=== design 1 ===
**src/rtl/led_sequencer.sv**
```systemverilog
// LED sequencer: per-LED OFF/ON/BLINK/CHASE modes on a shared tick time base,
// configured one word at a time through a valid/ready port.
module led_sequencer #(
  parameter int num_leds     = 4,
  parameter int tick_divider = 125000,
  parameter int period_width = 8
) (
  input  logic                    ext_clk,
  input  logic                    reset,
  input  logic                    enable,
  input  logic                    cfg_valid,
  output logic                    cfg_ready,
  input  logic [7:0]              cfg_index,
  input  logic [1:0]              cfg_mode,
  input  logic [period_width-1:0] cfg_period,
  output logic [num_leds-1:0]     led,
  output logic                    tick
);

  localparam int presc_w = $clog2(tick_divider);
  localparam int pos_w   = (num_leds > 1) ? $clog2(num_leds) : 1;
  localparam logic [7:0] num_leds_b = 8'(num_leds);

  localparam logic [1:0] mode_off   = 2'd0;
  localparam logic [1:0] mode_on    = 2'd1;
  localparam logic [1:0] mode_blink = 2'd2;
  localparam logic [1:0] mode_chase = 2'd3;

  typedef enum logic [1:0] {s_init, s_idle, s_apply} state_t;

  state_t                  state, state_next;
  logic                    accept;
  logic                    apply;
  logic                    apply_chase;
  logic [presc_w-1:0]      presc;
  logic [7:0]              lat_index;
  logic [1:0]              lat_mode;
  logic [period_width-1:0] lat_period;
  logic [1:0]              mode   [num_leds];
  logic [period_width-1:0] period [num_leds];
  logic [period_width-1:0] cnt    [num_leds];
  logic [num_leds-1:0]     phase;
  logic [period_width-1:0] chase_period;
  logic [period_width-1:0] chase_cnt;
  logic [pos_w-1:0]        chase_pos;
  logic [num_leds-1:0]     led_next;

  always_ff @(posedge ext_clk) begin
    if (reset) begin
      presc <= '0;
      tick  <= 1'b0;
    end else begin
      tick  <= (presc == presc_w'(tick_divider - 1));
      presc <= (presc == presc_w'(tick_divider - 1)) ? '0 : presc + 1'b1;
    end
  end

  always_ff @(posedge ext_clk) begin
    if (reset) begin
      state     <= s_init;
      cfg_ready <= 1'b0;
    end else begin
      state     <= state_next;
      cfg_ready <= (state_next == s_idle);
    end
  end

  always_comb begin
    state_next = state;
    accept     = 1'b0;
    case (state)
      s_init:  state_next = s_idle;
      s_idle: begin
        if (cfg_valid && cfg_ready) begin
          accept     = 1'b1;
          state_next = s_apply;
        end
      end
      s_apply: state_next = s_idle;
      default: state_next = s_init;
    endcase
  end

  assign apply       = (state == s_apply);
  assign apply_chase = apply && (lat_mode == mode_chase) && (lat_index < num_leds_b);

  always_ff @(posedge ext_clk) begin
    if (reset) begin
      lat_index  <= '0;
      lat_mode   <= mode_off;
      lat_period <= '0;
    end else if (accept) begin
      lat_index  <= cfg_index;
      lat_mode   <= cfg_mode;
      lat_period <= cfg_period;
    end
  end

  // A config write to an LED overrides any tick landing on the same cycle.
  always_ff @(posedge ext_clk) begin
    if (reset) begin
      for (int i = 0; i < num_leds; i++) begin
        mode[i]   <= mode_off;
        period[i] <= '0;
        cnt[i]    <= '0;
      end
      phase <= '0;
    end else begin
      for (int i = 0; i < num_leds; i++) begin
        if (apply && (lat_index == 8'(i))) begin
          mode[i]   <= lat_mode;
          period[i] <= lat_period;
          cnt[i]    <= '0;
          phase[i]  <= 1'b0;
        end else if (mode[i] == mode_blink) begin
          if (tick) begin
            if (cnt[i] == period[i]) begin
              cnt[i]   <= '0;
              phase[i] <= ~phase[i];
            end else begin
              cnt[i] <= cnt[i] + 1'b1;
            end
          end
        end else begin
          cnt[i]   <= '0;
          phase[i] <= 1'b0;
        end
      end
    end
  end

  always_ff @(posedge ext_clk) begin
    if (reset) begin
      chase_period <= '0;
      chase_cnt    <= '0;
      chase_pos    <= '0;
    end else if (apply_chase) begin
      chase_period <= lat_period;
      chase_cnt    <= '0;
      chase_pos    <= '0;
    end else if (tick) begin
      if (chase_cnt == chase_period) begin
        chase_cnt <= '0;
        chase_pos <= (chase_pos == pos_w'(num_leds - 1)) ? '0 : chase_pos + 1'b1;
      end else begin
        chase_cnt <= chase_cnt + 1'b1;
      end
    end
  end

  always_comb begin
    led_next = '0;
    for (int i = 0; i < num_leds; i++) begin
      led_next[i] = enable && ((mode[i] == mode_on) ||
                               ((mode[i] == mode_blink) && phase[i]) ||
                               ((mode[i] == mode_chase) && (chase_pos == pos_w'(i))));
    end
  end

  always_ff @(posedge ext_clk) begin
    if (reset) led <= '0;
    else       led <= led_next;
  end

endmodule

```
**config.mk**
```make
export PLATFORM = sky130hd
export DESIGN_NAME = led_sequencer
export DESIGN_NICKNAME = d
export VERILOG_FILES = /design/src/rtl/led_sequencer.sv
export SDC_FILE = /design/constraint.sdc
export NUM_CORES = 1
export LEC_CHECK = 0
export CORE_MARGIN = 4
export CORE_UTILIZATION = 55
export DETAILED_ROUTE_END_ITERATION = 8
export PLACE_DENSITY = 0.86
export SETUP_SLACK_MARGIN = 0.3
export SLEW_MARGIN = 20
export SYNTH_ARGS = -nofsm -noshare
export SYNTH_HDL_FRONTEND = slang
export SYNTH_SLANG_ARGS = --single-unit
```
**constraint.sdc**
```tcl
create_clock -name ext_clk -period 2 [get_ports ext_clk]
set_clock_uncertainty 0.2 [all_clocks]
set_input_delay 0.4 -clock ext_clk [delete_from_list [all_inputs] [get_ports ext_clk]]
set_output_delay 0.4 -clock ext_clk [all_outputs]
set_load 0.01 [all_outputs]
```
=== design 2 ===
--- config.mk ---
export PLATFORM = sky130hd
export DESIGN_NAME = bscan_cmd_bridge_flat
export DESIGN_NICKNAME = d
export VERILOG_FILES = /design/src/rtl/bscan_cmd_bridge_if.sv /design/src/rtl/bscan_cmd_bridge.sv /design/src/flat_wrapper.sv
export SDC_FILE = /design/constraint.sdc
export NUM_CORES = 1
export LEC_CHECK = 0
export CELL_PAD_IN_SITES_DETAIL_PLACEMENT = 0
export CELL_PAD_IN_SITES_GLOBAL_PLACEMENT = 2
export CORE_ASPECT_RATIO = 0.6
export CORE_MARGIN = 2
export CORE_UTILIZATION = 26
export CTS_CLUSTER_DIAMETER = 30
export DETAILED_ROUTE_END_ITERATION = 8
export PLACE_DENSITY_LB_ADDON = 0.08
export SYNTH_ARGS = -nofsm -noshare
export SYNTH_HDL_FRONTEND = slang
export SYNTH_SLANG_ARGS = --single-unit
--- constraint.sdc ---
create_clock -name CLK -period 2.8 [get_ports CLK]
set_input_delay 0.56 -clock CLK [delete_from_list [all_inputs] [get_ports CLK]]
set_output_delay 0.56 -clock CLK [all_outputs]
set_load 0.01 [all_outputs]
--- src/rtl/bscan_cmd_bridge_if.sv ---
// Signal bundle between the Bscan word streams, the bridge and the debug register bus.
// The master view belongs to the bridge; the slave view is for the Bscan block and the bus.
interface bscan_cmd_bridge_if #(
  parameter int WIDTH      = 32,
  parameter int ADDR_WIDTH = 16
);
  logic                  fromBscan_enq__ENA;
  logic [WIDTH-1:0]      fromBscan_enq_v;
  logic                  fromBscan_enq__RDY;

  logic                  toBscan_enq__ENA;
  logic [WIDTH-1:0]      toBscan_enq_v;
  logic                  toBscan_enq__RDY;

  logic                  req__ENA;
  logic                  req_write;
  logic [ADDR_WIDTH-1:0] req_addr;
  logic [WIDTH-1:0]      req_data;
  logic                  req__RDY;

  logic                  rsp__ENA;
  logic [WIDTH-1:0]      rsp_data;
  logic                  rsp__RDY;

  modport master (
    input  fromBscan_enq__ENA, fromBscan_enq_v,
    output fromBscan_enq__RDY,
    output toBscan_enq__ENA, toBscan_enq_v,
    input  toBscan_enq__RDY,
    output req__ENA, req_write, req_addr, req_data,
    input  req__RDY,
    input  rsp__ENA, rsp_data,
    output rsp__RDY
  );

  modport slave (
    output fromBscan_enq__ENA, fromBscan_enq_v,
    input  fromBscan_enq__RDY,
    input  toBscan_enq__ENA, toBscan_enq_v,
    output toBscan_enq__RDY,
    input  req__ENA, req_write, req_addr, req_data,
    output req__RDY,
    output rsp__ENA, rsp_data,
    input  rsp__RDY
  );
endinterface

--- src/rtl/bscan_cmd_bridge.sv ---
// Decodes JTAG command words from Bscan into register-bus reads/writes with incrementing
// bursts, and returns read data or error words to the host through the toBscan stream.
module bscan_cmd_bridge #(
  parameter int WIDTH      = 32,
  parameter int ADDR_WIDTH = 16
) (
  input  logic                     CLK,
  input  logic                     RST,
  bscan_cmd_bridge_if.master       bus,
  output logic                     busy,
  output logic [7:0]               errCount
);

  typedef enum logic [2:0] {
    ST_IDLE,
    ST_WDATA,
    ST_WREQ,
    ST_RREQ,
    ST_RWAIT,
    ST_RSEND,
    ST_ERRSEND
  } state_t;

  localparam logic [1:0] OP_NOP   = 2'b00;
  localparam logic [1:0] OP_WRITE = 2'b01;
  localparam logic [1:0] OP_READ  = 2'b10;
  localparam logic [7:0] ERR_TAG  = 8'hEE;
  localparam logic [ADDR_WIDTH-1:0] ADDR_ONE = {{(ADDR_WIDTH-1){1'b0}}, 1'b1};

  state_t                r_state;
  state_t                w_state_next;
  logic [ADDR_WIDTH-1:0] r_addr;
  logic [ADDR_WIDTH-1:0] w_addr_next;
  logic [7:0]            r_cnt;
  logic [7:0]            w_cnt_next;
  logic [WIDTH-1:0]      r_data;
  logic [WIDTH-1:0]      w_data_next;
  logic [7:0]            r_err_count;
  logic [7:0]            w_err_count_next;

  logic                  w_from_rdy;
  logic                  w_to_ena;
  logic                  w_req_ena;
  logic                  w_rsp_rdy;
  logic                  w_from_fire;
  logic                  w_to_fire;
  logic                  w_req_fire;
  logic                  w_rsp_fire;
  logic [1:0]            w_opcode;
  logic [7:0]            w_burst;
  logic [WIDTH-1:0]      w_err_word;
  logic                  w_unused_bits;

  // Handshake flags depend only on the state; reset masks them so nothing moves while RST is high.
  assign w_from_rdy = !RST && ((r_state == ST_IDLE) || (r_state == ST_WDATA));
  assign w_to_ena   = !RST && ((r_state == ST_RSEND) || (r_state == ST_ERRSEND));
  assign w_req_ena  = !RST && ((r_state == ST_WREQ) || (r_state == ST_RREQ));
  assign w_rsp_rdy  = !RST && (r_state == ST_RWAIT);

  assign w_from_fire = w_from_rdy && bus.fromBscan_enq__ENA;
  assign w_to_fire   = w_to_ena && bus.toBscan_enq__RDY;
  assign w_req_fire  = w_req_ena && bus.req__RDY;
  assign w_rsp_fire  = w_rsp_rdy && bus.rsp__ENA;

  assign w_opcode      = bus.fromBscan_enq_v[31:30];
  assign w_burst       = bus.fromBscan_enq_v[23:16];
  assign w_unused_bits = ^bus.fromBscan_enq_v[29:24];

  always_comb begin
    w_err_word        = r_data;
    w_err_word[31:24] = ERR_TAG;
  end

  always_ff @(posedge CLK) begin
    if (RST) begin
      r_state     <= ST_IDLE;
      r_addr      <= '0;
      r_cnt       <= '0;
      r_data      <= '0;
      r_err_count <= '0;
    end else begin
      r_state     <= w_state_next;
      r_addr      <= w_addr_next;
      r_cnt       <= w_cnt_next;
      r_data      <= w_data_next;
      r_err_count <= w_err_count_next;
    end
  end

  always_comb begin
    w_state_next     = r_state;
    w_addr_next      = r_addr;
    w_cnt_next       = r_cnt;
    w_data_next      = r_data;
    w_err_count_next = r_err_count;
    unique case (r_state)
      ST_IDLE: begin
        if (w_from_fire) begin
          unique case (w_opcode)
            OP_NOP: w_state_next = ST_IDLE;
            OP_WRITE: begin
              w_addr_next  = bus.fromBscan_enq_v[ADDR_WIDTH-1:0];
              w_cnt_next   = w_burst;
              w_state_next = ST_WDATA;
            end
            OP_READ: begin
              w_addr_next  = bus.fromBscan_enq_v[ADDR_WIDTH-1:0];
              w_cnt_next   = w_burst;
              w_state_next = ST_RREQ;
            end
            default: begin
              // The offending word is kept in the data register for the error reply.
              w_data_next  = bus.fromBscan_enq_v;
              if (r_err_count != 8'hFF) begin
                w_err_count_next = r_err_count + 8'd1;
              end
              w_state_next = ST_ERRSEND;
            end
          endcase
        end
      end
      ST_WDATA: begin
        if (w_from_fire) begin
          w_data_next  = bus.fromBscan_enq_v;
          w_state_next = ST_WREQ;
        end
      end
      ST_WREQ: begin
        if (w_req_fire) begin
          if (r_cnt == 8'd0) begin
            w_state_next = ST_IDLE;
          end else begin
            w_cnt_next   = r_cnt - 8'd1;
            w_addr_next  = r_addr + ADDR_ONE;
            w_state_next = ST_WDATA;
          end
        end
      end
      ST_RREQ: begin
        if (w_req_fire) begin
          w_state_next = ST_RWAIT;
        end
      end
      ST_RWAIT: begin
        if (w_rsp_fire) begin
          w_data_next  = bus.rsp_data;
          w_state_next = ST_RSEND;
        end
      end
      ST_RSEND: begin
        // The reply waits here for the Bscan capture window, however long that takes.
        if (w_to_fire) begin
          if (r_cnt == 8'd0) begin
            w_state_next = ST_IDLE;
          end else begin
            w_cnt_next   = r_cnt - 8'd1;
            w_addr_next  = r_addr + ADDR_ONE;
            w_state_next = ST_RREQ;
          end
        end
      end
      ST_ERRSEND: begin
        if (w_to_fire) begin
          w_state_next = ST_IDLE;
        end
      end
      default: w_state_next = ST_IDLE;
    endcase
  end

  always_comb begin
    bus.toBscan_enq_v = '0;
    if (r_state == ST_RSEND) begin
      bus.toBscan_enq_v = r_data;
    end else if (r_state == ST_ERRSEND) begin
      bus.toBscan_enq_v = w_err_word;
    end
  end

  assign bus.fromBscan_enq__RDY = w_from_rdy;
  assign bus.toBscan_enq__ENA   = w_to_ena;
  assign bus.req__ENA           = w_req_ena;
  assign bus.req_write          = (r_state == ST_WREQ);
  assign bus.req_addr           = r_addr;
  assign bus.req_data           = (r_state == ST_WREQ) ? r_data : '0;
  assign bus.rsp__RDY           = w_rsp_rdy;

  assign busy     = (r_state != ST_IDLE);
  assign errCount = r_err_count;

endmodule
--- src/flat_wrapper.sv ---
// flat-port wrapper written by rule: the top's interface ports become plain ports
module bscan_cmd_bridge_flat 
#(
  parameter int WIDTH      = 32,
  parameter int ADDR_WIDTH = 16
)
  (CLK, RST, busy, errCount, bus_fromBscan_enq__ENA, bus_fromBscan_enq_v, bus_fromBscan_enq__RDY, bus_toBscan_enq__ENA, bus_toBscan_enq_v, bus_toBscan_enq__RDY, bus_req__ENA, bus_req_write, bus_req_addr, bus_req_data, bus_req__RDY, bus_rsp__ENA, bus_rsp_data, bus_rsp__RDY);
  bscan_cmd_bridge_if #(.WIDTH(WIDTH), .ADDR_WIDTH(ADDR_WIDTH)) bus_i ();
  input  logic CLK;
  input  logic RST;
  output logic busy;
  output logic [7:0] errCount;
  input wire logic [$bits(bus_i.fromBscan_enq__ENA)-1:0] bus_fromBscan_enq__ENA;
  input wire logic [$bits(bus_i.fromBscan_enq_v)-1:0] bus_fromBscan_enq_v;
  output wire logic [$bits(bus_i.fromBscan_enq__RDY)-1:0] bus_fromBscan_enq__RDY;
  output wire logic [$bits(bus_i.toBscan_enq__ENA)-1:0] bus_toBscan_enq__ENA;
  output wire logic [$bits(bus_i.toBscan_enq_v)-1:0] bus_toBscan_enq_v;
  input wire logic [$bits(bus_i.toBscan_enq__RDY)-1:0] bus_toBscan_enq__RDY;
  output wire logic [$bits(bus_i.req__ENA)-1:0] bus_req__ENA;
  output wire logic [$bits(bus_i.req_write)-1:0] bus_req_write;
  output wire logic [$bits(bus_i.req_addr)-1:0] bus_req_addr;
  output wire logic [$bits(bus_i.req_data)-1:0] bus_req_data;
  input wire logic [$bits(bus_i.req__RDY)-1:0] bus_req__RDY;
  input wire logic [$bits(bus_i.rsp__ENA)-1:0] bus_rsp__ENA;
  input wire logic [$bits(bus_i.rsp_data)-1:0] bus_rsp_data;
  output wire logic [$bits(bus_i.rsp__RDY)-1:0] bus_rsp__RDY;
  assign bus_i.fromBscan_enq__ENA = bus_fromBscan_enq__ENA;
  assign bus_i.fromBscan_enq_v = bus_fromBscan_enq_v;
  assign bus_fromBscan_enq__RDY = bus_i.fromBscan_enq__RDY;
  assign bus_toBscan_enq__ENA = bus_i.toBscan_enq__ENA;
  assign bus_toBscan_enq_v = bus_i.toBscan_enq_v;
  assign bus_i.toBscan_enq__RDY = bus_toBscan_enq__RDY;
  assign bus_req__ENA = bus_i.req__ENA;
  assign bus_req_write = bus_i.req_write;
  assign bus_req_addr = bus_i.req_addr;
  assign bus_req_data = bus_i.req_data;
  assign bus_i.req__RDY = bus_req__RDY;
  assign bus_i.rsp__ENA = bus_rsp__ENA;
  assign bus_i.rsp_data = bus_rsp_data;
  assign bus_rsp__RDY = bus_i.rsp__RDY;
  bscan_cmd_bridge #(.WIDTH(WIDTH), .ADDR_WIDTH(ADDR_WIDTH)) u_core (.CLK(CLK), .RST(RST), .bus(bus_i), .busy(busy), .errCount(errCount));
endmodule
=== design 3 ===
## config.mk

```make
export PLATFORM = sky130hd
export DESIGN_NAME = ascon_absorb_seq
export DESIGN_NICKNAME = d
export VERILOG_FILES = /design/src/rtl/ascon_absorb_seq.sv
export SDC_FILE = /design/constraint.sdc
export NUM_CORES = 1
export LEC_CHECK = 0
export CAP_MARGIN = 10
export CORE_ASPECT_RATIO = 2
export CORE_UTILIZATION = 40
export DETAILED_ROUTE_END_ITERATION = 12
export GPL_ROUTABILITY_DRIVEN = 1
export GPL_TIMING_DRIVEN = 0
export PLACE_DENSITY_LB_ADDON = 0.08
export SYNTH_ARGS = -nofsm -noshare
export SYNTH_HDL_FRONTEND = slang
export SYNTH_SLANG_ARGS = --single-unit
```

## constraint.sdc

```tcl
create_clock -name clk -period 5.5 [get_ports clk]
set_input_delay 0.55 -clock clk [delete_from_list [all_inputs] [get_ports clk]]
set_output_delay 0.55 -clock clk [all_outputs]
set_load 0.01 [all_outputs]
```

## src/rtl/ascon_absorb_seq.sv

```systemverilog
// Ascon absorb sequencer: latches a job, fetches one 128-bit beat per rate block,
// waits out the permutation settle time and strobes process_en once per block.
module ascon_absorb_seq #(
  parameter int unsigned PERM_LAT = 2
) (
  input  logic         clk,
  input  logic         rst_n,
  input  logic         start,
  input  logic [1:0]   sel_type_i,
  input  logic [31:0]  data_length_i,
  input  logic         in_valid,
  output logic         in_ready,
  input  logic [127:0] in_data,
  output logic [1:0]   sel_type_o,
  output logic [31:0]  data_length_o,
  output logic [31:0]  data_position_o,
  output logic [127:0] data_o,
  output logic         process_en,
  output logic         state_sel,
  output logic         busy,
  output logic         done
);

  typedef enum logic [2:0] {
    S_IDLE,
    S_FETCH,
    S_WAIT,
    S_EXEC,
    S_DONE
  } state_t;

  localparam logic [3:0] CNT_LOAD = 4'(PERM_LAT - 1);

  state_t       state_q, state_d;
  logic [1:0]   sel_q, sel_d;
  logic [31:0]  len_q, len_d;
  logic [31:0]  pos_q, pos_d;
  logic [127:0] data_q, data_d;
  logic         ssel_q, ssel_d;
  logic [3:0]   cnt_q, cnt_d;

  logic [31:0]  rate;
  logic [31:0]  rem;

  // Unsigned 32-bit remaining-byte count; position only advances while rem >= rate.
  assign rate = (sel_q == 2'b00) ? 32'd16 : 32'd8;
  assign rem  = len_q - pos_q;

  always_ff @(posedge clk or negedge rst_n) begin
    if (!rst_n) begin
      state_q <= S_IDLE;
      sel_q   <= 2'b00;
      len_q   <= 32'd0;
      pos_q   <= 32'd0;
      data_q  <= 128'd0;
      ssel_q  <= 1'b0;
      cnt_q   <= 4'd0;
    end else begin
      state_q <= state_d;
      sel_q   <= sel_d;
      len_q   <= len_d;
      pos_q   <= pos_d;
      data_q  <= data_d;
      ssel_q  <= ssel_d;
      cnt_q   <= cnt_d;
    end
  end

  always_comb begin
    state_d    = state_q;
    sel_d      = sel_q;
    len_d      = len_q;
    pos_d      = pos_q;
    data_d     = data_q;
    ssel_d     = ssel_q;
    cnt_d      = cnt_q;
    in_ready   = 1'b0;
    process_en = 1'b0;
    done       = 1'b0;

    unique case (state_q)
      S_IDLE: begin
        if (start) begin
          sel_d  = sel_type_i;
          len_d  = data_length_i;
          pos_d  = 32'd0;
          ssel_d = 1'b0;
          if (data_length_i != 32'd0) begin
            state_d = S_FETCH;
          end else begin
            state_d = S_WAIT;
            cnt_d   = CNT_LOAD;
          end
        end
      end
      S_FETCH: begin
        in_ready = 1'b1;
        if (in_valid) begin
          data_d  = in_data;
          cnt_d   = CNT_LOAD;
          state_d = S_WAIT;
        end
      end
      S_WAIT: begin
        if (cnt_q == 4'd0) begin
          state_d = S_EXEC;
        end else begin
          cnt_d = cnt_q - 4'd1;
        end
      end
      S_EXEC: begin
        process_en = 1'b1;
        if (rem < rate) begin
          state_d = S_DONE;
        end else begin
          pos_d  = pos_q + rate;
          ssel_d = 1'b1;
          // A block that lands exactly on the end still needs a padding-only step.
          if (rem == rate) begin
            state_d = S_WAIT;
            cnt_d   = CNT_LOAD;
          end else begin
            state_d = S_FETCH;
          end
        end
      end
      S_DONE: begin
        done    = 1'b1;
        state_d = S_IDLE;
      end
      default: state_d = S_IDLE;
    endcase
  end

  assign busy            = (state_q != S_IDLE);
  assign sel_type_o      = sel_q;
  assign data_length_o   = len_q;
  assign data_position_o = pos_q;
  assign data_o          = data_q;
  assign state_sel       = ssel_q;

endmodule
```

=== design 4 ===
<file path="src/rtl/regfile_pkg.sv">
// ============================================================================
// Module      : regfile_pkg
// Description : Shared types and default sizes for the burst-reading register
//               bank (reader FSM state encoding, default word/address widths).
// Ports       : none (package)
// Revision    : 1.0 - initial release
// ============================================================================
`default_nettype none

package regfile_pkg;

  localparam int DEF_WIDTH  = 32;
  localparam int DEF_ADDR_W = 3;

  typedef enum logic [0:0] {
    IDLE   = 1'b0,
    STREAM = 1'b1
  } rd_state_e;

endpackage

`default_nettype wire

</file>
<file path="src/rtl/regfile_burst_reader_if.sv">
// ============================================================================
// Module      : regfile_burst_reader_if
// Description : Bundles the write port, burst request and valid/ready read
//               stream of the burst-reading register bank.
// Ports       : master - requester/consumer side (drives Wr*, Data_in,
//                        Rd_*, Out_ready; observes Data_out, Out_*, Busy)
//               slave  - register bank side (the reverse)
// Revision    : 1.0 - initial release
// ============================================================================
`default_nettype none

interface regfile_burst_reader_if
  import regfile_pkg::*;
#(
  parameter int WIDTH  = DEF_WIDTH,
  parameter int ADDR_W = DEF_ADDR_W,
  parameter int LEN_W  = ADDR_W + 1
);

  logic              Wr;
  logic [ADDR_W-1:0] Wr_addr;
  logic [WIDTH-1:0]  Data_in;
  logic              Rd_start;
  logic [ADDR_W-1:0] Rd_addr;
  logic [LEN_W-1:0]  Rd_len;
  logic              Out_ready;
  logic [WIDTH-1:0]  Data_out;
  logic              Out_valid;
  logic              Out_last;
  logic              Busy;

  modport master (
    output Wr, Wr_addr, Data_in, Rd_start, Rd_addr, Rd_len, Out_ready,
    input  Data_out, Out_valid, Out_last, Busy
  );

  modport slave (
    input  Wr, Wr_addr, Data_in, Rd_start, Rd_addr, Rd_len, Out_ready,
    output Data_out, Out_valid, Out_last, Busy
  );

endinterface

`default_nettype wire

</file>
<file path="src/rtl/regfile_storage.sv">
// ============================================================================
// Module      : regfile_storage
// Description : 2**ADDR_W x WIDTH register array, one synchronous write port
//               and one combinational read port. Cleared by reset.
// Ports       : Clk, Reset (async, active-low)
//               i_wr, i_wr_addr, i_wr_data - write port
//               i_rd_addr, o_rd_data       - combinational read port
// Revision    : 1.0 - initial release
// ============================================================================
`default_nettype none

module regfile_storage
  import regfile_pkg::*;
#(
  parameter int WIDTH  = DEF_WIDTH,
  parameter int ADDR_W = DEF_ADDR_W
) (
  input  wire logic              Clk,
  input  wire logic              Reset,
  input  wire logic              i_wr,
  input  wire logic [ADDR_W-1:0] i_wr_addr,
  input  wire logic [WIDTH-1:0]  i_wr_data,
  input  wire logic [ADDR_W-1:0] i_rd_addr,
  output      logic [WIDTH-1:0]  o_rd_data
);

  localparam int NREGS = 2 ** ADDR_W;

  logic [WIDTH-1:0] r_regs [NREGS];

  always_ff @(posedge Clk or negedge Reset) begin
    if (!Reset) begin
      for (int i = 0; i < NREGS; i++) begin
        r_regs[i] <= '0;
      end
    end else if (i_wr) begin
      r_regs[i_wr_addr] <= i_wr_data;
    end
  end

  // Read sees the pre-edge contents, so a same-edge write is not visible here.
  assign o_rd_data = r_regs[i_rd_addr];

endmodule

`default_nettype wire

</file>
<file path="src/rtl/regfile_burst_reader.sv">
// ============================================================================
// Module      : regfile_burst_reader
// Description : Register bank with a burst reader that streams consecutive
//               registers (wrapping modulo 2**ADDR_W) over valid/ready.
//               Optional macro REGFILE_BYPASS_EN: a write colliding with the
//               word being loaded into Data_out is forwarded (write-through).
// Ports       : Clk, Reset (async, active-low)
//               bus (regfile_burst_reader_if.slave): Wr, Wr_addr, Data_in,
//               Rd_start, Rd_addr, Rd_len, Out_ready -> Data_out, Out_valid,
//               Out_last, Busy
// Revision    : 1.0 - initial release
// ============================================================================
`default_nettype none

module regfile_burst_reader
  import regfile_pkg::*;
#(
  parameter int WIDTH  = DEF_WIDTH,
  parameter int ADDR_W = DEF_ADDR_W,
  parameter int LEN_W  = ADDR_W + 1
) (
  input wire logic              Clk,
  input wire logic              Reset,
  regfile_burst_reader_if.slave bus
);

  localparam int               NREGS   = 2 ** ADDR_W;
  localparam logic [LEN_W-1:0] C_NREGS = LEN_W'(NREGS);

  rd_state_e         r_state;
  rd_state_e         w_state_nxt;
  logic [ADDR_W-1:0] r_ptr,   w_ptr_nxt;
  logic [LEN_W-1:0]  r_rem,   w_rem_nxt;
  logic [WIDTH-1:0]  r_data,  w_data_nxt;
  logic              r_valid, w_valid_nxt;
  logic              r_last,  w_last_nxt;
  logic              r_busy,  w_busy_nxt;

  logic [LEN_W-1:0]  w_len_sat;
  logic              w_start;
  logic              w_xfer;
  logic [ADDR_W-1:0] w_rd_addr;
  logic [WIDTH-1:0]  w_rd_data;
  logic [WIDTH-1:0]  w_load_data;

  assign w_len_sat = (bus.Rd_len > C_NREGS) ? C_NREGS : bus.Rd_len;
  assign w_start   = bus.Rd_start && (bus.Rd_len != '0);
  assign w_xfer    = r_valid && bus.Out_ready;
  // In IDLE the first word comes straight from the request address.
  assign w_rd_addr = (r_state == IDLE) ? bus.Rd_addr : r_ptr;

  regfile_storage #(
    .WIDTH  (WIDTH),
    .ADDR_W (ADDR_W)
  ) u_storage (
    .Clk       (Clk),
    .Reset     (Reset),
    .i_wr      (bus.Wr),
    .i_wr_addr (bus.Wr_addr),
    .i_wr_data (bus.Data_in),
    .i_rd_addr (w_rd_addr),
    .o_rd_data (w_rd_data)
  );

`ifdef REGFILE_BYPASS_EN
  assign w_load_data = (bus.Wr && (bus.Wr_addr == w_rd_addr)) ? bus.Data_in : w_rd_data;
`else
  assign w_load_data = w_rd_data;
`endif

  // State and datapath registers.
  always_ff @(posedge Clk or negedge Reset) begin
    if (!Reset) begin
      r_state <= IDLE;
      r_ptr   <= '0;
      r_rem   <= '0;
      r_data  <= '0;
      r_valid <= 1'b0;
      r_last  <= 1'b0;
      r_busy  <= 1'b0;
    end else begin
      r_state <= w_state_nxt;
      r_ptr   <= w_ptr_nxt;
      r_rem   <= w_rem_nxt;
      r_data  <= w_data_nxt;
      r_valid <= w_valid_nxt;
      r_last  <= w_last_nxt;
      r_busy  <= w_busy_nxt;
    end
  end

  // Next-state logic.
  always_comb begin
    w_state_nxt = r_state;
    case (r_state)
      IDLE:    if (w_start)           w_state_nxt = STREAM;
      STREAM:  if (w_xfer && r_last)  w_state_nxt = IDLE;
      default:                        w_state_nxt = IDLE;
    endcase
  end

  // Output/datapath logic; everything holds unless a start or transfer occurs.
  always_comb begin
    w_ptr_nxt   = r_ptr;
    w_rem_nxt   = r_rem;
    w_data_nxt  = r_data;
    w_valid_nxt = r_valid;
    w_last_nxt  = r_last;
    w_busy_nxt  = r_busy;
    case (r_state)
      IDLE: begin
        if (w_start) begin
          w_data_nxt  = w_load_data;
          w_valid_nxt = 1'b1;
          w_busy_nxt  = 1'b1;
          w_last_nxt  = (w_len_sat == LEN_W'(1));
          w_ptr_nxt   = bus.Rd_addr + ADDR_W'(1);
          w_rem_nxt   = w_len_sat - LEN_W'(1);
        end
      end
      STREAM: begin
        if (w_xfer) begin
          if (r_last) begin
            // Data_out deliberately keeps the final word.
            w_valid_nxt = 1'b0;
            w_last_nxt  = 1'b0;
            w_busy_nxt  = 1'b0;
          end else begin
            w_data_nxt = w_load_data;
            w_ptr_nxt  = r_ptr + ADDR_W'(1);
            w_rem_nxt  = r_rem - LEN_W'(1);
            w_last_nxt = (r_rem == LEN_W'(1));
          end
        end
      end
      default: begin
        w_valid_nxt = 1'b0;
        w_last_nxt  = 1'b0;
        w_busy_nxt  = 1'b0;
      end
    endcase
  end

  assign bus.Data_out  = r_data;
  assign bus.Out_valid = r_valid;
  assign bus.Out_last  = r_last;
  assign bus.Busy      = r_busy;

endmodule

`default_nettype wire

</file>
<file path="src/flat_wrapper.sv">
// flat-port wrapper written by rule: the top's interface ports become plain ports
module regfile_burst_reader_flat import regfile_pkg::*;
#(
  parameter int WIDTH  = DEF_WIDTH,
  parameter int ADDR_W = DEF_ADDR_W,
  parameter int LEN_W  = ADDR_W + 1
)
  (Clk, Reset, bus_Wr, bus_Wr_addr, bus_Data_in, bus_Rd_start, bus_Rd_addr, bus_Rd_len, bus_Out_ready, bus_Data_out, bus_Out_valid, bus_Out_last, bus_Busy);
  regfile_burst_reader_if #(.WIDTH(WIDTH), .ADDR_W(ADDR_W), .LEN_W(LEN_W)) bus_i ();
  input wire logic Clk;
  input wire logic Reset;
  input wire logic [$bits(bus_i.Wr)-1:0] bus_Wr;
  input wire logic [$bits(bus_i.Wr_addr)-1:0] bus_Wr_addr;
  input wire logic [$bits(bus_i.Data_in)-1:0] bus_Data_in;
  input wire logic [$bits(bus_i.Rd_start)-1:0] bus_Rd_start;
  input wire logic [$bits(bus_i.Rd_addr)-1:0] bus_Rd_addr;
  input wire logic [$bits(bus_i.Rd_len)-1:0] bus_Rd_len;
  input wire logic [$bits(bus_i.Out_ready)-1:0] bus_Out_ready;
  output wire logic [$bits(bus_i.Data_out)-1:0] bus_Data_out;
  output wire logic [$bits(bus_i.Out_valid)-1:0] bus_Out_valid;
  output wire logic [$bits(bus_i.Out_last)-1:0] bus_Out_last;
  output wire logic [$bits(bus_i.Busy)-1:0] bus_Busy;
  assign bus_i.Wr = bus_Wr;
  assign bus_i.Wr_addr = bus_Wr_addr;
  assign bus_i.Data_in = bus_Data_in;
  assign bus_i.Rd_start = bus_Rd_start;
  assign bus_i.Rd_addr = bus_Rd_addr;
  assign bus_i.Rd_len = bus_Rd_len;
  assign bus_i.Out_ready = bus_Out_ready;
  assign bus_Data_out = bus_i.Data_out;
  assign bus_Out_valid = bus_i.Out_valid;
  assign bus_Out_last = bus_i.Out_last;
  assign bus_Busy = bus_i.Busy;
  regfile_burst_reader #(.WIDTH(WIDTH), .ADDR_W(ADDR_W), .LEN_W(LEN_W)) u_core (.Clk(Clk), .Reset(Reset), .bus(bus_i));
endmodule
</file>
<file path="config.mk">
export PLATFORM = sky130hd
export DESIGN_NAME = regfile_burst_reader_flat
export DESIGN_NICKNAME = d
export VERILOG_FILES = /design/src/rtl/regfile_pkg.sv /design/src/rtl/regfile_burst_reader_if.sv /design/src/rtl/regfile_storage.sv /design/src/rtl/regfile_burst_reader.sv /design/src/flat_wrapper.sv
export SDC_FILE = /design/constraint.sdc
export NUM_CORES = 1
export LEC_CHECK = 0
export CAP_MARGIN = 20
export CELL_PAD_IN_SITES_DETAIL_PLACEMENT = 1
export CELL_PAD_IN_SITES_GLOBAL_PLACEMENT = 1
export CORE_MARGIN = 3
export CORE_UTILIZATION = 40
export DETAILED_ROUTE_END_ITERATION = 8
export HOLD_SLACK_MARGIN = 0.08
export PLACE_DENSITY = 0.75
export SYNTH_ARGS = -nofsm -noshare
export SYNTH_HDL_FRONTEND = slang
export SYNTH_HIERARCHICAL = 1
export SYNTH_SLANG_ARGS = --single-unit
export TNS_END_PERCENT = 1
</file>
<file path="constraint.sdc">
create_clock -name Clk -period 2.9 [get_ports Clk]
set_clock_uncertainty 0.2 [all_clocks]
set_input_delay 0.29 -clock Clk [delete_from_list [all_inputs] [get_ports Clk]]
set_output_delay 0.29 -clock Clk [all_outputs]
set_load 0.02 [all_outputs]
</file>

==> gallery <==
Cell classes on the final placement.
image #1
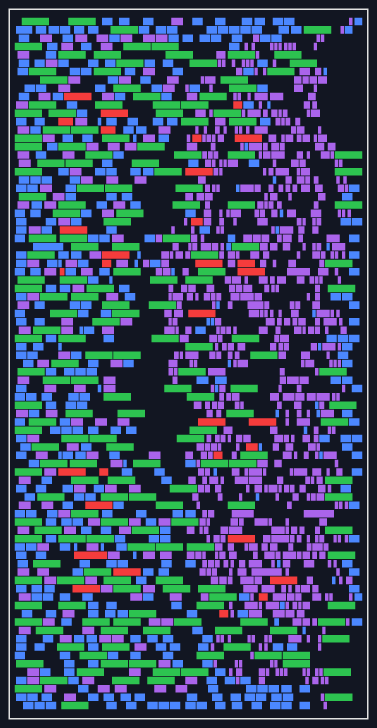
image #2
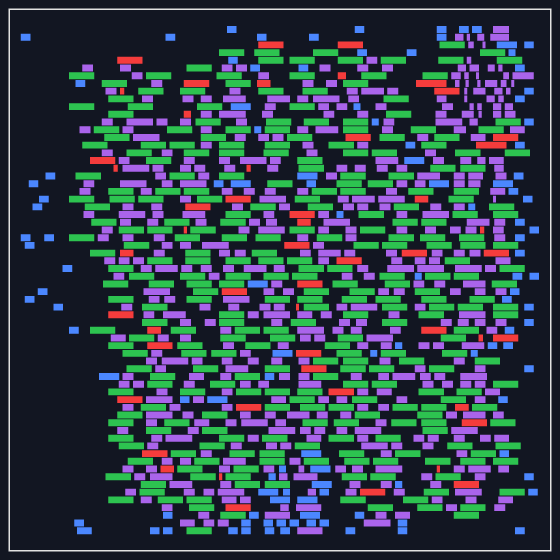
image #3
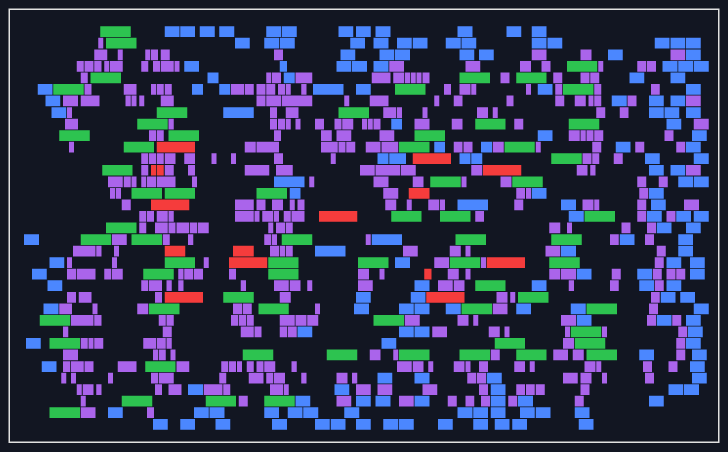
image #4
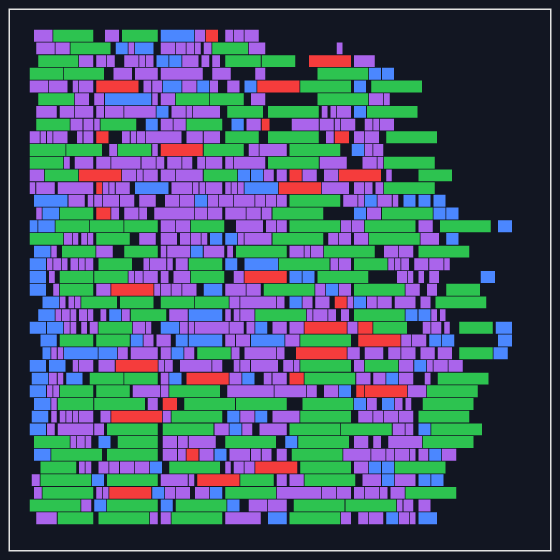
image #1: design 3
image #2: design 4
image #4: design 1
image #3: design 2

Design 1, clock network drawn from the DEF:
Bar = 20 um.
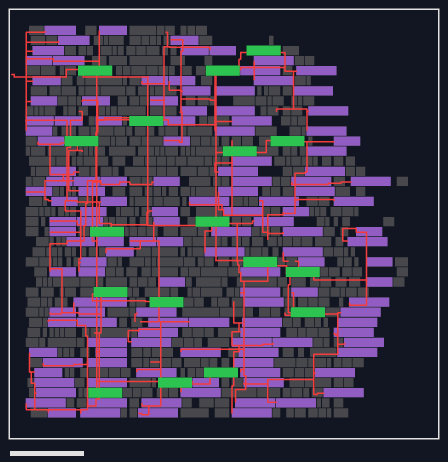
Red stands for clock wires, length 1750 um. Green stands for clock drivers, count 17. Purple stands for flip-flops, count 137.
There are 18 routed clock nets.
Insertion Delay late pin: 0.42 ns
Clock power frac: 46.9%
P_clk: 0.00312 W

==> reports/results.tsv, design 1 <==
metric	value	unit
dieArea	13400	um2
violations	negative setup slack	
final_cell_mix	edfxtp_1, buf_4, nand2_1	
area_leaders	edfxtp_1, dfxtp_1, xnor2_1	
status	finished with violations	
dp_cells	765	
synthCells	589	
maxCapViolCount	0	
top_area_cell	edfxtp_1	
final_util	76.2	%
drtPass1Iterations	5	
setup_slack	-0.137	ns
dr_wl_met3	1.88	mm
lay_top_count	edfxtp_1	
grtUsageMet1	30.7	%
syn_nets	621	
edf_count	72	
setup_viol	37	
path_cells	xnor2_1, nand4_1, o211ai_4, nor2_2	
fmax	0.468	GHz
area_growth	35.8	%
-- design 1: tightest hold or removal path: stages --
cell,delay [ns]
buf_2,0.17
nand2b_1,0.15
a21oi_2,0.03
-- design 1: power by group through the flow --
| stage | Combinational (W) | Clock (W) | Sequential, W |
|---|---|---|---|
| after floorplan | 0.000170 | 0 | 0.00312 |
| after global placement | 0.000265 | 0 | 0.00314 |
| after detailed placement | 0.000279 | 0 | 0.00315 |
| after CTS | 0.000385 | 0.00307 | 0.00308 |
| after global routing | 0.000465 | 0.00324 | 0.00309 |
| final | 0.000442 | 0.00312 | 0.00309 |
-- design 1: final cells by class --
type / count / area (um2)
sequential: 137 / 3500
multi-input combinational: 427 / 3280
fill: 577 / 2710
timing repair buffer: 114 / 1070
clock buffer: 18 / 429
tap: 143 / 179
clock inverter: 14 / 151
inverter: 12 / 45.0
-- design 1: registers in the layout, indices dropped and copies added, names as in the netlist --
register      count
tick              1
cfg_ready         1
chase_cnt         8
lat_period        8
cnt              32
lat_index         8
phase             4
state             2
period           32
chase_period      8
chase_pos         2
lat_mode          2
mode              8
presc            17
led               4
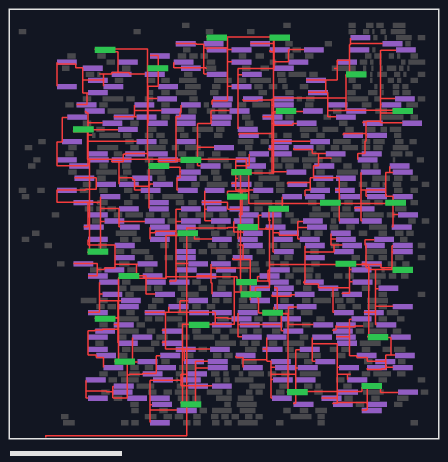
Design 4: clock network drawn from the DEF
Bar = 50 um.
Green stands for clock drivers, count 31. Red stands for clock wires, length 3820 um. Purple stands for flip-flops, count 298.
There are 32 routed clock nets.
Insertion Delay late pin: 0.55 ns
P_clk: 0.00388 W
Clock power frac: 24.9%

==> reports/results.tsv, design 4 <==
metric	value	unit
finalWirelength	30.8	mm
internal-power	0.0111	W
required	3.14	ns
p_comb	0.00582	W
whs	0.0920	ns
largest_reg_flops	256	
status	finished clean	
clock_buffer_count	42	
grt_pass1_vias	8225	
critPathTopFamily	multiplexers	
synth.avg_cell_area	17.1	um2
final_cell_area	16100	um2
power_leader	registers	
r2r_setup_slack	0.30	ns
fin_crit	2.60	ns
irDropWorstVdd	0.000691	V
area_leaders	dfrtp_1, mux2_2, mux4_1	
grt_pass1_wl	48.7	mm
ios	82	
wl_met2	15.1	mm
place.detailed.hpwl	17.8	mm
worstSetupPathType	reg -> reg	
ys_async_sr_fraction	100	%
dr_wl_met3	1.04	mm
cts_root_buffer	clkbuf_16	
ff_latch_area	7460	um2
grt.total_usage	17.1	%
ys.warnings.count	6	
swShare	29.0	%
cts_setup_buffers	0	
## design 4: cells by family (layout without fill, tap and decap cells)
kind of cell | after synthesis | in the layout | synth area share, %
compound gates | 10 | 10 | 0.552
mux | 395 | 395 | 39.5
xor+xnor | 4 | 4 | 0.257
simple gates | 25 | 25 | 1.53
fa+ha+maj | 5 | 5 | 0.460
flops | 298 | 298 | 54.8
buf+inv | 60 | 170 | 2.88
## design 4: placed cells by master, fill, tap and decap left out, types with 4 or more instances in the layout
| cell type | Yosys | routed |
|---|---|---|
| mux4_1 | 40 | 40 |
| dfrtp_1 | 298 | 298 |
| buf_4 | 14 | 14 |
| inv_1 | 5 | 5 |
| mux2_1 | 9 | 9 |
| mux2_4 | 18 | 19 |
| clkbuf_1 | 3 | 4 |
| clkinv_2 | 0 | 5 |
| buf_12 | 0 | 18 |
| mux4_2 | 24 | 24 |
| clkbuf_16 | 0 | 31 |
| clkbuf_8 | 0 | 7 |
| clkdlybuf4s50_1 | 0 | 80 |
| mux2_2 | 301 | 300 |
| ha_1 | 5 | 5 |
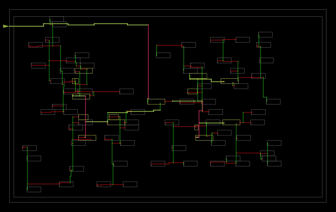
Design 2: clock wiring as the flow saved it
CTS Buf Count: 9
flop count: 67
Worst Skew: 0.00668 ns

==> reports/results.tsv, design 2 <==
metric	value	unit
status	finished clean	
syn_nets	590	
vias	4282	
min-delay-start	u_core.r_cnt[7]	
area_growth	52.9	%
cp-end-kind	primary output	
edf_count	0	
logic_area	2560	um2
antenna_found_initial	0	
combPwrFrac	35.0	%
ys_cells	514	
required	2.24	ns
swShare	34.0	%
synth_flop_count	67	
top_area_cell	dfxtp_1	
internal-power	0.00233	W
nFillCells	1559	
cts_resized	0	
rsz0062_at_grt	no	
worstSetupPathType	reg -> out	
final_cell_mix	clkdlybuf4s50_1, dfxtp_1, and2_1	
place.gp.congestion	0.808	
drive_above_1_share	7.95	%
crit_path_start	u_core.r_state[1]	
dominant_cells	logic gates	
cts_max_path_buffers	2	
dp_cells	854	
cp.depth	5	
drtPass1Iterations	5	
critPathLaunchType	flip-flop	
ys_seq_share	32.4	%
ios	164	
wl_per_cell	17.8	um
pwr-share-clk	30.3	%
clk_pin_slew	0.06	ns
p_sw	0.00120	W
slowest_stage	clkdlybuf4s50_1	
yosysUniqueCellTypes	64	
synth_top_area_share	32.4	%
most_common_cell	dfxtp_1	
top_logic_kind	simple AND/OR/NAND/NOR gates	
drc	0	
ys_async_sr_fraction	0	%
-- design 2: through the flow --
step / hold WS [ns] / worst slack [ns] / util [%]
floorplan: 0.470 / 0.789 / -
detailed placement: 0.495 / 0.109 / 39.0
CTS: 0.503 / 0.0287 / 40.8
global route: 0.518 / 0.0266 / 40.9
finish: 0.503 / 0.144 / 40.9
global placement: 0.484 / 0.187 / 39.0
-- design 2: power groups by stage --
stage | clock [W] | sequential [W] | combinational [W]
finish | 0.00107 | 0.00123 | 0.00124
global route | 0.00115 | 0.00125 | 0.00136
CTS | 0.00111 | 0.00122 | 0.00123
detailed placement | 0 | 0.00124 | 0.00122
global placement | 0 | 0.00124 | 0.00121
floorplan | 0 | 0.00122 | 0.000709
-- design 2: routing by layer --
metal | GRT usage, % | share of wire [%] | vias up
met1 | 27.8 | 55 | 1991
li1 | - | - | 2140
met3 | 3.91 | 4.6 | 16
met5 | 0 | 0 | -
met4 | 4.31 | 1.1 | 0
met2 | 25.7 | 40 | 135
-- design 2: flip-flops by register name, indices dropped and copies added (netlist names) --
name,cells
u_core.r_state,3
u_core.errCount,8
u_core.r_cnt,8
u_core.bus.req_addr,16
u_core.r_data,32
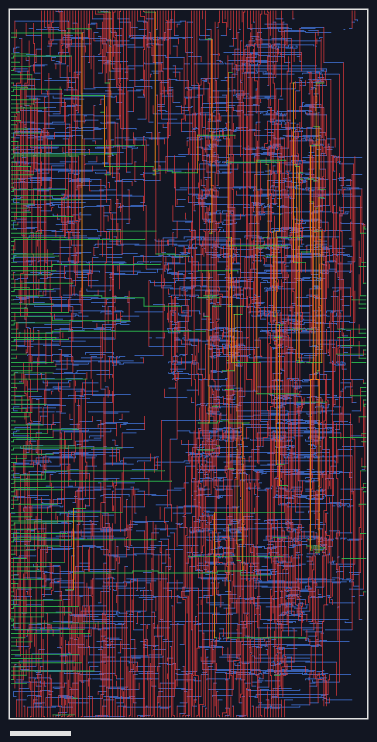
Design 3: signal wires by layer
Bar = 20 um.
Red stands for metal 2, wire length 20.9 mm. Blue stands for metal 1, wire length 11800 um. Green stands for metal 3, wire length 2470 um. Orange stands for metal 4, wire length 1640 um.
Routed wire per std cell: 21.1 um
DRT Wirelength: 36.8 mm
via count: 9295
Total Routing Usage GR: 28.3%

==> reports/results.tsv, design 3 <==
metric	value	unit
status	finished clean	
cts_hold_buffers	0	
place.gp.congestion	0.945	
critPathLaunchType	flip-flop	
cp_max_fo	10	
rsz0062_at_grt	no	
grt_pass1_wl	55.6	mm
slew_viol_final	0	
largest_reg_flops	128	
cts_buffers	17	
ys_seq_share	47.5	%
place.detailed.hpwl	29.7	mm
insertion_delay	0.46	ns
edf_count	0	
ios	365	
fin_crit	4.74	ns
r2r-start	data_position_o[10]	
synth_flop_count	199	
tritoncts	built	
die_h	231	um
cts_root_buffer	clkbuf_16	
port_buffers	361	
grt_start_max_net_pins	119	
path_cells	inv_1, ha_1, a21oi_1, o211ai_1, o21ai_1, a21o_1, o311ai_0, nand4b_1, nor4_4, nand4_2, a21oi_4, buf_6, a21o_1	
fp_util	40.8	%
cts.sinks	199	
ys_sh_aoi	12.9	%
finalHoldViolCount	0	
grt_overflow	0	
rows	83	
dieArea	26900	um2
cp-end-kind	flip-flop	
dp_cells	1714	
setup_viol	0	
rr_worst_depth	13	
slew_headroom	20.3	%
lay_top_count	clkdlybuf4s50_1	
drtPass1Iterations	5	
design 3: area by class of cell:
class	instances	area [um2]	area share (%)
Antenna cell	1	2.50	0.0165
Buffer	50	221	1.46
Clock buffer	19	453	2.99
Clock inverter	12	135	0.892
Inverter	45	169	1.11
Multi-Input combinational cell	718	5120	33.8
Sequential cell	199	4980	32.9
Tap cell	340	425	2.81
Timing Repair Buffer	362	3650	24.1
design 3: layer usage:
| layer | routed length (um) | global-route usage [%] | part of all wire [%] |
|---|---|---|---|
| met5 | 0 | 0 | 0 |
| met4 | 1640 | 14.1 | 4.5 |
| met3 | 2470 | 8.64 | 6.7 |
| met2 | 20900 | 54.8 | 57 |
| met1 | 11800 | 25.3 | 32 |
design 3: where the power goes:
part | internal [W] | switching [W]
logic | 0.00252 | 0.00265
clock network | 0.000665 | 0.000613
registers | 0.00210 | 0.000425
design 3: stage by stage:
stage	power, W	setup TNS [ns]
after CTS	0.00903	0
final	0.00898	0
after global placement	0.00765	-977.63
after floorplan	0.00530	0
after global routing	0.00953	0
after detailed placement	0.00770	0

=== design 5 ===
Design 5, clock network drawn from the DEF:
Bar = 10 um.
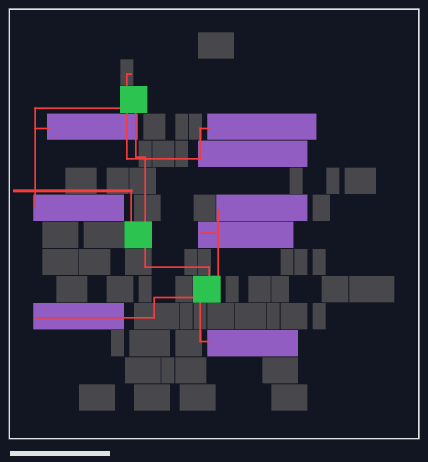

### src/rtl/buffered_link_inverter_pkg.sv
// Shared constants for put->get link modules.
package buffered_link_inverter_pkg;

    localparam int LINK_DEFAULT_WIDTH = 1;
    localparam int LINK_DEFAULT_DEPTH = 2;

    // Occupancy must represent 0..depth inclusive, hence one extra bit.
    function automatic int LINK_CNT_W(input int depth);
        return $clog2(depth) + 1;
    endfunction

endpackage

### src/rtl/buffered_link_inverter_link_fifo_core.sv
// DEPTH-entry register FIFO; callers must never request enq when full or deq when empty.
module link_fifo_core
    import buffered_link_inverter_pkg::*;
#(
    parameter int DATA_WIDTH = LINK_DEFAULT_WIDTH,
    parameter int DEPTH      = LINK_DEFAULT_DEPTH,
    parameter int CNT_W      = LINK_CNT_W(DEPTH)
) (
    input  logic                  clk,
    input  logic                  rst_n,
    input  logic                  enq,
    input  logic                  deq,
    input  logic [DATA_WIDTH-1:0] wdata,
    output logic                  full,
    output logic                  empty,
    output logic [DATA_WIDTH-1:0] head,
    output logic [CNT_W-1:0]      count
);

    localparam int PTR_W = $clog2(DEPTH);

    logic [DATA_WIDTH-1:0] mem [DEPTH];
    logic [PTR_W-1:0]      wr_ptr;
    logic [PTR_W-1:0]      rd_ptr;

    // Storage is not reset: contents are don't-care until written.
    always_ff @(posedge clk) begin
        if (enq) mem[wr_ptr] <= wdata;
    end

    // Pointers are exactly log2(DEPTH) bits, so increment wraps DEPTH-1 -> 0.
    always_ff @(posedge clk or negedge rst_n) begin
        if (!rst_n) begin
            wr_ptr <= '0;
            rd_ptr <= '0;
            count  <= '0;
        end else begin
            if (enq) wr_ptr <= wr_ptr + 1'b1;
            if (deq) rd_ptr <= rd_ptr + 1'b1;
            case ({enq, deq})
                2'b10:   count <= count + 1'b1;
                2'b01:   count <= count - 1'b1;
                default: count <= count;
            endcase
        end
    end

    assign full  = (count == CNT_W'(DEPTH));
    assign empty = (count == '0);
    assign head  = mem[rd_ptr];

endmodule

### src/rtl/buffered_link_inverter.sv
// Buffered put->get link with BSV EN_/RDY_ handshake, occupancy and sticky error flags.
module buffered_link_inverter
    import buffered_link_inverter_pkg::*;
#(
    parameter int DATA_WIDTH = LINK_DEFAULT_WIDTH,
    parameter int DEPTH      = LINK_DEFAULT_DEPTH,
    parameter int CNT_W      = LINK_CNT_W(DEPTH)
) (
    input  logic                  CLK,
    input  logic                  RST,
    input  logic [DATA_WIDTH-1:0] put,
    input  logic                  EN_put,
    output logic                  RDY_put,
    output logic [DATA_WIDTH-1:0] get,
    input  logic                  EN_get,
    output logic                  RDY_get,
    output logic                  modReady,
    output logic                  inverseReady,
    output logic [CNT_W-1:0]      count,
    output logic                  err_overflow,
    output logic                  err_underflow
);

    logic                  full;
    logic                  empty;
    logic                  enq;
    logic                  deq;
    logic [DATA_WIDTH-1:0] head;

    // Readies come only from registered occupancy, so no ready->enable loop exists.
    assign RDY_put = !full;
    assign RDY_get = !empty;
    assign enq     = EN_put & RDY_put;
    assign deq     = EN_get & RDY_get;

    assign inverseReady = enq;
    assign modReady     = deq;

    // Uninitialised storage must not leak onto get while reset is held.
    assign get = RST ? head : '0;

    link_fifo_core #(
        .DATA_WIDTH (DATA_WIDTH),
        .DEPTH      (DEPTH),
        .CNT_W      (CNT_W)
    ) u_core (
        .clk   (CLK),
        .rst_n (RST),
        .enq   (enq),
        .deq   (deq),
        .wdata (put),
        .full  (full),
        .empty (empty),
        .head  (head),
        .count (count)
    );

    always_ff @(posedge CLK or negedge RST) begin
        if (!RST) begin
            err_overflow  <= 1'b0;
            err_underflow <= 1'b0;
        end else begin
            if (EN_put && !RDY_put) err_overflow  <= 1'b1;
            if (EN_get && !RDY_get) err_underflow <= 1'b1;
        end
    end

endmodule

### config.mk
export PLATFORM = sky130hd
export DESIGN_NAME = buffered_link_inverter
export DESIGN_NICKNAME = d
export VERILOG_FILES = /design/src/rtl/buffered_link_inverter_pkg.sv /design/src/rtl/buffered_link_inverter_link_fifo_core.sv /design/src/rtl/buffered_link_inverter.sv
export SDC_FILE = /design/constraint.sdc
export NUM_CORES = 1
export LEC_CHECK = 0
export ABC_AREA = 1
export CORE_AREA = 2 2 39 41
export CTS_CLUSTER_SIZE = 20
export DETAILED_ROUTE_END_ITERATION = 7
export DIE_AREA = 0 0 41 43
export GPL_ROUTABILITY_DRIVEN = 0
export HOLD_SLACK_MARGIN = 0.03
export REMOVE_ABC_BUFFERS = 1
export SYNTH_ARGS = -nofsm -noshare
export SYNTH_HDL_FRONTEND = slang
export SYNTH_SLANG_ARGS = --single-unit
### constraint.sdc
create_clock -name CLK -period 1.8 [get_ports CLK]
set_input_delay 0.36 -clock CLK [delete_from_list [all_inputs] [get_ports CLK]]
set_output_delay 0.36 -clock CLK [all_outputs]
set_load 0.02 [all_outputs]
=== design 6 ===
### src/rtl/serial_add_ctrl_if.sv
// Operand/result handshake bundle for the bit-serial adder controller.
// Optional macro SERIAL_ADD_SUB_EN adds the 'sub' request bit.
interface serial_add_ctrl_if #(
  parameter int WIDTH = 8
);
  logic             start_valid;
  logic             start_ready;
  logic [WIDTH-1:0] op_a;
  logic [WIDTH-1:0] op_b;
`ifdef SERIAL_ADD_SUB_EN
  logic             sub;
`endif
  logic             res_valid;
  logic             res_ready;
  logic [WIDTH-1:0] result;
  logic             carry_out;

`ifdef SERIAL_ADD_SUB_EN
  modport master (
    output start_valid, op_a, op_b, sub, res_ready,
    input  start_ready, res_valid, result, carry_out
  );
  modport slave (
    input  start_valid, op_a, op_b, sub, res_ready,
    output start_ready, res_valid, result, carry_out
  );
`else
  modport master (
    output start_valid, op_a, op_b, res_ready,
    input  start_ready, res_valid, result, carry_out
  );
  modport slave (
    input  start_valid, op_a, op_b, res_ready,
    output start_ready, res_valid, result, carry_out
  );
`endif
endinterface

### src/rtl/serial_add_ctrl.sv
// Bit-serial adder controller: one shared full-adder bit sequenced LSB-first over WIDTH cycles.
// Optional macro SERIAL_ADD_SUB_EN enables subtraction (op_a - op_b) selected per operation.
module half_adder (
  input  logic a,
  input  logic b,
  output logic s,
  output logic c
);
  assign s = a ^ b;
  assign c = a & b;
endmodule

module serial_add_ctrl #(
  parameter int WIDTH = 8
) (
  input  logic                clk,
  input  logic                rst,
  serial_add_ctrl_if.slave    bus,
  output logic                busy
);
  localparam int CNT_W = $clog2(WIDTH + 1);
  localparam logic [CNT_W-1:0] LAST_BIT = CNT_W'(WIDTH - 1);

  localparam logic [1:0] ST_IDLE = 2'd0;
  localparam logic [1:0] ST_RUN  = 2'd1;
  localparam logic [1:0] ST_DONE = 2'd2;

  logic [1:0]       state_q,     state_d;
  logic [WIDTH-1:0] a_sh_q,      a_sh_d;
  logic [WIDTH-1:0] b_sh_q,      b_sh_d;
  logic [WIDTH-1:0] result_q,    result_d;
  logic             carry_q,     carry_d;
  logic             carry_out_q, carry_out_d;
  logic [CNT_W-1:0] cnt_q,       cnt_d;
  logic             sub_q,       sub_d;

  logic accept;
  logic b_bit;
  logic ha0_s, ha0_c, sum_bit, ha1_c, cout;
  logic load_sub;

`ifdef SERIAL_ADD_SUB_EN
  assign load_sub = bus.sub;
`else
  assign load_sub = 1'b0;
`endif

  // Subtract is a + ~b + 1: invert the b stream and seed the carry with 1.
  assign b_bit = b_sh_q[0] ^ sub_q;

  half_adder u_ha0 (.a(a_sh_q[0]), .b(b_bit),   .s(ha0_s),   .c(ha0_c));
  half_adder u_ha1 (.a(ha0_s),     .b(carry_q), .s(sum_bit), .c(ha1_c));
  assign cout = ha0_c | ha1_c;

  assign bus.start_ready = (state_q == ST_IDLE);
  assign bus.res_valid   = (state_q == ST_DONE);
  assign busy            = (state_q == ST_RUN) || (state_q == ST_DONE);
  assign bus.result      = result_q;
  assign bus.carry_out   = carry_out_q;

  assign accept = bus.start_valid && bus.start_ready;

  // NOTE: every always_comb output gets a default first so no path can infer a latch.
  always_comb begin
    state_d     = state_q;
    a_sh_d      = a_sh_q;
    b_sh_d      = b_sh_q;
    result_d    = result_q;
    carry_d     = carry_q;
    carry_out_d = carry_out_q;
    cnt_d       = cnt_q;
    sub_d       = sub_q;

    case (state_q)
      ST_IDLE: begin
        if (accept) begin
          a_sh_d  = bus.op_a;
          b_sh_d  = bus.op_b;
          sub_d   = load_sub;
          carry_d = load_sub;
          cnt_d   = '0;
          state_d = ST_RUN;
        end
      end
      ST_RUN: begin
        result_d = {sum_bit, result_q[WIDTH-1:1]};
        a_sh_d   = {1'b0, a_sh_q[WIDTH-1:1]};
        b_sh_d   = {1'b0, b_sh_q[WIDTH-1:1]};
        carry_d  = cout;
        cnt_d    = cnt_q + CNT_W'(1);
        if (cnt_q == LAST_BIT) begin
          carry_out_d = cout;
          state_d     = ST_DONE;
        end
      end
      ST_DONE: begin
        if (bus.res_ready) state_d = ST_IDLE;
      end
      default: state_d = ST_IDLE;
    endcase
  end

  // NOTE: sequential state uses non-blocking assignments so all flops update together.
  always_ff @(posedge clk) begin
    if (rst) begin
      state_q     <= ST_IDLE;
      a_sh_q      <= '0;
      b_sh_q      <= '0;
      result_q    <= '0;
      carry_q     <= 1'b0;
      carry_out_q <= 1'b0;
      cnt_q       <= '0;
      sub_q       <= 1'b0;
    end else begin
      state_q     <= state_d;
      a_sh_q      <= a_sh_d;
      b_sh_q      <= b_sh_d;
      result_q    <= result_d;
      carry_q     <= carry_d;
      carry_out_q <= carry_out_d;
      cnt_q       <= cnt_d;
      sub_q       <= sub_d;
    end
  end
endmodule
### src/flat_wrapper.sv
// flat-port wrapper written by rule: the top's interface ports become plain ports
module serial_add_ctrl_flat 
#(
  parameter int WIDTH = 8
)
  (clk, rst, busy, bus_start_valid, bus_op_a, bus_op_b, bus_res_ready, bus_start_ready, bus_res_valid, bus_result, bus_carry_out);
  serial_add_ctrl_if #(.WIDTH(WIDTH)) bus_i ();
  input  logic clk;
  input  logic rst;
  output logic busy;
  input wire logic [$bits(bus_i.start_valid)-1:0] bus_start_valid;
  input wire logic [$bits(bus_i.op_a)-1:0] bus_op_a;
  input wire logic [$bits(bus_i.op_b)-1:0] bus_op_b;
  input wire logic [$bits(bus_i.res_ready)-1:0] bus_res_ready;
  output wire logic [$bits(bus_i.start_ready)-1:0] bus_start_ready;
  output wire logic [$bits(bus_i.res_valid)-1:0] bus_res_valid;
  output wire logic [$bits(bus_i.result)-1:0] bus_result;
  output wire logic [$bits(bus_i.carry_out)-1:0] bus_carry_out;
  assign bus_i.start_valid = bus_start_valid;
  assign bus_i.op_a = bus_op_a;
  assign bus_i.op_b = bus_op_b;
  assign bus_i.res_ready = bus_res_ready;
  assign bus_start_ready = bus_i.start_ready;
  assign bus_res_valid = bus_i.res_valid;
  assign bus_result = bus_i.result;
  assign bus_carry_out = bus_i.carry_out;
  serial_add_ctrl #(.WIDTH(WIDTH)) u_core (.clk(clk), .rst(rst), .bus(bus_i), .busy(busy));
endmodule
### config.mk
export PLATFORM = sky130hd
export DESIGN_NAME = serial_add_ctrl_flat
export DESIGN_NICKNAME = d
export VERILOG_FILES = /design/src/rtl/serial_add_ctrl_if.sv /design/src/rtl/serial_add_ctrl.sv /design/src/flat_wrapper.sv
export SDC_FILE = /design/constraint.sdc
export NUM_CORES = 1
export LEC_CHECK = 0
export ABC_AREA = 1
export CAP_MARGIN = 20
export CORE_MARGIN = 3
export CORE_UTILIZATION = 50
export DETAILED_ROUTE_END_ITERATION = 8
export PLACE_DENSITY = 0.79
export SLEW_MARGIN = 20
export SYNTH_ARGS = -nofsm -noshare
export SYNTH_HDL_FRONTEND = slang
export SYNTH_SLANG_ARGS = --single-unit
### constraint.sdc
create_clock -name clk -period 2.5 [get_ports clk]
set_input_delay 0.75 -clock clk [delete_from_list [all_inputs] [get_ports clk]]
set_output_delay 0.75 -clock clk [all_outputs]
set_load 0.005 [all_outputs]
=== design 7 ===
==> src/rtl/uart_multiplier.sv <==
// uart_multiplier: receives two 8-bit operands over an 8N1 UART line,
// multiplies them and sends back the 16-bit product, high byte first.
module uart_multiplier #(
  parameter int DesiredBaudRate = 9_600,
  parameter int ClockFrequency  = 12_000_000
) (
  input  logic clk_i,
  input  logic rst_ni,
  input  logic rx_i,
  output logic tx_o
);

  localparam int CyclesPerBit = (ClockFrequency + DesiredBaudRate / 2) / DesiredBaudRate;
  localparam int CntW         = $clog2(CyclesPerBit);

  typedef logic [CntW-1:0] cnt_t;

  localparam cnt_t BitLast  = cnt_t'(CyclesPerBit - 1);
  localparam cnt_t HalfLast = cnt_t'(CyclesPerBit / 2 - 1);

  typedef enum logic [1:0] {RX_IDLE, RX_START, RX_DATA, RX_STOP} rx_state_e;
  typedef enum logic [1:0] {TX_IDLE, TX_START, TX_DATA, TX_STOP} tx_state_e;

  // ---------------------------------------------------------------------------
  // RX synchronizer plus one extra stage for falling-edge detection
  // ---------------------------------------------------------------------------
  logic rx_meta_q, rx_sync_q, rx_prev_q;

  // Bring rx_i into the clk_i domain; the line idles high so reset to 1.
  always_ff @(posedge clk_i or negedge rst_ni) begin
    if (!rst_ni) begin
      rx_meta_q <= 1'b1;
      rx_sync_q <= 1'b1;
      rx_prev_q <= 1'b1;
    end else begin
      // NOTE: non-blocking assignments make every flop sample the old value of
      // its neighbour, which is what turns this chain into a real shift register.
      rx_meta_q <= rx_i;
      rx_sync_q <= rx_meta_q;
      rx_prev_q <= rx_sync_q;
    end
  end

  // ---------------------------------------------------------------------------
  // RX FSM
  // ---------------------------------------------------------------------------
  rx_state_e  rx_state_q, rx_state_d;
  cnt_t       rx_cnt_q, rx_cnt_d;
  logic [2:0] rx_bit_q, rx_bit_d;
  logic [7:0] rx_shift_q, rx_shift_d;
  logic       rx_valid_q, rx_valid_d;

  // RX next-state: mid-bit sampling timed from the detected start edge.
  always_comb begin
    // NOTE: every output of this block gets a default first, so no path can
    // leave a signal unassigned and infer a latch.
    rx_state_d = rx_state_q;
    rx_cnt_d   = rx_cnt_q + 1'b1;
    rx_bit_d   = rx_bit_q;
    rx_shift_d = rx_shift_q;
    rx_valid_d = 1'b0;
    unique case (rx_state_q)
      RX_IDLE: begin
        rx_cnt_d = '0;
        if (rx_prev_q && !rx_sync_q) rx_state_d = RX_START;
      end
      RX_START: if (rx_cnt_q == HalfLast) begin
        rx_cnt_d   = '0;
        rx_bit_d   = '0;
        // Line already back high at mid start bit: treat as a glitch.
        rx_state_d = rx_sync_q ? RX_IDLE : RX_DATA;
      end
      RX_DATA: if (rx_cnt_q == BitLast) begin
        rx_cnt_d   = '0;
        rx_shift_d = {rx_sync_q, rx_shift_q[7:1]};
        rx_bit_d   = rx_bit_q + 3'd1;
        if (rx_bit_q == 3'd7) rx_state_d = RX_STOP;
      end
      RX_STOP: if (rx_cnt_q == BitLast) begin
        rx_cnt_d   = '0;
        rx_valid_d = rx_sync_q;  // low stop bit is a frame error: drop byte
        rx_state_d = RX_IDLE;
      end
      default: rx_state_d = RX_IDLE;
    endcase
  end

  // RX state register.
  always_ff @(posedge clk_i or negedge rst_ni) begin
    if (!rst_ni) begin
      rx_state_q <= RX_IDLE;
      rx_cnt_q   <= '0;
      rx_bit_q   <= '0;
      rx_shift_q <= '0;
      rx_valid_q <= 1'b0;
    end else begin
      rx_state_q <= rx_state_d;
      rx_cnt_q   <= rx_cnt_d;
      rx_bit_q   <= rx_bit_d;
      rx_shift_q <= rx_shift_d;
      rx_valid_q <= rx_valid_d;
    end
  end

  // ---------------------------------------------------------------------------
  // Operand sequencing and one-entry pending-product buffer
  // ---------------------------------------------------------------------------
  logic [7:0]  op_a_q;
  logic        expect_b_q;
  logic [15:0] pend_q;
  logic        pend_full_q;
  logic        pend_pop;
  logic        pend_push;

  // Push only when empty; a product arriving while full is dropped.
  assign pend_push = rx_valid_q && expect_b_q && !pend_full_q;

  // Latch A, then on B write A*B into the pending buffer.
  always_ff @(posedge clk_i or negedge rst_ni) begin
    if (!rst_ni) begin
      op_a_q      <= '0;
      expect_b_q  <= 1'b0;
      pend_q      <= '0;
      pend_full_q <= 1'b0;
    end else begin
      if (rx_valid_q) begin
        if (!expect_b_q) op_a_q <= rx_shift_q;
        expect_b_q <= !expect_b_q;
      end
      if (pend_push) begin
        pend_q      <= 16'(op_a_q) * 16'(rx_shift_q);
        pend_full_q <= 1'b1;
      end else if (pend_pop) begin
        pend_full_q <= 1'b0;
      end
    end
  end

  // ---------------------------------------------------------------------------
  // TX FSM
  // ---------------------------------------------------------------------------
  tx_state_e  tx_state_q, tx_state_d;
  cnt_t       tx_cnt_q, tx_cnt_d;
  logic [2:0] tx_bit_q, tx_bit_d;
  logic [7:0] tx_shift_q, tx_shift_d;
  logic [7:0] tx_low_q, tx_low_d;
  logic       tx_lo_byte_q, tx_lo_byte_d;
  logic       tx_q, tx_d;

  // TX next-state: the line level is computed here and registered below, so
  // each bit edge lands exactly CyclesPerBit cycles after the previous one.
  always_comb begin
    tx_state_d   = tx_state_q;
    tx_cnt_d     = tx_cnt_q + 1'b1;
    tx_bit_d     = tx_bit_q;
    tx_shift_d   = tx_shift_q;
    tx_low_d     = tx_low_q;
    tx_lo_byte_d = tx_lo_byte_q;
    tx_d         = tx_q;
    pend_pop     = 1'b0;
    unique case (tx_state_q)
      TX_IDLE: begin
        tx_cnt_d = '0;
        tx_d     = 1'b1;
        if (pend_full_q) begin
          pend_pop     = 1'b1;
          tx_shift_d   = pend_q[15:8];
          tx_low_d     = pend_q[7:0];
          tx_lo_byte_d = 1'b0;
          tx_d         = 1'b0;
          tx_state_d   = TX_START;
        end
      end
      TX_START: if (tx_cnt_q == BitLast) begin
        tx_cnt_d   = '0;
        tx_bit_d   = '0;
        tx_d       = tx_shift_q[0];
        tx_state_d = TX_DATA;
      end
      TX_DATA: if (tx_cnt_q == BitLast) begin
        tx_cnt_d = '0;
        if (tx_bit_q == 3'd7) begin
          tx_d       = 1'b1;
          tx_state_d = TX_STOP;
        end else begin
          tx_shift_d = {1'b0, tx_shift_q[7:1]};
          tx_d       = tx_shift_q[1];
          tx_bit_d   = tx_bit_q + 3'd1;
        end
      end
      TX_STOP: if (tx_cnt_q == BitLast) begin
        tx_cnt_d = '0;
        if (!tx_lo_byte_q) begin
          // Low byte starts straight after the high byte's stop bit.
          tx_shift_d   = tx_low_q;
          tx_lo_byte_d = 1'b1;
          tx_d         = 1'b0;
          tx_state_d   = TX_START;
        end else begin
          tx_state_d = TX_IDLE;
        end
      end
      default: tx_state_d = TX_IDLE;
    endcase
  end

  // TX state register; tx_q resets high so the line idles at once.
  always_ff @(posedge clk_i or negedge rst_ni) begin
    if (!rst_ni) begin
      tx_state_q   <= TX_IDLE;
      tx_cnt_q     <= '0;
      tx_bit_q     <= '0;
      tx_shift_q   <= '0;
      tx_low_q     <= '0;
      tx_lo_byte_q <= 1'b0;
      tx_q         <= 1'b1;
    end else begin
      tx_state_q   <= tx_state_d;
      tx_cnt_q     <= tx_cnt_d;
      tx_bit_q     <= tx_bit_d;
      tx_shift_q   <= tx_shift_d;
      tx_low_q     <= tx_low_d;
      tx_lo_byte_q <= tx_lo_byte_d;
      tx_q         <= tx_d;
    end
  end

  assign tx_o = tx_q;

endmodule

==> config.mk <==
export PLATFORM = sky130hd
export DESIGN_NAME = uart_multiplier
export DESIGN_NICKNAME = d
export VERILOG_FILES = /design/src/rtl/uart_multiplier.sv
export SDC_FILE = /design/constraint.sdc
export NUM_CORES = 1
export LEC_CHECK = 0
export CAP_MARGIN = 20
export CORE_MARGIN = 4
export CORE_UTILIZATION = 60
export CTS_CLUSTER_SIZE = 8
export DETAILED_ROUTE_END_ITERATION = 7
export DONT_BUFFER_PORTS = 1
export GPL_TIMING_DRIVEN = 1
export PLACE_DENSITY = 0.72
export SLEW_MARGIN = 10
export SYNTH_ARGS = -nofsm -noshare
export SYNTH_HDL_FRONTEND = slang
export SYNTH_SLANG_ARGS = --single-unit
export TNS_END_PERCENT = 5
==> constraint.sdc <==
create_clock -name clk_i -period 11.85 [get_ports clk_i]
set_clock_uncertainty 0.2 [all_clocks]
set_input_delay 2.37 -clock clk_i [delete_from_list [all_inputs] [get_ports clk_i]]
set_output_delay 2.37 -clock clk_i [all_outputs]
set_load 0.01 [all_outputs]
=== design 8 ===
==> config.mk <==
export PLATFORM = sky130hd
export DESIGN_NAME = place_req_scheduler
export DESIGN_NICKNAME = d
export VERILOG_FILES = /design/src/rtl/place_sched_pkg.sv /design/src/rtl/place_sched_rr_arb.sv /design/src/rtl/place_req_scheduler.sv
export SDC_FILE = /design/constraint.sdc
export NUM_CORES = 1
export LEC_CHECK = 0
export ABC_CLOCK_PERIOD_IN_PS = 9550
export CORE_MARGIN = 3
export CORE_UTILIZATION = 45
export DETAILED_ROUTE_END_ITERATION = 16
export PLACE_DENSITY = 0.76
export SETUP_SLACK_MARGIN = 0.15
export SKIP_LAST_GASP = 1
export SYNTH_ARGS = -nofsm -noshare
export SYNTH_HDL_FRONTEND = slang
export SYNTH_SLANG_ARGS = --single-unit
==> constraint.sdc <==
create_clock -name clk_i -period 9.55 [get_ports clk_i]
set_input_delay 1.4325 -clock clk_i [delete_from_list [all_inputs] [get_ports clk_i]]
set_output_delay 1.4325 -clock clk_i [all_outputs]
set_load 0.01 [all_outputs]
==> src/rtl/place_sched_pkg.sv <==
// place_sched_pkg
// Shared widths and the result-tag type for the placement request scheduler.
//   HEIGHT_W/WIDTH_W : rectangle size field widths
//   IDX_W            : placement index width returned by the engine
//   STRIKE_W         : engine strike counter width
//   MAX_REQ          : largest supported requester count
//   tag_t            : {valid, drop, id} carried alongside each issued request
package place_sched_pkg;

   localparam int HEIGHT_W = 5;
   localparam int WIDTH_W  = 5;
   localparam int IDX_W    = 8;
   localparam int STRIKE_W = 4;
   localparam int MAX_REQ  = 8;
   localparam int ID_W     = $clog2(MAX_REQ);

   typedef struct packed {
      logic            valid;
      logic            drop;
      logic [ID_W-1:0] id;
   } tag_t;

endpackage

==> src/rtl/place_sched_rr_arb.sv <==
// place_sched_rr_arb
// Round-robin arbiter: combinational grant of the first requesting client at
// or above the pointer (wrapping upward), plus the registered pointer, which
// moves past the winner only when the grant is actually taken.
// Ports:
//   clk_i, rst_ni : clock, async active-low reset
//   req           : per-client request lines
//   advance       : grant is consumed on this edge (slot start, not halted)
//   grant         : one-hot grant
//   grant_id      : binary index of the granted client
//   grant_valid   : some client is granted
module place_sched_rr_arb
   import place_sched_pkg::*;
#(
   parameter int NUM_REQ = 4
) (
   input  logic               clk_i,
   input  logic               rst_ni,
   input  logic [NUM_REQ-1:0] req,
   input  logic               advance,
   output logic [NUM_REQ-1:0] grant,
   output logic [ID_W-1:0]    grant_id,
   output logic               grant_valid
);

   logic [ID_W-1:0] ptr;

   always_comb begin
      int idx;
      grant_id    = '0;
      grant_valid = 1'b0;
      idx         = 0;
      for (int i = 0; i < NUM_REQ; i++) begin
         idx = int'(ptr) + i;
         if (idx >= NUM_REQ) idx = idx - NUM_REQ;
         if (!grant_valid && (|(req & (NUM_REQ'(1) << idx)))) begin
            grant_valid = 1'b1;
            grant_id    = ID_W'(idx);
         end
      end
      grant = grant_valid ? (NUM_REQ'(1) << grant_id) : '0;
   end

   always_ff @(posedge clk_i or negedge rst_ni) begin
      if (!rst_ni) begin
         ptr <= '0;
      end else if (advance && grant_valid) begin
         ptr <= (int'(grant_id) == NUM_REQ - 1) ? '0 : grant_id + 1'b1;
      end
   end

endmodule

==> src/rtl/place_req_scheduler.sv <==
// place_req_scheduler
// Front end for the strip-placement engine. Arbitrates NUM_REQ clients
// round-robin, issues at most one rectangle per SLOT_CYCLES-clock slot, and
// routes each engine result back to its owner RESULT_LATENCY+1 clocks after
// the accept edge.
// Ports:
//   clk_i, rst_ni                  : clock, async active-low reset
//   req_valid_i/height_i/width_i   : client requests (5-bit fields packed per client)
//   req_ready_o                    : one-hot accept, high only before a slot start
//   eng_height_o/eng_width_o       : registered engine inputs, held for a slot
//   eng_index_x_i/y_i, eng_strike_i: engine results
//   rsp_valid_o/rsp_drop_o         : one-hot response pulse, drop qualifier
//   rsp_index_x_o/y_o              : returned placement, held until next response
//   strike_o                       : registered engine strike count
//   busy_o                         : some request in flight
//   halted_o                       : issuing stopped on strike limit
// Build option: define PLACE_SCHED_STRIKE_LIMIT_EN to stop issuing once
// strike_o reaches STRIKE_LIMIT; otherwise halted_o is tied low.
module place_req_scheduler
   import place_sched_pkg::*;
#(
   parameter int NUM_REQ        = 4,
   parameter int SLOT_CYCLES    = 4,
   parameter int RESULT_LATENCY = 8,
   parameter int STRIKE_LIMIT   = 15
) (
   input  logic                        clk_i,
   input  logic                        rst_ni,
   input  logic [NUM_REQ-1:0]          req_valid_i,
   input  logic [HEIGHT_W*NUM_REQ-1:0] req_height_i,
   input  logic [WIDTH_W*NUM_REQ-1:0]  req_width_i,
   output logic [NUM_REQ-1:0]          req_ready_o,
   output logic [HEIGHT_W-1:0]         eng_height_o,
   output logic [WIDTH_W-1:0]          eng_width_o,
   input  logic [IDX_W-1:0]            eng_index_x_i,
   input  logic [IDX_W-1:0]            eng_index_y_i,
   input  logic [STRIKE_W-1:0]         eng_strike_i,
   output logic [NUM_REQ-1:0]          rsp_valid_o,
   output logic                        rsp_drop_o,
   output logic [IDX_W-1:0]            rsp_index_x_o,
   output logic [IDX_W-1:0]            rsp_index_y_o,
   output logic [STRIKE_W-1:0]         strike_o,
   output logic                        busy_o,
   output logic                        halted_o
);

   localparam int CNT_W = (SLOT_CYCLES > 1) ? $clog2(SLOT_CYCLES) : 1;

   logic [CNT_W-1:0]    slot_cnt;
   logic                slot_start;
   logic                issue_en;
   logic                halted;
   logic [NUM_REQ-1:0]  grant;
   logic [ID_W-1:0]     grant_id;
   logic                grant_valid;
   logic [HEIGHT_W-1:0] sel_height;
   logic [WIDTH_W-1:0]  sel_width;
   logic                zero_size;
   tag_t                new_tag;
   tag_t                out_tag;
   tag_t                tags [RESULT_LATENCY+1];

   assign slot_start = (slot_cnt == '0);
   assign issue_en   = slot_start && !halted;

   place_sched_rr_arb #(.NUM_REQ(NUM_REQ)) u_arb (
      .clk_i       (clk_i),
      .rst_ni      (rst_ni),
      .req         (req_valid_i),
      .advance     (issue_en),
      .grant       (grant),
      .grant_id    (grant_id),
      .grant_valid (grant_valid)
   );

   // Slot counter idles at 0 in reset, so the raw grant would otherwise leak out.
   assign req_ready_o = (issue_en && rst_ni) ? grant : '0;

   assign sel_height = HEIGHT_W'(req_height_i >> (int'(grant_id) * HEIGHT_W));
   assign sel_width  = WIDTH_W'(req_width_i >> (int'(grant_id) * WIDTH_W));
   assign zero_size  = (sel_height == '0) || (sel_width == '0);

   always_comb begin
      new_tag       = '0;
      new_tag.valid = issue_en && grant_valid;
      new_tag.drop  = zero_size;
      new_tag.id    = grant_id;
   end

   assign out_tag = tags[RESULT_LATENCY];

   always_ff @(posedge clk_i or negedge rst_ni) begin
      if (!rst_ni) begin
         slot_cnt <= '0;
      end else if (int'(slot_cnt) == SLOT_CYCLES - 1) begin
         slot_cnt <= '0;
      end else begin
         slot_cnt <= slot_cnt + 1'b1;
      end
   end

   // Engine inputs change only at slot starts; drops, bubbles and halted slots
   // all present 0/0 so the engine never sees a stale rectangle.
   always_ff @(posedge clk_i or negedge rst_ni) begin
      if (!rst_ni) begin
         eng_height_o <= '0;
         eng_width_o  <= '0;
      end else if (slot_start) begin
         if (issue_en && grant_valid && !zero_size) begin
            eng_height_o <= sel_height;
            eng_width_o  <= sel_width;
         end else begin
            eng_height_o <= '0;
            eng_width_o  <= '0;
         end
      end
   end

   always_ff @(posedge clk_i or negedge rst_ni) begin
      if (!rst_ni) begin
         for (int i = 0; i <= RESULT_LATENCY; i++) tags[i] <= '0;
      end else begin
         tags[0] <= new_tag.valid ? new_tag : '0;
         for (int i = 1; i <= RESULT_LATENCY; i++) tags[i] <= tags[i-1];
      end
   end

   always_ff @(posedge clk_i or negedge rst_ni) begin
      if (!rst_ni) begin
         rsp_valid_o   <= '0;
         rsp_drop_o    <= 1'b0;
         rsp_index_x_o <= '0;
         rsp_index_y_o <= '0;
         strike_o      <= '0;
      end else begin
         rsp_valid_o <= out_tag.valid ? (NUM_REQ'(1) << out_tag.id) : '0;
         rsp_drop_o  <= out_tag.valid && out_tag.drop;
         if (out_tag.valid) begin
            rsp_index_x_o <= out_tag.drop ? '0 : eng_index_x_i;
            rsp_index_y_o <= out_tag.drop ? '0 : eng_index_y_i;
         end
         strike_o <= eng_strike_i;
      end
   end

   always_comb begin
      busy_o = 1'b0;
      for (int i = 0; i <= RESULT_LATENCY; i++) busy_o = busy_o | tags[i].valid;
   end

`ifdef PLACE_SCHED_STRIKE_LIMIT_EN
   // Sticky until reset; tags already in the delay line still drain normally.
   always_ff @(posedge clk_i or negedge rst_ni) begin
      if (!rst_ni) begin
         halted_o <= 1'b0;
      end else if (int'(strike_o) >= STRIKE_LIMIT) begin
         halted_o <= 1'b1;
      end
   end
`else
   assign halted_o = 1'b0;
`endif

   assign halted = halted_o;

endmodule

Design 7, cell classes on the final placement:
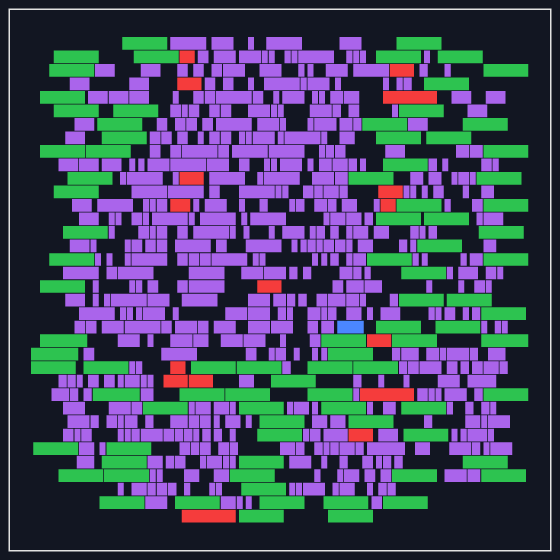
Red stands for clock drivers and dummy loads, cells 16, share of their area 4.0%. Green stands for sequential cells, cells 88, share of their area 35%. Blue stands for remaining buffers and delay cells, cells 1, share of their area 0.24%. Purple stands for combinational and other logic, cells 512, share of their area 61%.

==> reports/results.tsv, design 7 <==
metric	value	unit
min-delay-start	rx_meta_q	
regMostFlops	pend_q	
logic_area	3560	um2
nWellTaps	133	
rows	36	
top_area_cell	dfrtp_1	
dominant_cells	logic gates	
fin_nets	701	
flops	88	
status	finished clean	
tns	0	ns
slowest_stage	fa_1	
area_leaders	dfrtp_1, fa_1, ha_1	
maxCapViolCount	0	
whs	0.161	ns
path_buffers	3	
met2_usage	33.5	%
vias	4120	
ys_area	6080	um2
yosysUniqueCellTypes	48	
pg_seq	0.000322	W
area_growth	5.82	%
wl_met2	5.20	mm
internal-power	0.000467	W
ios	4	
slew_headroom	48.5	%
seq_share	34.3	%
non_clock_inverter_count	64	
vias_per_cell	5.49	
cp_max_fo	11	
largest_reg_flops	16	
nFillCells	830	
clockNetworkAreaShare	3.91	%
simple_gate_share	17.7	%
wl_per_cell	14.5	um
buffers	1	
cts_resized	0	
combPwrFrac	5.1	%
pwr-share-clk	42.3	%
die_h	109	um
tritoncts	built	
drtPass1Iterations	4	
r2r-start	rx_shift_q[7]	
dieArea	11800	um2
synth_top_area_share	34.5	%
synthCells	619	
comb_area_share	55.3	%
pwr-share-seq	52.5	%
grt-busiest-layer	met2	
irDropWorstVdd	0.0000684	V
fp_util	62.0	%
ys_sh_mux	5.45	%
cts.sinks	88	
dr_wl_met3	174	um
power_leader	registers	
design 7: cells in the final DEF (no fill, tap or decap), drive strengths merged, types with 2 or more instances in the layout:
cell / synthesis / routed
dfrtp: 84 / 84
nand2: 72 / 72
inv: 64 / 66
ha: 50 / 50
and2: 47 / 47
nor2: 42 / 42
fa: 36 / 36
o21ai: 26 / 26
mux2: 25 / 25
a21oi: 20 / 20
nand3: 16 / 16
xnor2: 16 / 16
xor2: 11 / 11
a22oi: 10 / 10
a31oi: 10 / 10
clkbuf: 16 / 9
nand2b: 8 / 8
and3: 7 / 7
nor3: 5 / 5
nand4: 5 / 5
mux2i: 5 / 5
or3: 4 / 4
a211oi: 4 / 4
dfstp: 4 / 4
nor4: 4 / 4
a21o: 3 / 3
bufinv: 0 / 3
a22o: 3 / 3
nor4bb: 2 / 2
o22ai: 2 / 2
o211ai: 2 / 2
o311ai: 2 / 2
clkinv: 0 / 2
design 7: stage by stage:
| stage | area, um2 | worst slack [ns] |
|---|---|---|
| CTS | 6420 | 7.22 |
| global placement | 6170 | 7.37 |
| global route | 6440 | 7.03 |
| detailed placement | 6170 | 7.25 |
| floorplan | 6080 | 7.50 |
| finish | 6440 | 7.25 |
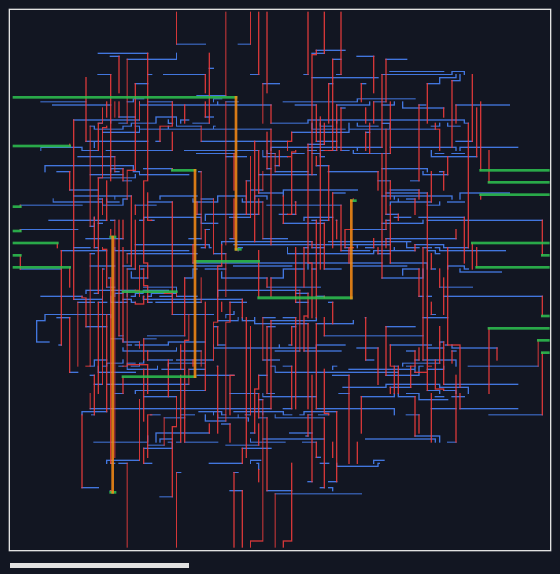
Design 6: signal wires by layer
Bar = 20 um.
Orange stands for metal 4, wire length 79.6 um. Blue stands for metal 1, wire length 1420 um. Green stands for metal 3, wire length 127 um. Red stands for metal 2, wire length 1430 um.
DRT Wirelength: 3.06 mm
via count: 1286
Routed wire per std cell: 12.4 um

==> reports/results.tsv, design 6 <==
metric	value	unit
critPathLaunchType	flip-flop	
fin_skew	0.0135	ns
pre_cts_ws	0.357	ns
grt_pass1_wl	5.16	mm
path_cells	inv_1, ha_1, clkdlybuf4s50_1	
hold_depth	2	
clk_pin_slew	0.09	ns
synth.top_cells.by_count	nand2_1, dfxtp_1, nand3_1	
synthXorXnorAreaFrac	0	%
finalPower	0.00132	W
diodes	0	
synth_flop_count	32	
core	2780	um2
min-delay-start	u_core.bus.carry_out	
worstSetupPathType	reg -> out	
hold_end	u_core.bus.carry_out	
ys_area	1480	um2
synth_top_area_share	43.2	%
grt.total_usage	18.7	%
ff_latch_area	641	um2
cts_root_buffer	clkbuf_4	
cp.depth	3	
status	finished clean	
swShare	29.2	%
hp-class	reg -> reg	
whs	0.472	ns
p_leak	0.891	nW
rows	19	
grt_start_max_net_pins	38	
final_cell_area	1840	um2
slowest_stage	clkdlybuf4s50_1	
yosysUniqueCellTypes	18	
cts.sinks	32	
pwr-share-seq	46.2	%
## design 6: power by group through the flow
stage / registers [W] / clock network [W] / logic, W
after floorplan: 0.000617 / 0 / 0.000227
after global placement: 0.000619 / 0 / 0.000312
after detailed placement: 0.000622 / 0 / 0.000322
after CTS: 0.000610 / 0.000391 / 0.000325
after global routing: 0.000619 / 0.000409 / 0.000362
final: 0.000609 / 0.000388 / 0.000320
## design 6: sequential cells by signal (all words and copies together), names as in the netlist
| name | flops |
|---|---|
| u_core.a_sh_q | 8 |
| u_core.b_sh_q | 8 |
| u_core.bus.result | 8 |
| u_core.cnt_q | 4 |
| u_core.state_q | 2 |
| u_core.bus.carry_out | 1 |
| u_core.carry_q | 1 |
## design 6: metal layers
metal  global-route usage [%]  wire [um]
met4                     8.98         79
met1                     22.5       1420
met5                        0          0
met2                     31.5       1430
met3                     4.47        127
## design 6: cell type report
type                       count  share of cell area, %
clock buffer                   6                   2.25
tap                           31                   2.11
inverter                      12                   2.45
sequential                    32                   34.9
clock inverter                 2                   1.91
multi-input combinational    130                   38.7
timing repair buffer          33                   17.7
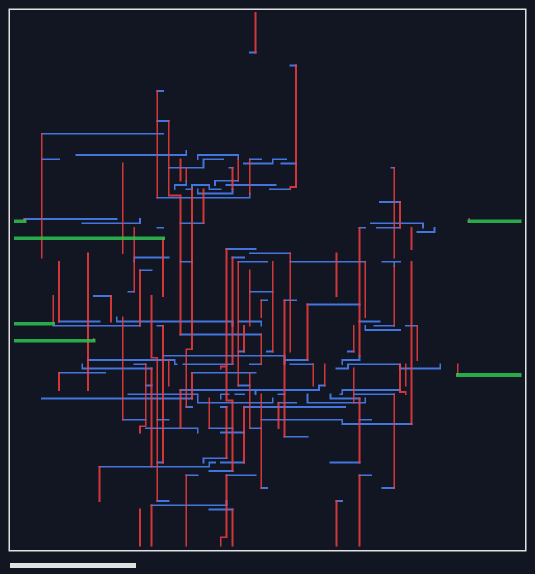
Design 5: signal wires by layer
Bar = 10 um.
Red stands for metal 2, wire length 389 um. Blue stands for metal 1, wire length 335 um. Green stands for metal 3, wire length 30.6 um.

## Picture notes: 'clock network drawn from the DEF' of design 5
Red stands for clock wires, length 120 um. Green stands for clock drivers, count 3. Purple stands for flip-flops, count 8.
There are 4 routed clock nets.

==> reports/results.tsv, design 5 <==
metric	value	unit
syn_area	389	um2
clockNetworkAreaShare	4.20	%
required	1.44	ns
flops	8	
finalPower	0.00100	W
first_iter_violations	3	
port_buffers	13	
dr_wl_met3	30	um
crit_path_start	u_core.count[1]	
critPathLaunchType	flip-flop	
synth_flop_count	8	
endpoint	RDY_put	
ys_async_sr_fraction	75.0	%
cts_max_path_buffers	2	
top_area_cell	dfrtp_1	
ios	14	
place.detailed.hpwl	591	um
ys.warnings.count	0	
grt_overflow	0	
status	finished clean	
fp_util	28.1	%
grt_start_max_net_pins	7	
finalClockPeriodUsage	97.0	%
core	1380	um2
nFillCells	139	
internal-power	0.000595	W
ant_nets	0	
area_growth	60.8	%
setup_slack	0.0548	ns
ys_area	389	um2
ys_sh_mux	0	%
wl_met1	334	um
diodes	0	
non_clock_inverter_count	9	
synth.top_cells.by_count	nand2_1, dfrtp_1, inv_1	
top_logic_kind	simple AND/OR/NAND/NOR gates	
h-tree-depth	1	
==> design 5: through the flow <==
step                utilization [%]  cells  hold WS (ns)
detailed placement             43.3     78         0.458
finish                         45.2     82         0.427
global route                   45.2     82         0.448
global placement               43.3     78         0.457
CTS                            45.0     82         0.432
floorplan                         -     41        0.0644
==> design 5: power groups by stage <==
stage / Combinational, W / Clock [W] / Sequential (W)
2_1_floorplan: 0.000287 / 0 / 0.000328
3_3_place_gp: 0.000577 / 0 / 0.000294
3_5_place_dp: 0.000579 / 0 / 0.000296
4_1_cts: 0.000573 / 0.000156 / 0.000295
5_1_grt: 0.000617 / 0.000166 / 0.000300
6_report: 0.000560 / 0.000149 / 0.000294
==> design 5: kinds of logic (layout without fill, tap and decap cells) <==
logic type | Yosys count | after routing
adder cells (fa/ha/maj) | 1 | 1
flip-flops | 8 | 8
AND-OR/OR-AND | 3 | 3
AND/OR/NAND/NOR | 19 | 19
XOR/XNOR | 1 | 1
buffers and inverters | 9 | 34
==> design 5: worst register-to-register path: cells and delay by family (launching register included) <==
family	cells	cell delay, ns
DFF	1	0.44
buffers and inverters	4	0.36
and+or+nand+nor	5	0.31
adders and majority gates	1	0.31
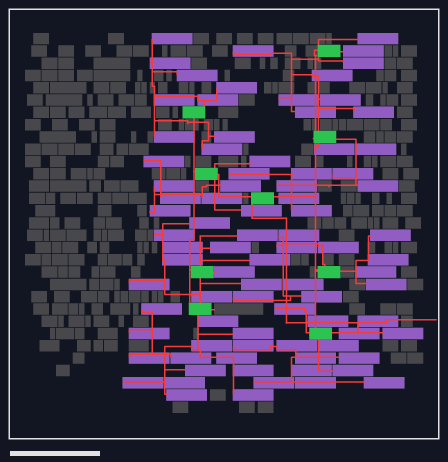
Design 8: clock network drawn from the DEF
Bar = 20 um.
Red stands for clock wires, length 872 um. Purple stands for flip-flops, count 85. Green stands for clock drivers, count 9.
There are 10 routed clock nets.
Insertion Delay late pin: 0.34 ns
P_clk: 0.000248 W
Worst Skew: 0.00601 ns

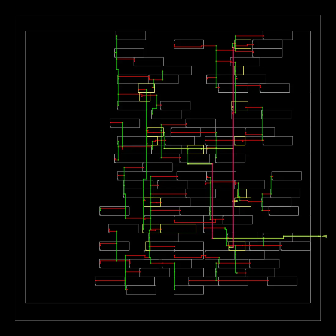
Design 8: clock wiring as the flow saved it
CTS Buf Count: 9
flop count: 85

==> reports/results.tsv, design 8 <==
metric	value	unit
status	finished clean	
tns	0	ns
path_cells	clkdlybuf4s50_1, mux4_2, and2_1, a311o_1, nand2_1, inv_1, ha_1, and3_1, clkdlybuf4s50_1	
dieArea	8970	um2
path_buffers	3	
synth.avg_cell_area	12.3	um2
cts.sinks	85	
setup_slack	3.43	ns
pre_cts_ws	3.45	ns
port_buffers	105	
grt_start_max_net_pins	64	
cts_resized	0	
ys_area	3540	um2
final_util	65.2	%
worstSetupPathType	in -> out	
hold_depth	0	
ff_latch_area	2130	um2
wl_per_cell	14.8	um
ys_seq_share	60.0	%
min-delay-start	tags[38]	
top_area_cell	dfrtp_1	
core	7450	um2
syn_area	3540	um2
fin_crit	6.12	ns
crit_arrival	4.69	ns
ant_nets	0	
most_common_cell	dfrtp_1	
fmax	0.163	GHz
area_leaders	dfrtp_1, mux4_2, inv_1	
antenna_found_initial	0	
synthCells	287	
finalWirelength	7.32	mm
grt_pass1_vias	2598	
slew_viol_final	0	
fin_nets	466	
synth_flop_count	85	
tritoncts	built	
ff_type	dfrtp_1	
ys_cells	287	
crit_path_start	req_valid_i[3]	
lay_top_count	clkdlybuf4s50_1	
first_iter_violations	122	
top_regs	tags (40), rsp_index_x_o (8), rsp_index_y_o (8)	
setup_viol	0	
cp-end-kind	primary output	
irDropWorstVdd	0.000180	V
synth_top_area_share	60.0	%
h-tree-depth	3	
maxCapViolCount	0	
cts_root_buffer	clkbuf_8	
cp_max_fo	18	
ys_async_sr_fraction	100	%
regMostFlops	tags	
grt.total_usage	17.5	%
rows	31	
clk_pin_slew	0.08	ns
r2r_setup_slack	5.39	ns
finalHoldViolCount	0	
synth.top_cells.by_count	dfrtp_1, inv_1, o21ai_0	
[design 8: kinds of logic after synthesis]
logic type	synth area share (%)
flip-flops	60.0
AND/OR/NAND/NOR	12.0
AND-OR/OR-AND	10.3
buffers and inverters	5.44
multiplexers	8.86
adder cells (fa/ha/maj)	3.18
other	0.106
[design 8: power breakdown]
part	internal [W]	switching (W)
registers	0.000427	0.0000621
clock network	0.000123	0.000125
logic	0.000302	0.000280
[design 8: worst register-to-register path: cells and delay by family (launching register included)]
family	cells	cell delay, ns
DFF	1	0.69
AOI/OAI and AO/OA	3	0.83
and+or+nand+nor	2	1.02
muxes	2	0.87
buffers and inverters	1	0.17
adders and majority gates	1	0.42
[design 8: area by class of cell]
cell class | count | share of cell area, %
flip-flops and latches | 85 | 43.8
multi-input cells | 155 | 25.2
repair buffers | 106 | 21.7
clock buffers | 10 | 2.63
inverters | 34 | 2.63
well taps | 99 | 2.55
clock inverters | 6 | 1.47
[design 8: routing by layer]
layer,wire length (um),vias up,global-route usage [%]
met5,0,-,0
met4,115,0,7.45
met3,612,9,4.22
met2,3380,114,27.4
met1,3210,1217,23.4
li1,-,1220,-


==> screenshots <==
Clock network drawn from the DEF.
Plate I
Bar = 20 um.
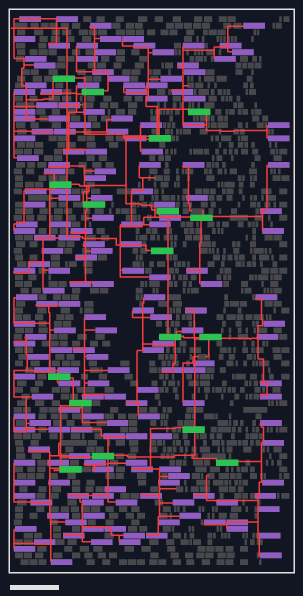
Plate II
Bar = 50 um.
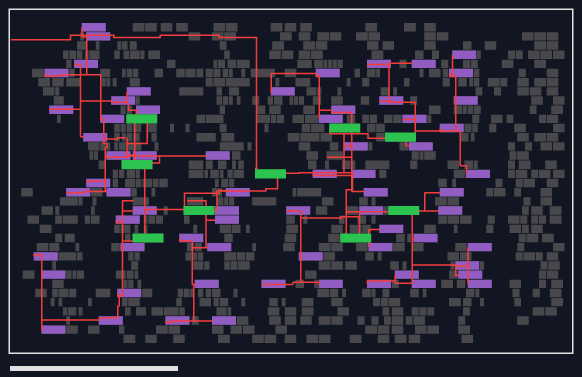
Plate III
Bar = 20 um.
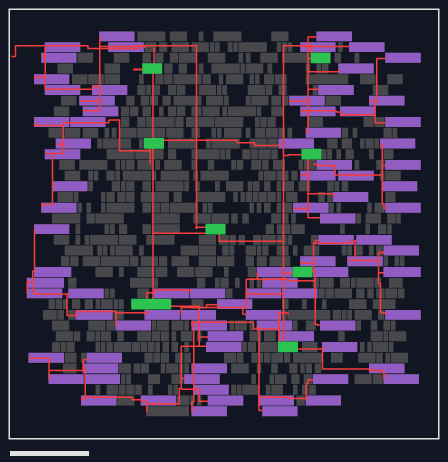
Plate IV
Bar = 20 um.
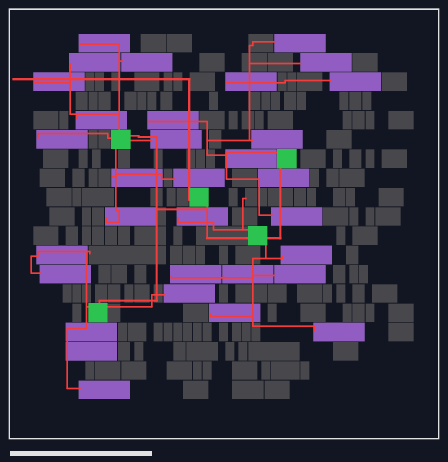
For design 7, see Plate III.
For design 6, see Plate IV.
For design 2, see Plate II.
For design 3, see Plate I.


==> notes/layouts.md <==
Pictures saved along the way, in no particular order.

Clock wiring as the flow saved it.
panel A
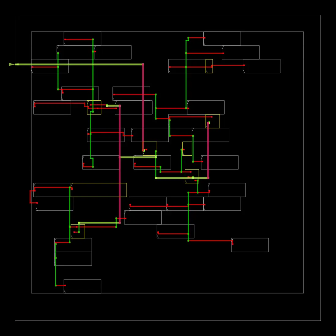
panel B
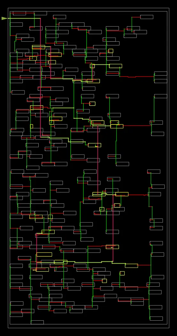
panel C
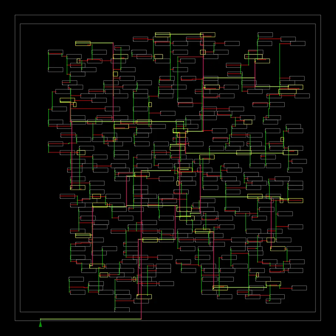
panel D
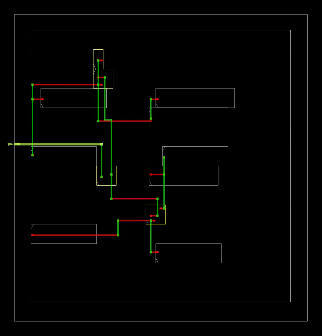
Panel C is design 4.
Panel D is design 5.
Panel B is design 3.
Panel A is design 6.

Power is estimated from default activity; no workload was simulated.
